# ---- design 1 ----
==> design_1/layers.png <==
The bar under the picture is 50 um long.
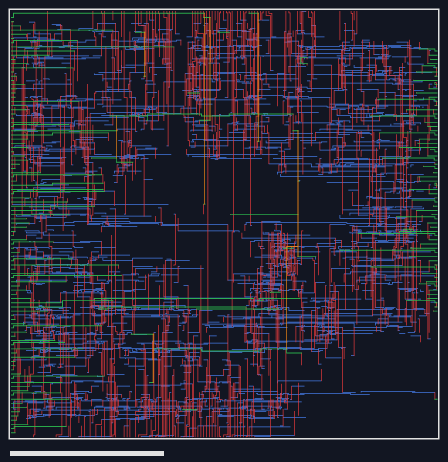

$ cat src/rtl/ysyx_25020047_mem_arb.sv
// Two-requester memory arbiter for the NPC core: shares one memory port between IFU and LSU,
// one transaction in flight, round-robin on contention, watchdog turns hung accesses into errors.
module ysyx_25020047_mem_arb #(
    parameter int unsigned TIMEOUT = 255
) (
    input  logic        clk,
    input  logic        rst_n,
    input  logic        ifu_req_valid,
    output logic        ifu_req_ready,
    input  logic [31:0] ifu_addr,
    output logic        ifu_resp_valid,
    output logic [31:0] ifu_rdata,
    output logic        ifu_err,
    input  logic        lsu_req_valid,
    output logic        lsu_req_ready,
    input  logic [31:0] lsu_addr,
    input  logic        lsu_wen,
    input  logic [31:0] lsu_wdata,
    input  logic [3:0]  lsu_wmask,
    output logic        lsu_resp_valid,
    output logic [31:0] lsu_rdata,
    output logic        lsu_err,
    output logic        mem_req_valid,
    input  logic        mem_req_ready,
    output logic [31:0] mem_addr,
    output logic        mem_wen,
    output logic [31:0] mem_wdata,
    output logic [3:0]  mem_wmask,
    input  logic        mem_resp_valid,
    input  logic [31:0] mem_rdata,
    input  logic        mem_err,
    output logic        busy,
    output logic        owner
);

    typedef enum logic [1:0] {S_IDLE, S_REQ, S_WAIT, S_RESP} state_t;

    localparam int unsigned CW = (TIMEOUT > 1) ? $clog2(TIMEOUT) : 1;
    localparam logic [CW-1:0] LAST_CNT = CW'(TIMEOUT - 1);

    state_t        state, state_nxt;
    logic          last_owner;
    logic          owner_q;
    logic [CW-1:0] cnt;
    logic [31:0]   addr_q, wdata_q, rdata_q;
    logic          wen_q, err_q;
    logic [3:0]    wmask_q;
    logic          grant_ifu, grant_lsu;
    logic          timeout_hit;
    logic          lsu_store;

    // Grants depend only on requester valids and state; on a tie the last owner yields.
    always_comb begin
        // NOTE: every always_comb output gets a default first so no path infers a latch.
        grant_ifu = 1'b0;
        grant_lsu = 1'b0;
        if (state == S_IDLE) begin
            grant_ifu = ifu_req_valid && (!lsu_req_valid || last_owner);
            grant_lsu = lsu_req_valid && (!ifu_req_valid || !last_owner);
        end
    end

    assign timeout_hit = (TIMEOUT != 0) && (cnt == LAST_CNT);
    assign lsu_store   = grant_lsu && lsu_wen;

    // Timeout beats a late acceptance in REQ; a real response beats the timeout in WAIT.
    always_comb begin
        state_nxt = state;
        case (state)
            S_IDLE: if (grant_ifu || grant_lsu) state_nxt = S_REQ;
            S_REQ: begin
                if (timeout_hit)        state_nxt = S_RESP;
                else if (mem_req_ready) state_nxt = S_WAIT;
            end
            S_WAIT: if (mem_resp_valid || timeout_hit) state_nxt = S_RESP;
            S_RESP:  state_nxt = S_IDLE;
            default: state_nxt = S_IDLE;
        endcase
    end

    always_ff @(posedge clk or negedge rst_n) begin
        if (!rst_n) begin
            state      <= S_IDLE;
            last_owner <= 1'b1;
            owner_q    <= 1'b0;
            cnt        <= '0;
            addr_q     <= '0;
            wen_q      <= 1'b0;
            wdata_q    <= '0;
            wmask_q    <= '0;
            rdata_q    <= '0;
            err_q      <= 1'b0;
        end else begin
            // NOTE: sequential state uses non-blocking assignments so all registers update together.
            state <= state_nxt;
            case (state)
                S_IDLE: begin
                    if (grant_ifu || grant_lsu) begin
                        owner_q <= grant_lsu;
                        addr_q  <= grant_lsu ? lsu_addr : ifu_addr;
                        wen_q   <= lsu_store;
                        wdata_q <= lsu_store ? lsu_wdata : 32'h0;
                        wmask_q <= lsu_store ? lsu_wmask : 4'h0;
                        cnt     <= '0;
                    end
                end
                S_REQ, S_WAIT: begin
                    cnt <= cnt + 1'b1;
                    if (state_nxt == S_RESP) begin
                        if (state == S_WAIT && mem_resp_valid) begin
                            rdata_q <= wen_q ? 32'h0 : mem_rdata;
                            err_q   <= mem_err;
                        end else begin
                            rdata_q <= 32'h0;
                            err_q   <= 1'b1;
                        end
                    end
                end
                S_RESP: begin
                    last_owner <= owner_q;
                    rdata_q    <= 32'h0;
                    err_q      <= 1'b0;
                end
                default: ;
            endcase
        end
    end

    assign ifu_req_ready  = grant_ifu;
    assign lsu_req_ready  = grant_lsu;

    assign mem_req_valid  = (state == S_REQ);
    assign mem_addr       = addr_q;
    assign mem_wen        = wen_q;
    assign mem_wdata      = wdata_q;
    assign mem_wmask      = wmask_q;

    assign ifu_resp_valid = (state == S_RESP) && !owner_q;
    assign lsu_resp_valid = (state == S_RESP) && owner_q;
    assign ifu_rdata      = ifu_resp_valid ? rdata_q : 32'h0;
    assign ifu_err        = ifu_resp_valid && err_q;
    assign lsu_rdata      = lsu_resp_valid ? rdata_q : 32'h0;
    assign lsu_err        = lsu_resp_valid && err_q;

    assign busy           = (state != S_IDLE);
    assign owner          = owner_q;

endmodule

$ cat config.mk
export PLATFORM = sky130hd
export DESIGN_NAME = ysyx_25020047_mem_arb
export DESIGN_NICKNAME = d
export VERILOG_FILES = /design/src/rtl/ysyx_25020047_mem_arb.sv
export SDC_FILE = /design/constraint.sdc
export NUM_CORES = 1
export LEC_CHECK = 0
export CORE_UTILIZATION = 29
export CTS_CLUSTER_DIAMETER = 30
export DETAILED_ROUTE_END_ITERATION = 8
export GPL_TIMING_DRIVEN = 0
export PLACE_DENSITY_LB_ADDON = 0.15
export REMOVE_ABC_BUFFERS = 1
export SLEW_MARGIN = 30
export SYNTH_ARGS = -nofsm -noshare
export SYNTH_HDL_FRONTEND = slang
export SYNTH_SLANG_ARGS = --single-unit
$ cat constraint.sdc
create_clock -name clk -period 3.5 [get_ports clk]
set_input_delay 0.7 -clock clk [delete_from_list [all_inputs] [get_ports clk]]
set_output_delay 0.7 -clock clk [all_outputs]
set_load 0.02 [all_outputs]
# ---- design 2 ----
$ cat config.mk
export PLATFORM = sky130hd
export DESIGN_NAME = prime_pair_gen
export DESIGN_NICKNAME = d
export VERILOG_FILES = /design/src/rtl/prime_pair_gen_pkg.sv /design/src/rtl/chk_watchdog.sv /design/src/rtl/prime_pair_gen.sv
export SDC_FILE = /design/constraint.sdc
export NUM_CORES = 1
export LEC_CHECK = 0
export ABC_AREA = 1
export CELL_PAD_IN_SITES_DETAIL_PLACEMENT = 1
export CELL_PAD_IN_SITES_GLOBAL_PLACEMENT = 2
export CORE_MARGIN = 4
export CORE_UTILIZATION = 32
export CTS_BUF_LIST = sky130_fd_sc_hd__clkbuf_2
export DETAILED_ROUTE_END_ITERATION = 10
export PLACE_DENSITY_LB_ADDON = 0.1
export SLEW_MARGIN = 20
export SYNTH_ARGS = -nofsm -noshare
export SYNTH_HDL_FRONTEND = slang
export SYNTH_SLANG_ARGS = --single-unit
$ cat constraint.sdc
create_clock -name clk -period 2.1 [get_ports clk]
set_input_delay 0.42 -clock clk [delete_from_list [all_inputs] [get_ports clk]]
set_output_delay 0.42 -clock clk [all_outputs]
set_load 0.01 [all_outputs]
$ cat src/rtl/prime_pair_gen_pkg.sv
// -----------------------------------------------------------------------------
// prime_pair_gen_pkg
// Shared definitions for the prime-pair generator: controller state encoding,
// default candidate width, default checker timeout and the largest candidate
// value at the default width.
// -----------------------------------------------------------------------------
package prime_pair_gen_pkg;

  localparam int W_DEF       = 8;
  localparam int TIMEOUT_DEF = 1024;

  // Largest candidate representable at the default width (2^W_DEF - 1).
  localparam logic [W_DEF-1:0] CAND_MAX = '1;

  typedef enum logic [2:0] {
    IDLE,
    ISSUE,
    WAIT,
    DONE,
    FAIL
  } state_t;

endpackage

$ cat src/rtl/chk_watchdog.sv
// -----------------------------------------------------------------------------
// chk_watchdog
// Cycle counter that bounds how long the controller waits for the external
// prime checker.
//
// Ports
//   clk      in   rising-edge clock
//   rst      in   asynchronous active-high reset (count := 0)
//   clear    in   restart the count at zero
//   enable   in   advance the count by one this cycle
//   expired  out  count has reached TIMEOUT-1
// -----------------------------------------------------------------------------
module chk_watchdog #(
  parameter int TIMEOUT = 1024
) (
  input  logic clk,
  input  logic rst,
  input  logic clear,
  input  logic enable,
  output logic expired
);

  localparam int            CW   = (TIMEOUT > 1) ? $clog2(TIMEOUT) : 1;
  localparam logic [CW-1:0] LAST = CW'(TIMEOUT - 1);

  logic [CW-1:0] count;

  // The count saturates at LAST so a caller that keeps enable high past
  // expiry still sees expired rather than a wrapped count.
  // NOTE: non-blocking assignments so every register updates from pre-edge values.
  always_ff @(posedge clk or posedge rst) begin
    if (rst) begin
      count <= '0;
    end else if (clear) begin
      count <= '0;
    end else if (enable && !expired) begin
      count <= count + CW'(1);
    end
  end

  // Pure function of the count; the controller decides when it matters.
  assign expired = (count == LAST);

endmodule

$ cat src/rtl/prime_pair_gen.sv
// -----------------------------------------------------------------------------
// prime_pair_gen
// Walks odd candidates upward from a seed, handing each one to an external
// prime checker, and reports the first two primes found.
//
// Ports
//   clk           in   rising-edge clock
//   rst           in   asynchronous active-high reset
//   start         in   one-cycle run request, honoured only while idle
//   seed   [W]    in   lowest candidate to consider, sampled with start
//   chk_start     out  one-cycle start pulse to the checker
//   chk_num [W]   out  candidate under test, stable until chk_finish
//   chk_finish    in   checker result strobe
//   chk_is_prime  in   checker verdict, qualified by chk_finish
//   busy          out  a run is in progress
//   p, q   [W]    out  first and second primes of the last run
//   done          out  one-cycle pulse: pair found
//   fail          out  one-cycle pulse: candidates exhausted or checker timeout
// -----------------------------------------------------------------------------
module prime_pair_gen
  import prime_pair_gen_pkg::*;
#(
  parameter int TIMEOUT = TIMEOUT_DEF,
  parameter int W       = W_DEF
) (
  input  logic         clk,
  input  logic         rst,
  input  logic         start,
  input  logic [W-1:0] seed,
  output logic         chk_start,
  output logic [W-1:0] chk_num,
  input  logic         chk_finish,
  input  logic         chk_is_prime,
  output logic         busy,
  output logic [W-1:0] p,
  output logic [W-1:0] q,
  output logic         done,
  output logic         fail
);

  localparam logic [W-1:0] CAND_LAST = {W{1'b1}};
  localparam logic [W-1:0] ONE       = W'(1);
  localparam logic [W-1:0] TWO       = W'(2);
  localparam logic [W-1:0] THREE     = W'(3);

  state_t       state, state_next;
  logic [W-1:0] cand, cand_next;
  logic [W-1:0] p_next, q_next;
  logic [W-1:0] seed_odd;
  logic         found, found_next;
  logic         wd_clear, wd_enable, wd_expired;

  chk_watchdog #(
    .TIMEOUT (TIMEOUT)
  ) u_watchdog (
    .clk     (clk),
    .rst     (rst),
    .clear   (wd_clear),
    .enable  (wd_enable),
    .expired (wd_expired)
  );

  assign seed_odd = seed | ONE;

  always_ff @(posedge clk or posedge rst) begin
    if (rst) begin
      state <= IDLE;
      cand  <= '0;
      found <= 1'b0;
      p     <= '0;
      q     <= '0;
    end else begin
      state <= state_next;
      cand  <= cand_next;
      found <= found_next;
      p     <= p_next;
      q     <= q_next;
    end
  end

  // NOTE: every signal gets a default first so no path leaves one unassigned (no latches).
  always_comb begin
    state_next = state;
    cand_next  = cand;
    found_next = found;
    p_next     = p;
    q_next     = q;
    wd_clear   = 1'b0;
    wd_enable  = 1'b0;

    unique case (state)
      IDLE: begin
        if (start) begin
          // 1 is not prime and 2 is never odd, so the search floor is 3.
          cand_next  = (seed_odd == ONE) ? THREE : seed_odd;
          found_next = 1'b0;
          p_next     = '0;
          q_next     = '0;
          state_next = ISSUE;
        end
      end

      ISSUE: begin
        wd_clear   = 1'b1;
        state_next = WAIT;
      end

      WAIT: begin
        wd_enable = 1'b1;
        if (chk_finish) begin
          if (chk_is_prime && found) begin
            q_next     = cand;
            state_next = DONE;
          end else begin
            if (chk_is_prime) begin
              p_next     = cand;
              found_next = 1'b1;
            end
            // Candidates are odd, so the all-ones value is the last one
            // reachable without wrapping.
            if (cand == CAND_LAST) begin
              state_next = FAIL;
            end else begin
              cand_next  = cand + TWO;
              state_next = ISSUE;
            end
          end
        end else if (wd_expired) begin
          state_next = FAIL;
        end
      end

      DONE, FAIL: state_next = IDLE;

      default: state_next = IDLE;
    endcase
  end

  assign chk_start = (state == ISSUE);
  assign chk_num   = cand;
  assign busy      = (state != IDLE);
  assign done      = (state == DONE);
  assign fail      = (state == FAIL);

endmodule


==> notes/layouts.md <==
Pictures saved along the way, in no particular order.

Clock nets.
(a)
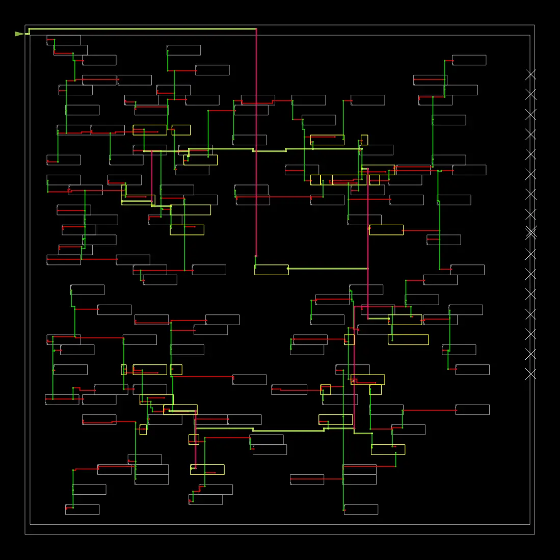
(b)
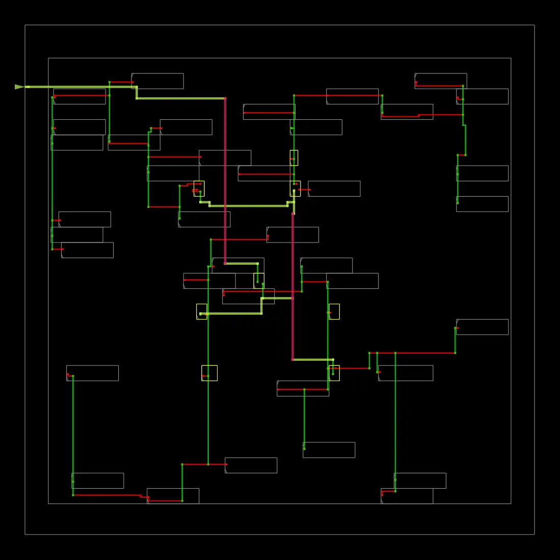
(b) -> design 2
(a) -> design 1

==> design_2/sizing.png <==
The bar under the picture is 20 um long.
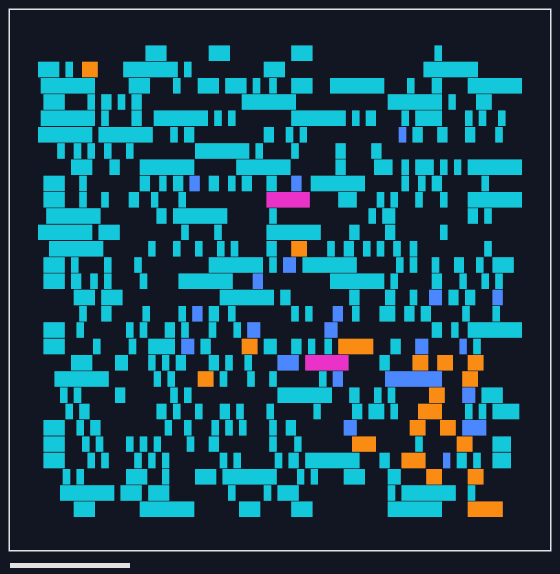
legend:
  x6 and larger:
    color: magenta
    cells: 2
  x2:
    color: blue
    cells: 21
  x3 and x4:
    color: orange
    cells: 19
  x1 and smaller:
    color: cyan
    cells: 305

==> design_2/layers.png <==
The bar under the picture is 20 um long.
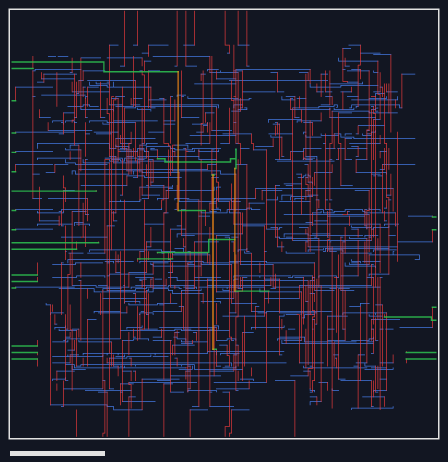
legend:
  M2:
    color: red
    wire_length: 3080 um
  M3:
    color: green
    wire_length: 211 um
  M4:
    color: orange
    wire_length: 91.8 um
  M1:
    color: blue
    wire_length: 2860 um

==> metrics.csv, design 2 <==
stage;metric;value;unit
logic_synthesis;synth unique cells;32;
setup_path;Reg-to-Reg Start;state[2];
clocking;cts hold-fix bufs;0;
die;FP Util;33.5;%
setup_path;CP Data Required Time;1.68;ns
setup_path;critical path type;flip-flop to output pin;
logic_synthesis;Cell Area, Synth;2160;um2
setup_path;CP max-delay cell;clkdlybuf4s50_1;
die;die span in y;90.2;um
finish;top logic cells by instance count in the layout;104 x nand2_1, 49 x nand3_1, 37 x dfrtp_1, 35 x clkdlybuf4s50_1, 29 x nor2_1;
status;status;finished clean;
die;Die ar.;8130;um2
setup_path;R2R depth;9;
finish;number of flip-flops under the largest register name;10;
setup_path;crit path DAT;1.58;ns
route;Max Used Layer;met4;
global_routing;GRT overflow;0;
logic_synthesis;cell taking the most area after synthesis;dfrtp_1;
logic_synthesis;yosys cell count;294;
clocking;Clock Pin Slew Worst Setup and Hold Paths;0.23;ns
setup_path;CP cell instances;clkdlybuf4s50_1;
finish;P&R area growth vs syn;27.2;%
finish;largest reg by FF count;u_watchdog.count;
finish;Final #Nets;361;
power;total power;0.00363;W
==> design 2: power by group <==
group          switching (W)  leakage, nW  internal [W]  total [W]
logic                0.00117        0.894      0.000878    0.00205
registers           0.000248        0.500      0.000986    0.00123
clock network       0.000271       0.0264     0.0000759   0.000347
total                0.00169         1.42       0.00194    0.00363
==> design 2: layout make-up <==
| class | count | area, um2 |
|---|---|---|
| clock buffer | 5 | 25.0 |
| clock inverter | 3 | 16.3 |
| fill | 834 | 3710 |
| inverter | 28 | 105 |
| multi-input combinational | 221 | 1070 |
| sequential | 38 | 952 |
| tap | 77 | 96.3 |
| timing repair buffer | 52 | 483 |
==> design_1/port_trees.png <==
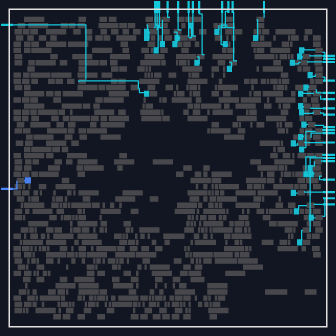
legend:
  lsu_rdata:
    color: cyan
    direction: output
    edge: 19 right, 12 top, 1 left
    end_cells: 32
    buffers: 32
    wire: 511 um
  lsu_wen:
    color: blue
    direction: input
    edge: left
    end_cells: 1
    buffers: 1
    wire: 6.60 um
I/O pin count: 282
Buffers on Ports: 281

==> design_1/ff_map.png <==
The bar under the picture is 50 um long. Other sequential cells in the stronger gray, the rest of the logic in the fainter gray.
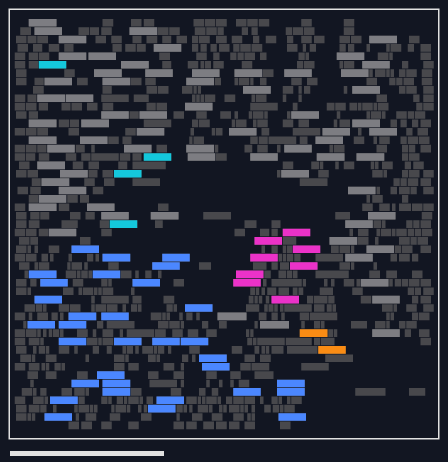
legend:
  state:
    color: orange
    placed_flops: 2
  cnt:
    color: magenta
    placed_flops: 8
  mem_addr:
    color: blue
    placed_flops: 32
  mem_wmask:
    color: cyan
    placed_flops: 4
not colored: 68

## Picture notes: design_1/layers.png
legend:
  M1:
    color: blue
    wire_length: 7300 um
  M2:
    color: red
    wire_length: 8670 um
  M3:
    color: green
    wire_length: 1870 um
  M4:
    color: orange
    wire_length: 258 um
total global routing track utilization: 18.9%
routed len/inst: 16.9 um
Total Wirelength: 18100 um

==> metrics.csv, design 1 <==
stage;metric;value;unit
power;Pwr Density;760;nW/um2
clocking;clk sinks;114;
logic_synthesis;synth unique cells;33;
logic_synthesis;main flop type;dfrtp_1;
route;ANT nets after route;0;
die;die span in y;139;um
setup_path;CP cell instances;clkdlybuf4s50_1, nand3_4, inv_8, clkdlybuf4s50_1;
sta;achievable frequency;297;MHz
status;status;complete, but fails checks;
sta;Final Hold Fails;0;
finish;Seq/total area;31.2;%
die;Core ar.;18100;um2
finish;CLK BUF;20;
power;peak supply drop;0.000433;V
logic_synthesis;Adder Area Share;1.61;%
setup_path;worst setup path startpoint;lsu_req_valid;
setup_path;CP max-delay cell;clkdlybuf4s50_1;
setup_path;Reg-to-Reg End;rdata_q[8];
route;DRC;17;
setup_path;critical path type;input port to output pin;
status;failing checks;design-rule violations;
setup_path;Crit path max-delay family;buffers and inverters;
setup_path;CP Data Required Time;2.80;ns
finish;Final #Nets;979;
logic_synthesis;xor and xnor area share after synthesis;0.484;%
finish;ratio of cells with drive above 1 in the final layout;7.10;%
design 1: metrics by stage:
step | cells | setup WS [ns] | area [um2] | power [W] | hold WS (ns)
2_1_floorplan | 518 | -0.221 | 5190 | 0.00368 | 0.404
3_3_place_gp | 1028 | -2.91 | 8290 | 0.00504 | 0.487
3_5_place_dp | 1040 | -0.674 | 8490 | 0.00521 | 0.490
4_1_cts | 1073 | 0.0363 | 9110 | 0.00700 | 0.203
5_1_grt | 1074 | 0.0249 | 9140 | 0.00736 | 0.218
6_report | 1074 | 0.128 | 9140 | 0.00695 | 0.196

# ---- design 3 ----
==> design_3/ff_map.png <==
The bar under the picture is 50 um long. Other sequential cells in the stronger gray, the rest of the logic in the fainter gray.
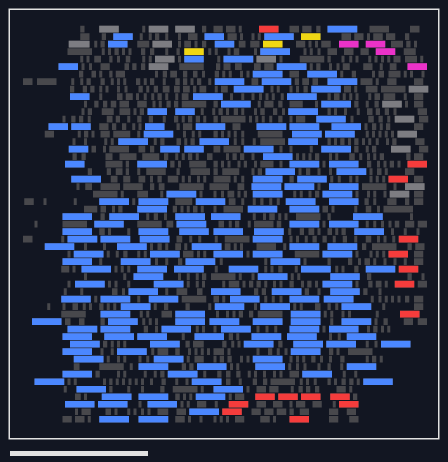

## config.mk

```make
export PLATFORM = sky130hd
export DESIGN_NAME = rob_commit_unit
export DESIGN_NICKNAME = d
export VERILOG_FILES = /design/src/rtl/tomasulo_pkg.sv /design/src/rtl/rob_ptr_ctr.sv /design/src/rtl/rob_commit_unit.sv
export SDC_FILE = /design/constraint.sdc
export NUM_CORES = 1
export LEC_CHECK = 0
export ABC_AREA = 1
export CAP_MARGIN = 20
export CELL_PAD_IN_SITES_DETAIL_PLACEMENT = 1
export CELL_PAD_IN_SITES_GLOBAL_PLACEMENT = 1
export CORE_MARGIN = 3
export CORE_UTILIZATION = 46
export DETAILED_ROUTE_END_ITERATION = 8
export MAX_ROUTING_LAYER = met4
export PLACE_DENSITY = 0.83
export SLEW_MARGIN = 20
export SYNTH_ARGS = -nofsm -noshare
export SYNTH_HDL_FRONTEND = slang
export SYNTH_SLANG_ARGS = --single-unit
```

## constraint.sdc

```tcl
create_clock -name clk1 -period 2.7 [get_ports clk1]
set_input_delay 0.54 -clock clk1 [delete_from_list [all_inputs] [get_ports clk1]]
set_output_delay 0.54 -clock clk1 [all_outputs]
set_load 0.01 [all_outputs]
```

## src/rtl/tomasulo_pkg.sv

```systemverilog
// Shared ROB geometry and entry layout for the tomasulo core.
// Pure declarations; no logic, no latency.
package tomasulo_pkg;
    localparam int ROB_DEPTH = 8;
    localparam int TAG_W     = 3;
    localparam int REG_AW    = 4;
    localparam int DATA_W    = 16;

    typedef struct packed {
        logic              busy;
        logic              ready;
        logic              has_dest;
        logic [REG_AW-1:0] dest;
        logic [DATA_W-1:0] value;
    } rob_entry_t;
endpackage

```

## src/rtl/rob_ptr_ctr.sv

```systemverilog
// Wrapping ROB pointer: +1 per cycle when inc, zeroed by rst or clr; 1-cycle update.
// No backpressure; the caller gates inc.
module rob_ptr_ctr #(
    parameter int W = 3
) (
    input  logic         clk1,
    input  logic         rst,
    input  logic         clr,
    input  logic         inc,
    output logic [W-1:0] ptr
);
    always_ff @(posedge clk1) begin
        if (rst || clr) begin
            ptr <= '0;
        end else if (inc) begin
            ptr <= ptr + 1'b1;
        end
    end
endmodule

```

## src/rtl/rob_commit_unit.sv

```systemverilog
// ROB with out-of-order CDB completion and in-order single retire per cycle; CDB->commit 2 edges.
// Issue stalls on alloc_ready (full or reset); optional flush port under ROB_FLUSH_EN.
module rob_commit_unit
    import tomasulo_pkg::*;
(
    input  logic              clk1,
    input  logic              rst,
`ifdef ROB_FLUSH_EN
    input  logic              flush,
`endif
    input  logic              alloc_valid,
    input  logic              alloc_has_dest,
    input  logic [REG_AW-1:0] alloc_dest,
    output logic              alloc_ready,
    output logic [TAG_W-1:0]  alloc_tag,
    input  logic              cdb_valid,
    input  logic [TAG_W-1:0]  cdb_tag,
    input  logic [DATA_W-1:0] cdb_data,
    output logic              commit_valid,
    output logic              commit_we,
    output logic [REG_AW-1:0] commit_reg,
    output logic [DATA_W-1:0] commit_data,
    output logic [TAG_W-1:0]  commit_tag,
    output logic [TAG_W-1:0]  head_p,
    output logic [TAG_W-1:0]  tail_p,
    output logic [TAG_W:0]    rob_count,
    output logic              rob_empty,
    output logic              rob_full
);
    rob_entry_t rob_q [ROB_DEPTH];
    rob_entry_t head_e;
    logic       flush_i;
    logic       do_alloc;
    logic       do_commit;
    logic       cdb_hit;

`ifdef ROB_FLUSH_EN
    assign flush_i = flush;
`else
    assign flush_i = 1'b0;
`endif

    assign head_e      = rob_q[head_p];
    assign rob_full    = (rob_count == (TAG_W+1)'(ROB_DEPTH));
    assign rob_empty   = (rob_count == '0);
    assign alloc_ready = !rob_full && !rst;
    assign alloc_tag   = tail_p;

    // Full/empty come from rob_count since head_p == tail_p in both cases.
    assign do_alloc  = alloc_valid && alloc_ready && !flush_i;
    assign do_commit = head_e.busy && head_e.ready && !flush_i;
    // A same-cycle alloc to cdb_tag sees busy=0 here, so that writeback is dropped.
    assign cdb_hit   = cdb_valid && rob_q[cdb_tag].busy && !rob_q[cdb_tag].ready && !flush_i;

    always_ff @(posedge clk1) begin
        if (rst) begin
            for (int i = 0; i < ROB_DEPTH; i++) begin
                rob_q[i] <= '0;
            end
            rob_count    <= '0;
            commit_valid <= 1'b0;
            commit_we    <= 1'b0;
            commit_reg   <= '0;
            commit_data  <= '0;
            commit_tag   <= '0;
        end else if (flush_i) begin
            for (int i = 0; i < ROB_DEPTH; i++) begin
                rob_q[i] <= '0;
            end
            rob_count    <= '0;
            commit_valid <= 1'b0;
            commit_we    <= 1'b0;
        end else begin
            if (do_alloc) begin
                rob_q[tail_p] <= rob_entry_t'{busy: 1'b1, ready: 1'b0,
                                              has_dest: alloc_has_dest,
                                              dest: alloc_dest, value: '0};
            end
            if (cdb_hit) begin
                rob_q[cdb_tag].value <= cdb_data;
                rob_q[cdb_tag].ready <= 1'b1;
            end
            if (do_commit) begin
                rob_q[head_p].busy  <= 1'b0;
                rob_q[head_p].ready <= 1'b0;
                commit_reg          <= head_e.dest;
                commit_data         <= head_e.value;
                commit_tag          <= head_p;
            end
            commit_valid <= do_commit;
            commit_we    <= do_commit && head_e.has_dest;
            rob_count    <= rob_count + (TAG_W+1)'(do_alloc) - (TAG_W+1)'(do_commit);
        end
    end

    rob_ptr_ctr #(.W(TAG_W)) u_head (
        .clk1 (clk1),
        .rst  (rst),
        .clr  (flush_i),
        .inc  (do_commit),
        .ptr  (head_p)
    );

    rob_ptr_ctr #(.W(TAG_W)) u_tail (
        .clk1 (clk1),
        .rst  (rst),
        .clr  (flush_i),
        .inc  (do_alloc),
        .ptr  (tail_p)
    );
endmodule

```

# ---- design 4 ----
==> config.mk <==
export PLATFORM = sky130hd
export DESIGN_NAME = interrupt_controller_flat
export DESIGN_NICKNAME = d
export VERILOG_FILES = /design/src/rtl/interrupt_controller_if.sv /design/src/rtl/interrupt_controller.sv /design/src/flat_wrapper.sv
export SDC_FILE = /design/constraint.sdc
export NUM_CORES = 1
export LEC_CHECK = 0
export ABC_AREA = 1
export CAP_MARGIN = 20
export CORE_MARGIN = 1
export CORE_UTILIZATION = 35
export DETAILED_ROUTE_END_ITERATION = 8
export DONT_BUFFER_PORTS = 1
export PLACE_DENSITY = 0.59
export SLEW_MARGIN = 20
export SYNTH_ARGS = -nofsm -noshare
export SYNTH_HDL_FRONTEND = slang
export SYNTH_SLANG_ARGS = --single-unit
==> constraint.sdc <==
create_clock -name clk -period 0.87 [get_ports clk]
set_input_delay 0.2175 -clock clk [delete_from_list [all_inputs] [get_ports clk]]
set_output_delay 0.2175 -clock clk [all_outputs]
set_load 0.01 [all_outputs]
==> src/rtl/interrupt_controller_if.sv <==
// Interrupt request/dispatch bundle between sources, pipeline control and
// the interrupt controller (master = sources/pipeline, slave = controller).
interface interrupt_controller_if #(
  parameter int N_CH = 4
) ();
  localparam int VEC_W = $clog2(N_CH);

  logic [N_CH-1:0]  INT_IN;
  logic [N_CH-1:0]  MASK;
  logic             Stall;
  logic             ACK;
  logic             INT_OUT;
  logic [VEC_W-1:0] INT_VEC;
  logic [N_CH-1:0]  PENDING;
  logic             BUSY;

  modport master (
    output INT_IN,
    output MASK,
    output Stall,
    output ACK,
    input  INT_OUT,
    input  INT_VEC,
    input  PENDING,
    input  BUSY
  );

  modport slave (
    input  INT_IN,
    input  MASK,
    input  Stall,
    input  ACK,
    output INT_OUT,
    output INT_VEC,
    output PENDING,
    output BUSY
  );
endinterface

==> src/rtl/interrupt_controller.sv <==
// Multi-channel interrupt controller: edge detect, pending latch, masked
// fixed-priority dispatch (lowest index wins), stall-frozen INT_OUT pulse,
// then wait for ACK. Ports: clk, reset (sync, active-low), bus (slave):
// INT_IN/MASK/Stall/ACK in, INT_OUT/INT_VEC/PENDING/BUSY out.
module interrupt_controller #(
  parameter int N_CH        = 4,
  parameter int HOLD_CYCLES = 2,
  parameter int VEC_W       = $clog2(N_CH)
) (
  input logic                   clk,
  input logic                   reset,
  interrupt_controller_if.slave bus
);

  localparam int CNT_W = (HOLD_CYCLES > 1) ? $clog2(HOLD_CYCLES) : 1;
  localparam logic [CNT_W-1:0] LAST = CNT_W'(HOLD_CYCLES - 1);

  typedef enum logic [1:0] {
    IDLE,
    ASSERT,
    WAIT_ACK
  } state_t;

  state_t state_q;
  state_t state_d;

  logic [N_CH-1:0]  prev_q;
  logic [N_CH-1:0]  pend_q;
  logic [N_CH-1:0]  pend_d;
  logic [N_CH-1:0]  evt;
  logic [N_CH-1:0]  elig;
  logic [N_CH-1:0]  clr;
  logic [VEC_W-1:0] sel;
  logic [VEC_W-1:0] vec_q;
  logic [VEC_W-1:0] vec_d;
  logic [CNT_W-1:0] cnt_q;
  logic [CNT_W-1:0] cnt_d;
  logic             int_out_q;

  assign evt  = bus.INT_IN & ~prev_q;
  assign elig = pend_q & bus.MASK;

  // Scan downward so the lowest eligible index is the last write.
  always_comb begin
    sel = '0;
    for (int i = N_CH - 1; i >= 0; i--) begin
      if (elig[i]) sel = VEC_W'(i);
    end
  end

  always_comb begin
    state_d = state_q;
    cnt_d   = cnt_q;
    vec_d   = vec_q;
    clr     = '0;
    unique case (state_q)
      IDLE: begin
        vec_d = '0;
        if ((|elig) && !bus.Stall) begin
          state_d = ASSERT;
          vec_d   = sel;
          cnt_d   = '0;
          clr     = N_CH'(1) << sel;
        end
      end
      ASSERT: begin
        if (!bus.Stall) begin
          if (cnt_q == LAST) state_d = WAIT_ACK;
          else cnt_d = cnt_q + CNT_W'(1);
        end
      end
      WAIT_ACK: begin
        if (bus.ACK) begin
          state_d = IDLE;
          vec_d   = '0;
          cnt_d   = '0;
        end
      end
      default: begin
        state_d = IDLE;
        vec_d   = '0;
        cnt_d   = '0;
      end
    endcase
    // A fresh edge on the bit being dispatched keeps it pending.
    pend_d = (pend_q & ~clr) | evt;
  end

  always_ff @(posedge clk) begin
    if (!reset) begin
      state_q   <= IDLE;
      prev_q    <= bus.INT_IN;
      pend_q    <= '0;
      vec_q     <= '0;
      cnt_q     <= '0;
      int_out_q <= 1'b0;
    end else begin
      state_q   <= state_d;
      prev_q    <= bus.INT_IN;
      pend_q    <= pend_d;
      vec_q     <= vec_d;
      cnt_q     <= cnt_d;
      int_out_q <= (state_d == ASSERT);
    end
  end

  assign bus.INT_OUT = int_out_q;
  assign bus.INT_VEC = vec_q;
  assign bus.PENDING = pend_q;
  assign bus.BUSY    = (state_q != IDLE);

endmodule

==> src/flat_wrapper.sv <==
// flat-port wrapper written by rule: the top's interface ports become plain ports
module interrupt_controller_flat 
#(
  parameter int N_CH        = 4,
  parameter int HOLD_CYCLES = 2,
  parameter int VEC_W       = $clog2(N_CH)
)
  (clk, reset, bus_INT_IN, bus_MASK, bus_Stall, bus_ACK, bus_INT_OUT, bus_INT_VEC, bus_PENDING, bus_BUSY);
  interrupt_controller_if #(.N_CH(N_CH)) bus_i ();
  input logic clk;
  input logic reset;
  input wire logic [$bits(bus_i.INT_IN)-1:0] bus_INT_IN;
  input wire logic [$bits(bus_i.MASK)-1:0] bus_MASK;
  input wire logic [$bits(bus_i.Stall)-1:0] bus_Stall;
  input wire logic [$bits(bus_i.ACK)-1:0] bus_ACK;
  output wire logic [$bits(bus_i.INT_OUT)-1:0] bus_INT_OUT;
  output wire logic [$bits(bus_i.INT_VEC)-1:0] bus_INT_VEC;
  output wire logic [$bits(bus_i.PENDING)-1:0] bus_PENDING;
  output wire logic [$bits(bus_i.BUSY)-1:0] bus_BUSY;
  assign bus_i.INT_IN = bus_INT_IN;
  assign bus_i.MASK = bus_MASK;
  assign bus_i.Stall = bus_Stall;
  assign bus_i.ACK = bus_ACK;
  assign bus_INT_OUT = bus_i.INT_OUT;
  assign bus_INT_VEC = bus_i.INT_VEC;
  assign bus_PENDING = bus_i.PENDING;
  assign bus_BUSY = bus_i.BUSY;
  interrupt_controller #(.N_CH(N_CH), .HOLD_CYCLES(HOLD_CYCLES), .VEC_W(VEC_W)) u_core (.clk(clk), .reset(reset), .bus(bus_i));
endmodule
# ---- design 5 ----
`src/rtl/tt_lut_engine_pkg.sv`:
```
// Shared types and constants for the programmable truth-table engine.
package tt_pkg;

   typedef enum logic [1:0] {
      EMPTY = 2'd0,
      LOAD  = 2'd1,
      RUN   = 2'd2
   } tt_state_e;

   localparam int TT_MAX_IN  = 6;
   localparam int TT_MAX_OUT = 4;

   function automatic int tt_rows(input int n);
      return 1 << n;
   endfunction

endpackage

```
`src/rtl/tt_lut_engine_if.sv`:
```
// Config, input-vector and result streams of the truth-table engine.
interface tt_lut_engine_if #(
   parameter int NUM_IN  = 2,
   parameter int NUM_OUT = 1
);
   logic               cfg_start;
   logic               cfg_valid;
   logic               cfg_ready;
   logic [NUM_OUT-1:0] cfg_data;
   logic               cfg_done;
   logic               in_valid;
   logic               in_ready;
   logic [NUM_IN-1:0]  in_data;
   logic               out_valid;
   logic               out_ready;
   logic [NUM_OUT-1:0] out_data;

   modport master (
      output cfg_start, cfg_valid, cfg_data, in_valid, in_data, out_ready,
      input  cfg_ready, cfg_done, in_ready, out_valid, out_data
   );

   modport slave (
      input  cfg_start, cfg_valid, cfg_data, in_valid, in_data, out_ready,
      output cfg_ready, cfg_done, in_ready, out_valid, out_data
   );
endinterface

```
`src/rtl/tt_lut_engine_table_mem.sv`:
```
// ROWS x NUM_OUT flop table: one write port, synchronous clear, async read.
module tt_table_mem
   import tt_pkg::*;
#(
   parameter int NUM_IN  = 2,
   parameter int NUM_OUT = 1
) (
   input  logic               clk,
   input  logic               clr_i,
   input  logic               we_i,
   input  logic [NUM_IN-1:0]  waddr_i,
   input  logic [NUM_OUT-1:0] wdata_i,
   input  logic [NUM_IN-1:0]  raddr_i,
   output logic [NUM_OUT-1:0] rdata_o
);
   localparam int ROWS = tt_rows(NUM_IN);

   logic [ROWS-1:0][NUM_OUT-1:0] mem_q;

   always_ff @(posedge clk) begin
      if (clr_i)     mem_q <= '0;
      else if (we_i) mem_q[waddr_i] <= wdata_i;
   end

   assign rdata_o = mem_q[raddr_i];
endmodule

```
`src/rtl/tt_lut_engine.sv`:
```
// Truth-table engine top: load FSM, row counter and one-entry result register.
module tt_lut_engine
   import tt_pkg::*;
#(
   parameter int NUM_IN  = 2,
   parameter int NUM_OUT = 1
) (
   input  logic           clk,
   input  logic           rst,
   tt_lut_engine_if.slave bus
);
   localparam int              ROWS     = tt_rows(NUM_IN);
   localparam logic [NUM_IN:0] LAST_ROW = (NUM_IN+1)'(ROWS-1);

   tt_state_e          state_q;
   logic [NUM_IN:0]    row_q;
   logic               cfg_ready_q;
   logic               cfg_done_q;
   logic               out_valid_q;
   logic [NUM_OUT-1:0] out_data_q;
   logic               in_ready;
   logic               beat;
   logic               accept;
   logic [NUM_OUT-1:0] rdata;

   // cfg_start outranks every handshake, so it masks both beat and accept.
   assign beat     = cfg_ready_q && bus.cfg_valid && !bus.cfg_start;
   assign in_ready = (state_q == RUN) && (!out_valid_q || bus.out_ready);
   assign accept   = bus.in_valid && in_ready && !bus.cfg_start;

   tt_table_mem #(
      .NUM_IN  (NUM_IN),
      .NUM_OUT (NUM_OUT)
   ) u_mem (
      .clk     (clk),
      .clr_i   (rst | bus.cfg_start),
      .we_i    (beat),
      .waddr_i (row_q[NUM_IN-1:0]),
      .wdata_i (bus.cfg_data),
      .raddr_i (bus.in_data),
      .rdata_o (rdata)
   );

   always_ff @(posedge clk) begin
      if (rst) begin
         state_q     <= EMPTY;
         row_q       <= '0;
         cfg_ready_q <= 1'b0;
         cfg_done_q  <= 1'b0;
         out_valid_q <= 1'b0;
         out_data_q  <= '0;
      end else if (bus.cfg_start) begin
         state_q     <= LOAD;
         row_q       <= '0;
         cfg_ready_q <= 1'b1;
         cfg_done_q  <= 1'b0;
         out_valid_q <= 1'b0;
         out_data_q  <= '0;
      end else begin
         cfg_done_q <= 1'b0;
         case (state_q)
            LOAD: begin
               if (beat) begin
                  row_q <= row_q + 1'b1;
                  if (row_q == LAST_ROW) begin
                     state_q     <= RUN;
                     cfg_ready_q <= 1'b0;
                     cfg_done_q  <= 1'b1;
                  end
               end
            end
            RUN: begin
               if (accept) begin
                  out_valid_q <= 1'b1;
                  out_data_q  <= rdata;
               end else if (bus.out_ready) begin
                  out_valid_q <= 1'b0;
               end
            end
            default: ;
         endcase
      end
   end

   assign bus.cfg_ready = cfg_ready_q;
   assign bus.cfg_done  = cfg_done_q;
   assign bus.in_ready  = in_ready;
   assign bus.out_valid = out_valid_q;
   assign bus.out_data  = out_data_q;
endmodule

```
`src/flat_wrapper.sv`:
```
// flat-port wrapper written by rule: the top's interface ports become plain ports
module tt_lut_engine_flat import tt_pkg::*;
#(
   parameter int NUM_IN  = 2,
   parameter int NUM_OUT = 1
)
  (clk, rst, bus_cfg_start, bus_cfg_valid, bus_cfg_data, bus_in_valid, bus_in_data, bus_out_ready, bus_cfg_ready, bus_cfg_done, bus_in_ready, bus_out_valid, bus_out_data);
  tt_lut_engine_if #(.NUM_IN(NUM_IN), .NUM_OUT(NUM_OUT)) bus_i ();
  input  logic clk;
  input  logic rst;
  input wire logic [$bits(bus_i.cfg_start)-1:0] bus_cfg_start;
  input wire logic [$bits(bus_i.cfg_valid)-1:0] bus_cfg_valid;
  input wire logic [$bits(bus_i.cfg_data)-1:0] bus_cfg_data;
  input wire logic [$bits(bus_i.in_valid)-1:0] bus_in_valid;
  input wire logic [$bits(bus_i.in_data)-1:0] bus_in_data;
  input wire logic [$bits(bus_i.out_ready)-1:0] bus_out_ready;
  output wire logic [$bits(bus_i.cfg_ready)-1:0] bus_cfg_ready;
  output wire logic [$bits(bus_i.cfg_done)-1:0] bus_cfg_done;
  output wire logic [$bits(bus_i.in_ready)-1:0] bus_in_ready;
  output wire logic [$bits(bus_i.out_valid)-1:0] bus_out_valid;
  output wire logic [$bits(bus_i.out_data)-1:0] bus_out_data;
  assign bus_i.cfg_start = bus_cfg_start;
  assign bus_i.cfg_valid = bus_cfg_valid;
  assign bus_i.cfg_data = bus_cfg_data;
  assign bus_i.in_valid = bus_in_valid;
  assign bus_i.in_data = bus_in_data;
  assign bus_i.out_ready = bus_out_ready;
  assign bus_cfg_ready = bus_i.cfg_ready;
  assign bus_cfg_done = bus_i.cfg_done;
  assign bus_in_ready = bus_i.in_ready;
  assign bus_out_valid = bus_i.out_valid;
  assign bus_out_data = bus_i.out_data;
  tt_lut_engine #(.NUM_IN(NUM_IN), .NUM_OUT(NUM_OUT)) u_core (.clk(clk), .rst(rst), .bus(bus_i));
endmodule
```
`config.mk`:
```
export PLATFORM = sky130hd
export DESIGN_NAME = tt_lut_engine_flat
export DESIGN_NICKNAME = d
export VERILOG_FILES = /design/src/rtl/tt_lut_engine_pkg.sv /design/src/rtl/tt_lut_engine_if.sv /design/src/rtl/tt_lut_engine_table_mem.sv /design/src/rtl/tt_lut_engine.sv /design/src/flat_wrapper.sv
export SDC_FILE = /design/constraint.sdc
export NUM_CORES = 1
export LEC_CHECK = 0
export CAP_MARGIN = 20
export CORE_MARGIN = 3
export CORE_UTILIZATION = 30
export DETAILED_ROUTE_END_ITERATION = 8
export PLACE_DENSITY_LB_ADDON = 0.25
export SYNTH_ARGS = -nofsm -noshare
export SYNTH_HDL_FRONTEND = slang
export SYNTH_HIERARCHICAL = 1
export SYNTH_SLANG_ARGS = --single-unit
```
`constraint.sdc`:
```
create_clock -name clk -period 1.45 [get_ports clk]
set_input_delay 0.29 -clock clk [delete_from_list [all_inputs] [get_ports clk]]
set_output_delay 0.29 -clock clk [all_outputs]
set_load 0.1 [all_outputs]
```
# ---- design 6 ----
<file path="src/rtl/wb_port_arbiter.sv">
// Register-file write-port arbiter: load FIFO head, ALU and link sources, fixed priority plus aging.
// Latency: ALU/link write 1 cycle after grant; loads >= 2 cycles from ld_valid. Optional WB_FWD_EN adds a forwarding lookup.
// Backpressure: ALU/link stall on ready; loads cannot stall, so a push into a full FIFO is dropped and flagged sticky.
module wb_port_arbiter #(
    parameter int XLEN          = 32,
    parameter int REG_AW        = 5,
    parameter int LD_FIFO_DEPTH = 4,
    parameter int MAX_WAIT      = 3
) (
    input  logic              clk,
    input  logic              rst_n,
    input  logic              ld_valid,
    input  logic [REG_AW-1:0] ld_rd,
    input  logic [XLEN-1:0]   ld_data,
    output logic              ld_fifo_full,
    output logic              ld_overflow,
    input  logic              alu_valid,
    output logic              alu_ready,
    input  logic [REG_AW-1:0] alu_rd,
    input  logic [XLEN-1:0]   alu_data,
    input  logic              lnk_valid,
    output logic              lnk_ready,
    input  logic [REG_AW-1:0] lnk_rd,
    input  logic [XLEN-1:0]   lnk_data,
    output logic              rf_we,
    output logic [REG_AW-1:0] rf_waddr,
    output logic [XLEN-1:0]   rf_wdata,
    output logic [1:0]        wb_sel
`ifdef WB_FWD_EN
    ,
    input  logic [REG_AW-1:0] fwd_rs,
    output logic              fwd_hit,
    output logic [XLEN-1:0]   fwd_data
`endif
);

    localparam int             PW       = $clog2(LD_FIFO_DEPTH);
    localparam logic [PW:0]    PTR_ONE  = (PW+1)'(1);
    localparam logic [3:0]     WAIT_MAX = 4'(MAX_WAIT);

    typedef enum logic [1:0] {
        SEL_LD   = 2'b00,
        SEL_ALU  = 2'b01,
        SEL_LNK  = 2'b10,
        SEL_IDLE = 2'b11
    } wb_sel_e;

    logic [REG_AW-1:0] fifo_rd  [LD_FIFO_DEPTH];
    logic [XLEN-1:0]   fifo_dat [LD_FIFO_DEPTH];
    logic [PW:0]       wr_ptr, rd_ptr;
    logic              ld_empty, ld_full, ld_push, ld_drop;

    logic [3:0]        alu_wait, lnk_wait;
    logic              alu_prom, lnk_prom;
    logic              gnt_ld, gnt_alu, gnt_lnk;
    wb_sel_e           win_sel;
    logic [REG_AW-1:0] win_rd;
    logic [XLEN-1:0]   win_dat;

    // Extra pointer bit separates full (MSBs differ) from empty (pointers equal).
    assign ld_empty = (wr_ptr == rd_ptr);
    assign ld_full  = (wr_ptr[PW] != rd_ptr[PW]) && (wr_ptr[PW-1:0] == rd_ptr[PW-1:0]);
    assign ld_fifo_full = ld_full;

    // A pop in the same cycle frees a slot, so a push at full is still accepted.
    assign ld_push = ld_valid && (!ld_full || gnt_ld);
    assign ld_drop = ld_valid && ld_full && !gnt_ld;

    assign alu_prom = alu_valid && (alu_wait == WAIT_MAX);
    assign lnk_prom = lnk_valid && (lnk_wait == WAIT_MAX);

    always_comb begin
        gnt_ld  = 1'b0;
        gnt_alu = 1'b0;
        gnt_lnk = 1'b0;
        win_sel = SEL_IDLE;
        win_rd  = '0;
        win_dat = '0;
        if (rst_n) begin
            if (alu_prom)       gnt_alu = 1'b1;
            else if (lnk_prom)  gnt_lnk = 1'b1;
            else if (!ld_empty) gnt_ld  = 1'b1;
            else if (alu_valid) gnt_alu = 1'b1;
            else if (lnk_valid) gnt_lnk = 1'b1;
        end
        if (gnt_ld) begin
            win_sel = SEL_LD;
            win_rd  = fifo_rd[rd_ptr[PW-1:0]];
            win_dat = fifo_dat[rd_ptr[PW-1:0]];
        end else if (gnt_alu) begin
            win_sel = SEL_ALU;
            win_rd  = alu_rd;
            win_dat = alu_data;
        end else if (gnt_lnk) begin
            win_sel = SEL_LNK;
            win_rd  = lnk_rd;
            win_dat = lnk_data;
        end
    end

    assign alu_ready = gnt_alu;
    assign lnk_ready = gnt_lnk;

    always_ff @(posedge clk) begin
        if (ld_push) begin
            fifo_rd[wr_ptr[PW-1:0]]  <= ld_rd;
            fifo_dat[wr_ptr[PW-1:0]] <= ld_data;
        end
    end

    always_ff @(posedge clk or negedge rst_n) begin
        if (!rst_n) begin
            wr_ptr      <= '0;
            rd_ptr      <= '0;
            ld_overflow <= 1'b0;
            alu_wait    <= '0;
            lnk_wait    <= '0;
            rf_we       <= 1'b0;
            rf_waddr    <= '0;
            rf_wdata    <= '0;
            wb_sel      <= SEL_IDLE;
        end else begin
            if (ld_push) wr_ptr <= wr_ptr + PTR_ONE;
            if (gnt_ld)  rd_ptr <= rd_ptr + PTR_ONE;
            if (ld_drop) ld_overflow <= 1'b1;

            if (!alu_valid || gnt_alu)  alu_wait <= '0;
            else if (alu_wait != WAIT_MAX) alu_wait <= alu_wait + 4'd1;
            if (!lnk_valid || gnt_lnk)  lnk_wait <= '0;
            else if (lnk_wait != WAIT_MAX) lnk_wait <= lnk_wait + 4'd1;

            // x0 writes still complete the handshake but never enable the port.
            if (win_sel != SEL_IDLE) begin
                rf_we    <= (win_rd != '0);
                rf_waddr <= win_rd;
                rf_wdata <= win_dat;
                wb_sel   <= win_sel;
            end else begin
                rf_we    <= 1'b0;
                wb_sel   <= SEL_IDLE;
            end
        end
    end

`ifdef WB_FWD_EN
    logic [PW:0]   ld_count;
    logic [PW-1:0] fwd_idx;

    assign ld_count = wr_ptr - rd_ptr;

    // Walk oldest to youngest so the youngest match overrides; the FIFO beats the output register.
    always_comb begin
        fwd_hit  = 1'b0;
        fwd_data = '0;
        fwd_idx  = '0;
        if (fwd_rs != '0) begin
            if (rf_we && (rf_waddr == fwd_rs)) begin
                fwd_hit  = 1'b1;
                fwd_data = rf_wdata;
            end
            for (int i = 0; i < LD_FIFO_DEPTH; i++) begin
                fwd_idx = rd_ptr[PW-1:0] + PW'(i);
                if ((i < int'(ld_count)) && (fifo_rd[fwd_idx] == fwd_rs)) begin
                    fwd_hit  = 1'b1;
                    fwd_data = fifo_dat[fwd_idx];
                end
            end
        end
    end
`endif

endmodule

</file>
<file path="config.mk">
export PLATFORM = sky130hd
export DESIGN_NAME = wb_port_arbiter
export DESIGN_NICKNAME = d
export VERILOG_FILES = /design/src/rtl/wb_port_arbiter.sv
export SDC_FILE = /design/constraint.sdc
export NUM_CORES = 1
export LEC_CHECK = 0
export CORE_ASPECT_RATIO = 0.6
export CORE_UTILIZATION = 46
export CTS_CLUSTER_DIAMETER = 50
export CTS_CLUSTER_SIZE = 16
export DETAILED_ROUTE_END_ITERATION = 8
export GPL_ROUTABILITY_DRIVEN = 0
export PLACE_DENSITY = 0.75
export SETUP_SLACK_MARGIN = 0.3
export SYNTH_ARGS = -nofsm -noshare
export SYNTH_HDL_FRONTEND = slang
export SYNTH_SLANG_ARGS = --single-unit
</file>
<file path="constraint.sdc">
create_clock -name clk -period 2.87 [get_ports clk]
set_input_delay 0.287 -clock clk [delete_from_list [all_inputs] [get_ports clk]]
set_output_delay 0.287 -clock clk [all_outputs]
set_load 0.01 [all_outputs]
</file>
==> design_3/port_trees.png <==
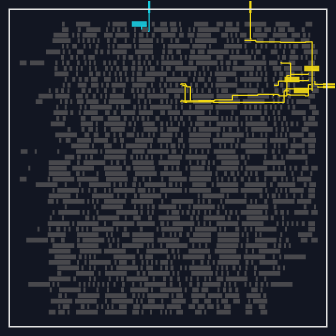
legend:
  commit_valid:
    color: cyan
    direction: output
    edge: top
    end_cells: 1
    buffers: 1
    wire: 14.5 um
  alloc_tag:
    color: yellow
    direction: output
    edge: 2 right, 1 top
    end_cells: 3
    buffers: 3
    wire: 311 um
I/O pin count: 69
Buffers on Ports: 68

About design_3/ff_map.png:
legend:
  rob_count:
    color: magenta
    placed_flops: 4
    where: top right
  commit_data:
    color: red
    placed_flops: 16
  commit_tag:
    color: yellow
    placed_flops: 3
  rob_q:
    color: blue
    placed_flops: 184
    where: widely spread
Seq/total area: 50.9%
FF+latch area: 6130 um2

==> metrics.csv, design 3 <==
stage;metric;value;unit
place;pre-CTS setup slack;0.00125;ns
route;Via Count;8299;
finish;top logic cells by instance count in the layout;321 x nor2_1, 168 x edfxtp_1, 130 x nand2_1, 92 x o21ai_0, 68 x clkdlybuf4s50_1;
die;FP Rows;53;
power;peak supply drop;0.000346;V
place;placed inst area;11300;um2
setup_path;WP buf/inv;3;
sta;Final min period;2.46;ns
sta;Fin Setup TNS;0;ns
clocking;Root Driver;clkbuf_16;
logic_synthesis;area share, top type;49.3;%
finish;ant diodes;0;
setup_path;CP startpoint kind;flip-flop;
sta;Max-slew headroom;40.6;%
route;Total Wirelength;32800;um
power;clock-net power;0.00328;W
sta;Tcrit/Tclk final;91.2;%
setup_path;Crit path max-delay family;buffers and inverters;
finish;fin area;12000;um2
global_routing;grt peak-use layer;met2;
logic_synthesis;synth top area cells;edfxtp_1 49%, nor2_1 12%, dfxtp_1 11%;
die;Die ar.;24100;um2
power;P_comb;0.00108;W
route;met2 wire length;15500;um
logic_synthesis;Yosys chip area;10200;um2
logic_synthesis;Warnings, synthesis;0;
power;combinational power share;13.0;%
global_routing;vias in the first global route;8627;
sta;achievable frequency;406;MHz
finish;Final Util;56.2;%
setup_path;crit path max fanout;3;
finish;fillcell total;2405;
logic_synthesis;synth unique cells;38;
status;status;finished clean;
finish;Comb/total area;28.8;%
power;Sw Pwr;0.00219;W
logic_synthesis;Flops after synth;222;
clocking;setup bufs post-CTS;0;
global_routing;met3 global-route usage;5.98;%
finish;CLK BUF;34;
finish;biggest regs;rob_q (184), commit_data (16);
setup_path;crit path DAT;1.92;ns
finish;post-route insts no fill;1440;
logic_synthesis;post-synthesis sequential area ratio;59.9;%
finish;largest class;flip-flops and latches;
global_routing;largest net degree at the start of global routing;85;
setup_path;Crit. End Element;output pin;
clocking;Latency at later pin;0.54;ns
hold_path;hold crit path type;flip-flop to flip-flop;
logic_synthesis;yosys cell count;1077;
sta;Worst Slack Setup Final;0.238;ns
clocking;htree depth;1;
finish;Inverters;74;
clocking;post-CTS sizing;0;
power;total power;0.00831;W
logic_synthesis;Cell Area, Synth;10200;um2
run;max-cap check violation count;0;
power;Sequential Power;0.00395;W
==> design 3: logic make-up after synthesis <==
group | synth area share, %
fa+ha+maj | 1.17
buf+inv | 6.27
flops | 59.9
simple gates | 23.3
compound gates | 9.34
xor+xnor | 0.0856
==> design 3: worst paths after layout <==
| check | start | end | slack (ns) | depth (start not counted) |
|---|---|---|---|---|
| worst max-delay path | rob_count[2] | alloc_ready | 0.24 | 6 |
| worst min-delay path | commit_data[13] | commit_data[13] | 0.50 | 1 |
| worst max register to register | rob_count[2] | rob_count[2] | 0.43 | 13 |
| worst min register to register | commit_data[13] | commit_data[13] | 0.50 | 1 |
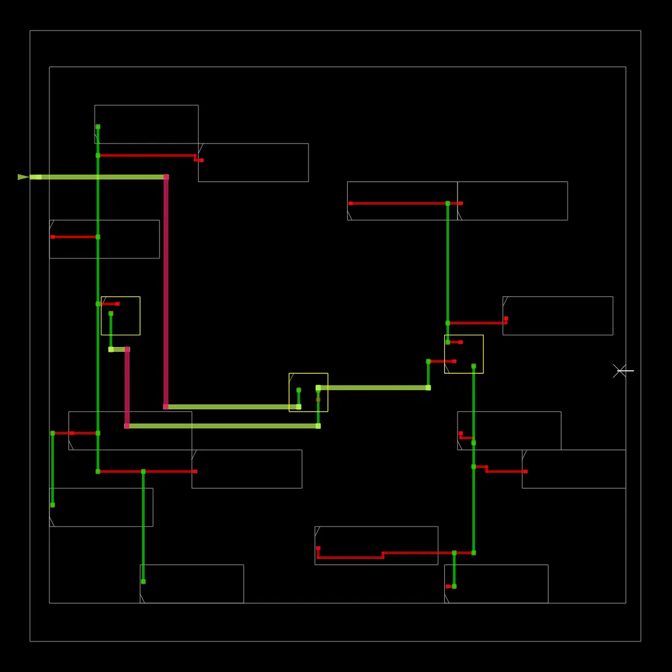
(design_4/clock_nets.png)
flip-flops: 14
CLK BUF: 3
Latency at later pin: 0.28 ns

==> metrics.csv, design 4 <==
stage;metric;value;unit
status;status;complete, but fails checks;
finish;Top cell excl fill/tap;inv_1;
finish;P&R area growth vs syn;59.1;%
global_routing;first-pass GRT wire length;2390;um
clocking;setup bufs post-CTS;5;
global_routing;M1 GR Usage;19.8;%
logic_synthesis;commonest cells in the netlist;14 x dfxtp_1, 13 x nand2_1, 11 x inv_1;
sta;Tcrit/Tclk final;130;%
sta;Final Skew;0.00281;ns
route;ANT nets after route;0;
setup_path;Reg-to-Reg Start;u_core.state_q[1];
finish;top logic cells by instance count in the layout;11 x inv_1, 10 x buf_6, 8 x nand2_1, 7 x nand2_4;
status;failing checks;design-rule violations, negative setup slack;
route;Via Count;590;
setup_path;CP startpoint kind;flip-flop;
global_routing;GRT overflow;0;
route;met2 wire length;770;um
finish;ratio of cells with drive above 1 in the final layout;51.5;%
logic_synthesis;cell taking the most area after synthesis;dfxtp_1;
route;DRC;2;
sta;Final Hold Fails;0;
sta;Worst Slack Setup Final;-0.263;ns
power;Net Sw Frac;27.4;%
route;Pre-antenna DRT Iters;6;
global_routing;M2 GR Usage;29.4;%
place;gpl congestion;0.747;
sta;final setup vio count;14;
clocking;clock buffer depth;2;
setup_path;critical path type;flip-flop to output pin;
die;Die X-Extent;43.4;um
die;I/O pin count;20;
logic_synthesis;Warnings, synthesis;0;
finish;Final #Nets;115;
[design 4: cell families after synthesis]
logic type	after synthesis	synth area share, %
compound gates	16	15.4
simple gates	34	29.0
flops	14	46.8
buf+inv	14	8.77
[design 4: cell type report]
class,count,area (um2),share of cell area [%]
Tap cell,16,20.0,2.10
Sequential cell,14,295,31.0
Multi-Input combinational cell,50,365,38.3
Timing Repair Buffer,20,198,20.7
Inverter,14,52.6,5.51
Clock buffer,3,22.5,2.36
[design 4: critical path, stage by stage (launching register included)]
cell and delay [ns]:
dfxtp_2 0.34, nor2_4 0.13, inv_2 0.06, buf_6 0.11
==> design_6/layers.png <==
The bar under the picture is 50 um long.
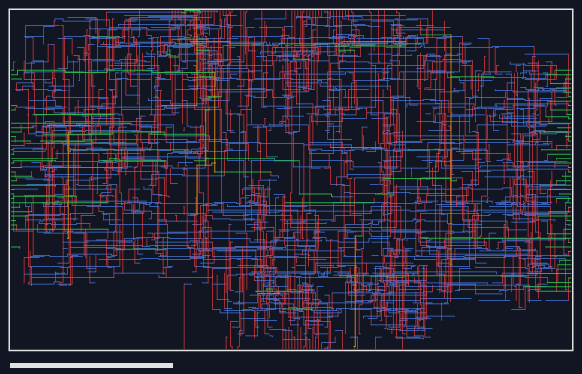
legend:
  M4:
    color: orange
    wire_length: 227 um
  M3:
    color: green
    wire_length: 1260 um
  M1:
    color: blue
    wire_length: 8400 um
  M2:
    color: red
    wire_length: 8450 um

==> metrics.csv, design 6 <==
stage;metric;value;unit
power;P_comb;0.00398;W
clocking;Clock Pin Slew Worst Setup and Hold Paths;0.07;ns
finish;flip-flops;203;
status;status;finished clean;
global_routing;grt peak-use layer;met2;
logic_synthesis;flip-flops with a built-in enable;148;
power;Sw Pwr;0.00324;W
route;met1 wire length;8400;um
clocking;htree depth;1;
global_routing;first-pass GRT wire length;28200;um
power;Int Power;0.00721;W
route;1st-iter DRT viols;316;
route;Via density;5.70;
global_routing;total global routing track utilization;20.6;%
sta;Final Skew;0.0140;ns
route;DRC;0;
## design 6: sequential cells by signal, indices dropped and copies added (netlist names)
register	flops
fifo_dat	128
rf_wdata	32
fifo_rd	20
rf_waddr	5
alu_wait	4
lnk_wait	4
rd_ptr	3
wr_ptr	3
wb_sel	2
ld_overflow	1
rf_we	1
## design 6: logic make-up (layout without fill, tap and decap cells)
kind of cell    Yosys count  after routing  synth area share [%]
buf+inv                  27            211                  1.66
fa+ha+maj                 7              7                  1.09
simple gates             51             51                  3.51
compound gates           81             81                  9.33
xor+xnor                 11             11                  1.47
mux                      40             40                  10.7
flops                   203            203                  72.2
==> design_5/layers.png <==
The bar under the picture is 10 um long.
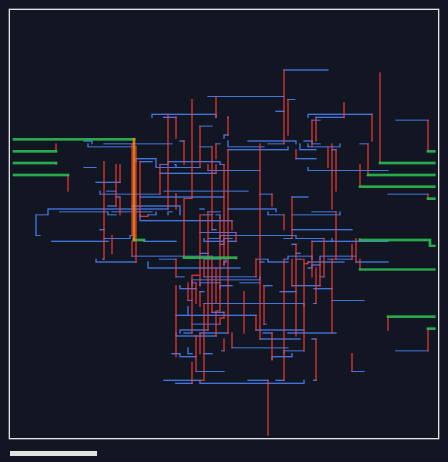
legend:
  M1:
    color: blue
    wire_length: 499 um
  M3:
    color: green
    wire_length: 84.8 um
  M2:
    color: red
    wire_length: 449 um
  M4:
    color: orange
    wire_length: 11.6 um
Total Wirelength: 1040 um
total global routing track utilization: 9.57%

==> metrics.csv, design 5 <==
stage;metric;value;unit
logic_synthesis;area share, top type;42.9;%
setup_path;WP depth;3;
status;status;finished clean;
route;Via density;4.60;
sta;Tcrit/Tclk final;95.1;%
setup_path;Max stage delay on crit path;0.36;ns
logic_synthesis;Floorplan Nets;66;
run;stage-log warning count;27;
finish;ratio of cells with drive above 1 in the final layout;29.7;%
finish;Top cell excl fill/tap;dfxtp_1;
setup_path;CP cell instances;nand2b_4, nor2_4, buf_12;
clocking;setup bufs post-CTS;0;
sta;final setup vio count;0;
place;Placed Cells;94;
setup_path;crit path max fanout;6;
logic_synthesis;cell taking the most area after synthesis;dfxtp_1;
logic_synthesis;main logic family after synthesis;simple AND/OR/NAND/NOR gates;
setup_path;CP Data Required Time;1.16;ns
setup_path;R2R setup slack;0.32;ns
clocking;Latency at later pin;0.27;ns
route;routed len/inst;10.6;um
setup_path;CP max-delay cell;dfxtp_2;
setup_path;R2R depth;3;
logic_synthesis;commonest cells in the netlist;12 x dfxtp_1, 6 x nor2_1, 5 x mux2i_1, 5 x nand2b_1, 3 x nand2_1;
setup_path;Reg-to-Reg Start;u_core/state_q[0];
place;pre-CTS setup slack;-0.103;ns
logic_synthesis;xor and xnor area share after synthesis;1.56;%
global_routing;first-pass GRT wire length;1770;um
die;Core ar.;1630;um2
die;Die X-Extent;49.2;um
sta;Max-slew headroom;84.5;%
finish;clk cell area share;4.31;%
setup_path;critical path type;flip-flop to output pin;
hold_path;hold crit path type;input port to flip-flop;
logic_synthesis;Cell Area, Synth;561;um2
global_routing;largest net degree at the start of global routing;8;
die;FP Rows;14;
setup_path;WP buf/inv;1;
==> design 5: routing by layer <==
metal | vias to the layer above | wire (um) | global-route usage, %
met2 | 15 | 448 | 15.2
met1 | 204 | 498 | 10.6
met3 | 2 | 84 | 3.98
met4 | 0 | 11 | 5.69
met5 | - | 0 | 0
li1 | 230 | - | -
==> design 5: report_power, final <==
part           switching, W  internal [W]  leakage, nW
registers        0.00000479      0.000333       0.0977
clock network      0.000113      0.000152       0.0210
logic             0.0000352     0.0000428        0.218


==> layout pictures side by side <==
Wires at chosen ports, followed through buffers.
Plate I
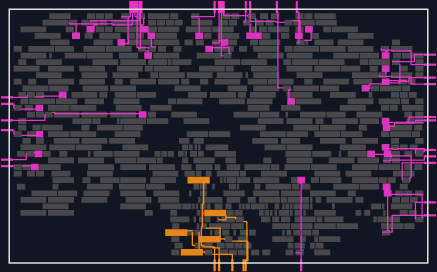
Plate II
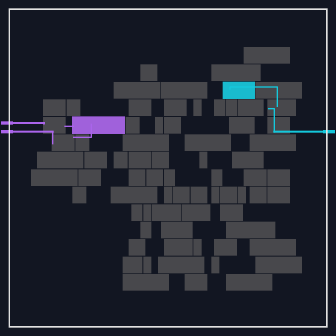
Plate III
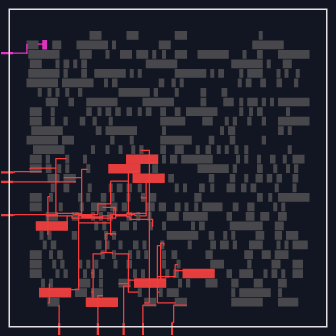
Plate IV
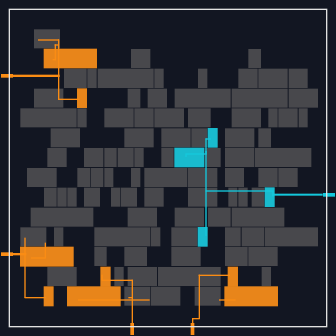
Of these, most cells: Plate I
Of these, fewest cells: Plate II
- Plate IV = design 4
- Plate II = design 5
- Plate I = design 6
- Plate III = design 2


==> gallery <==
Sizing map.
panel A
The bar under the picture is 10 um long.
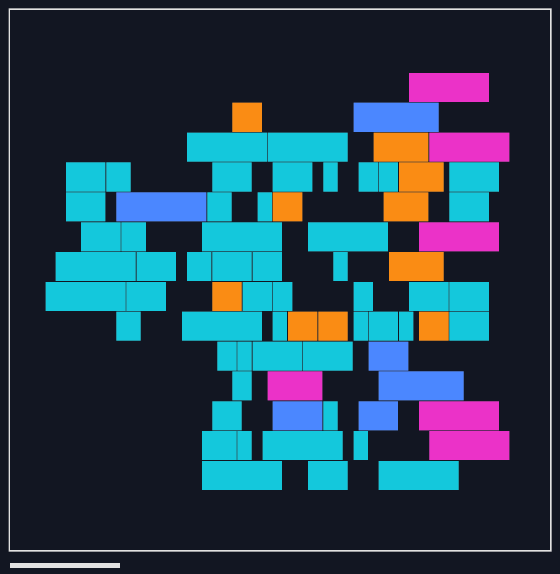
panel B
The bar under the picture is 50 um long.
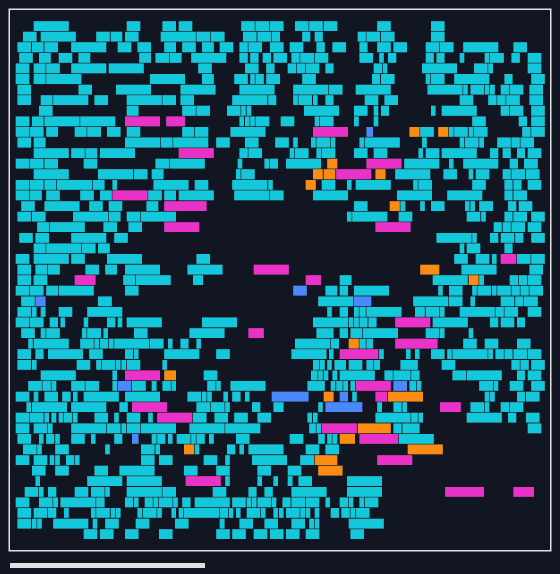
panel C
The bar under the picture is 50 um long.
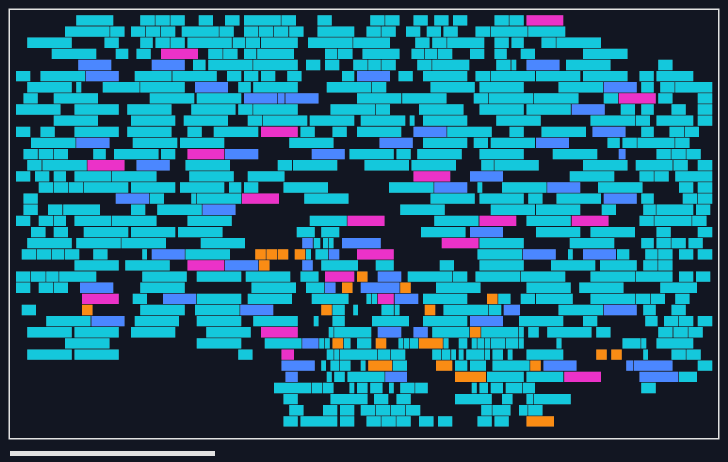
panel D
The bar under the picture is 10 um long.
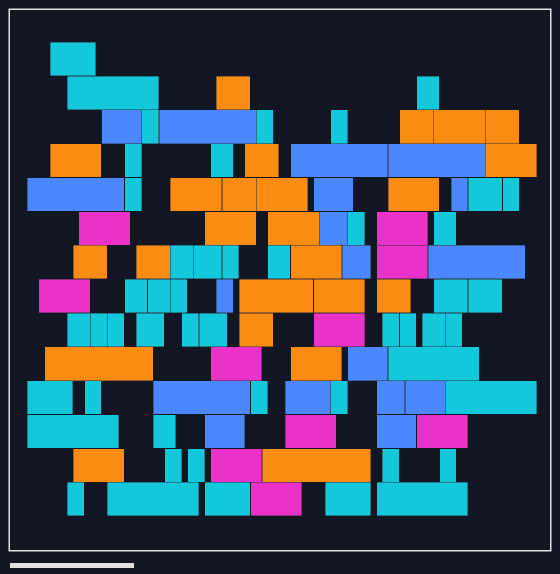
panel E
The bar under the picture is 50 um long.
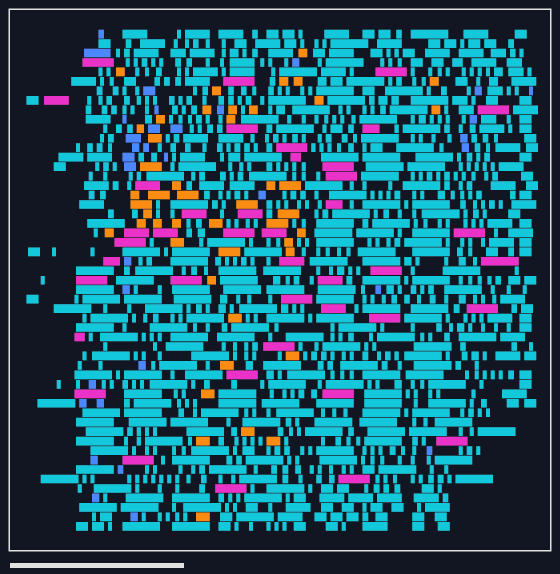
panel C -> design 6
panel E -> design 3
panel A -> design 5
panel B -> design 1
panel D -> design 4
Of these, largest die: panel E

Power and IR drop assume default switching activity.
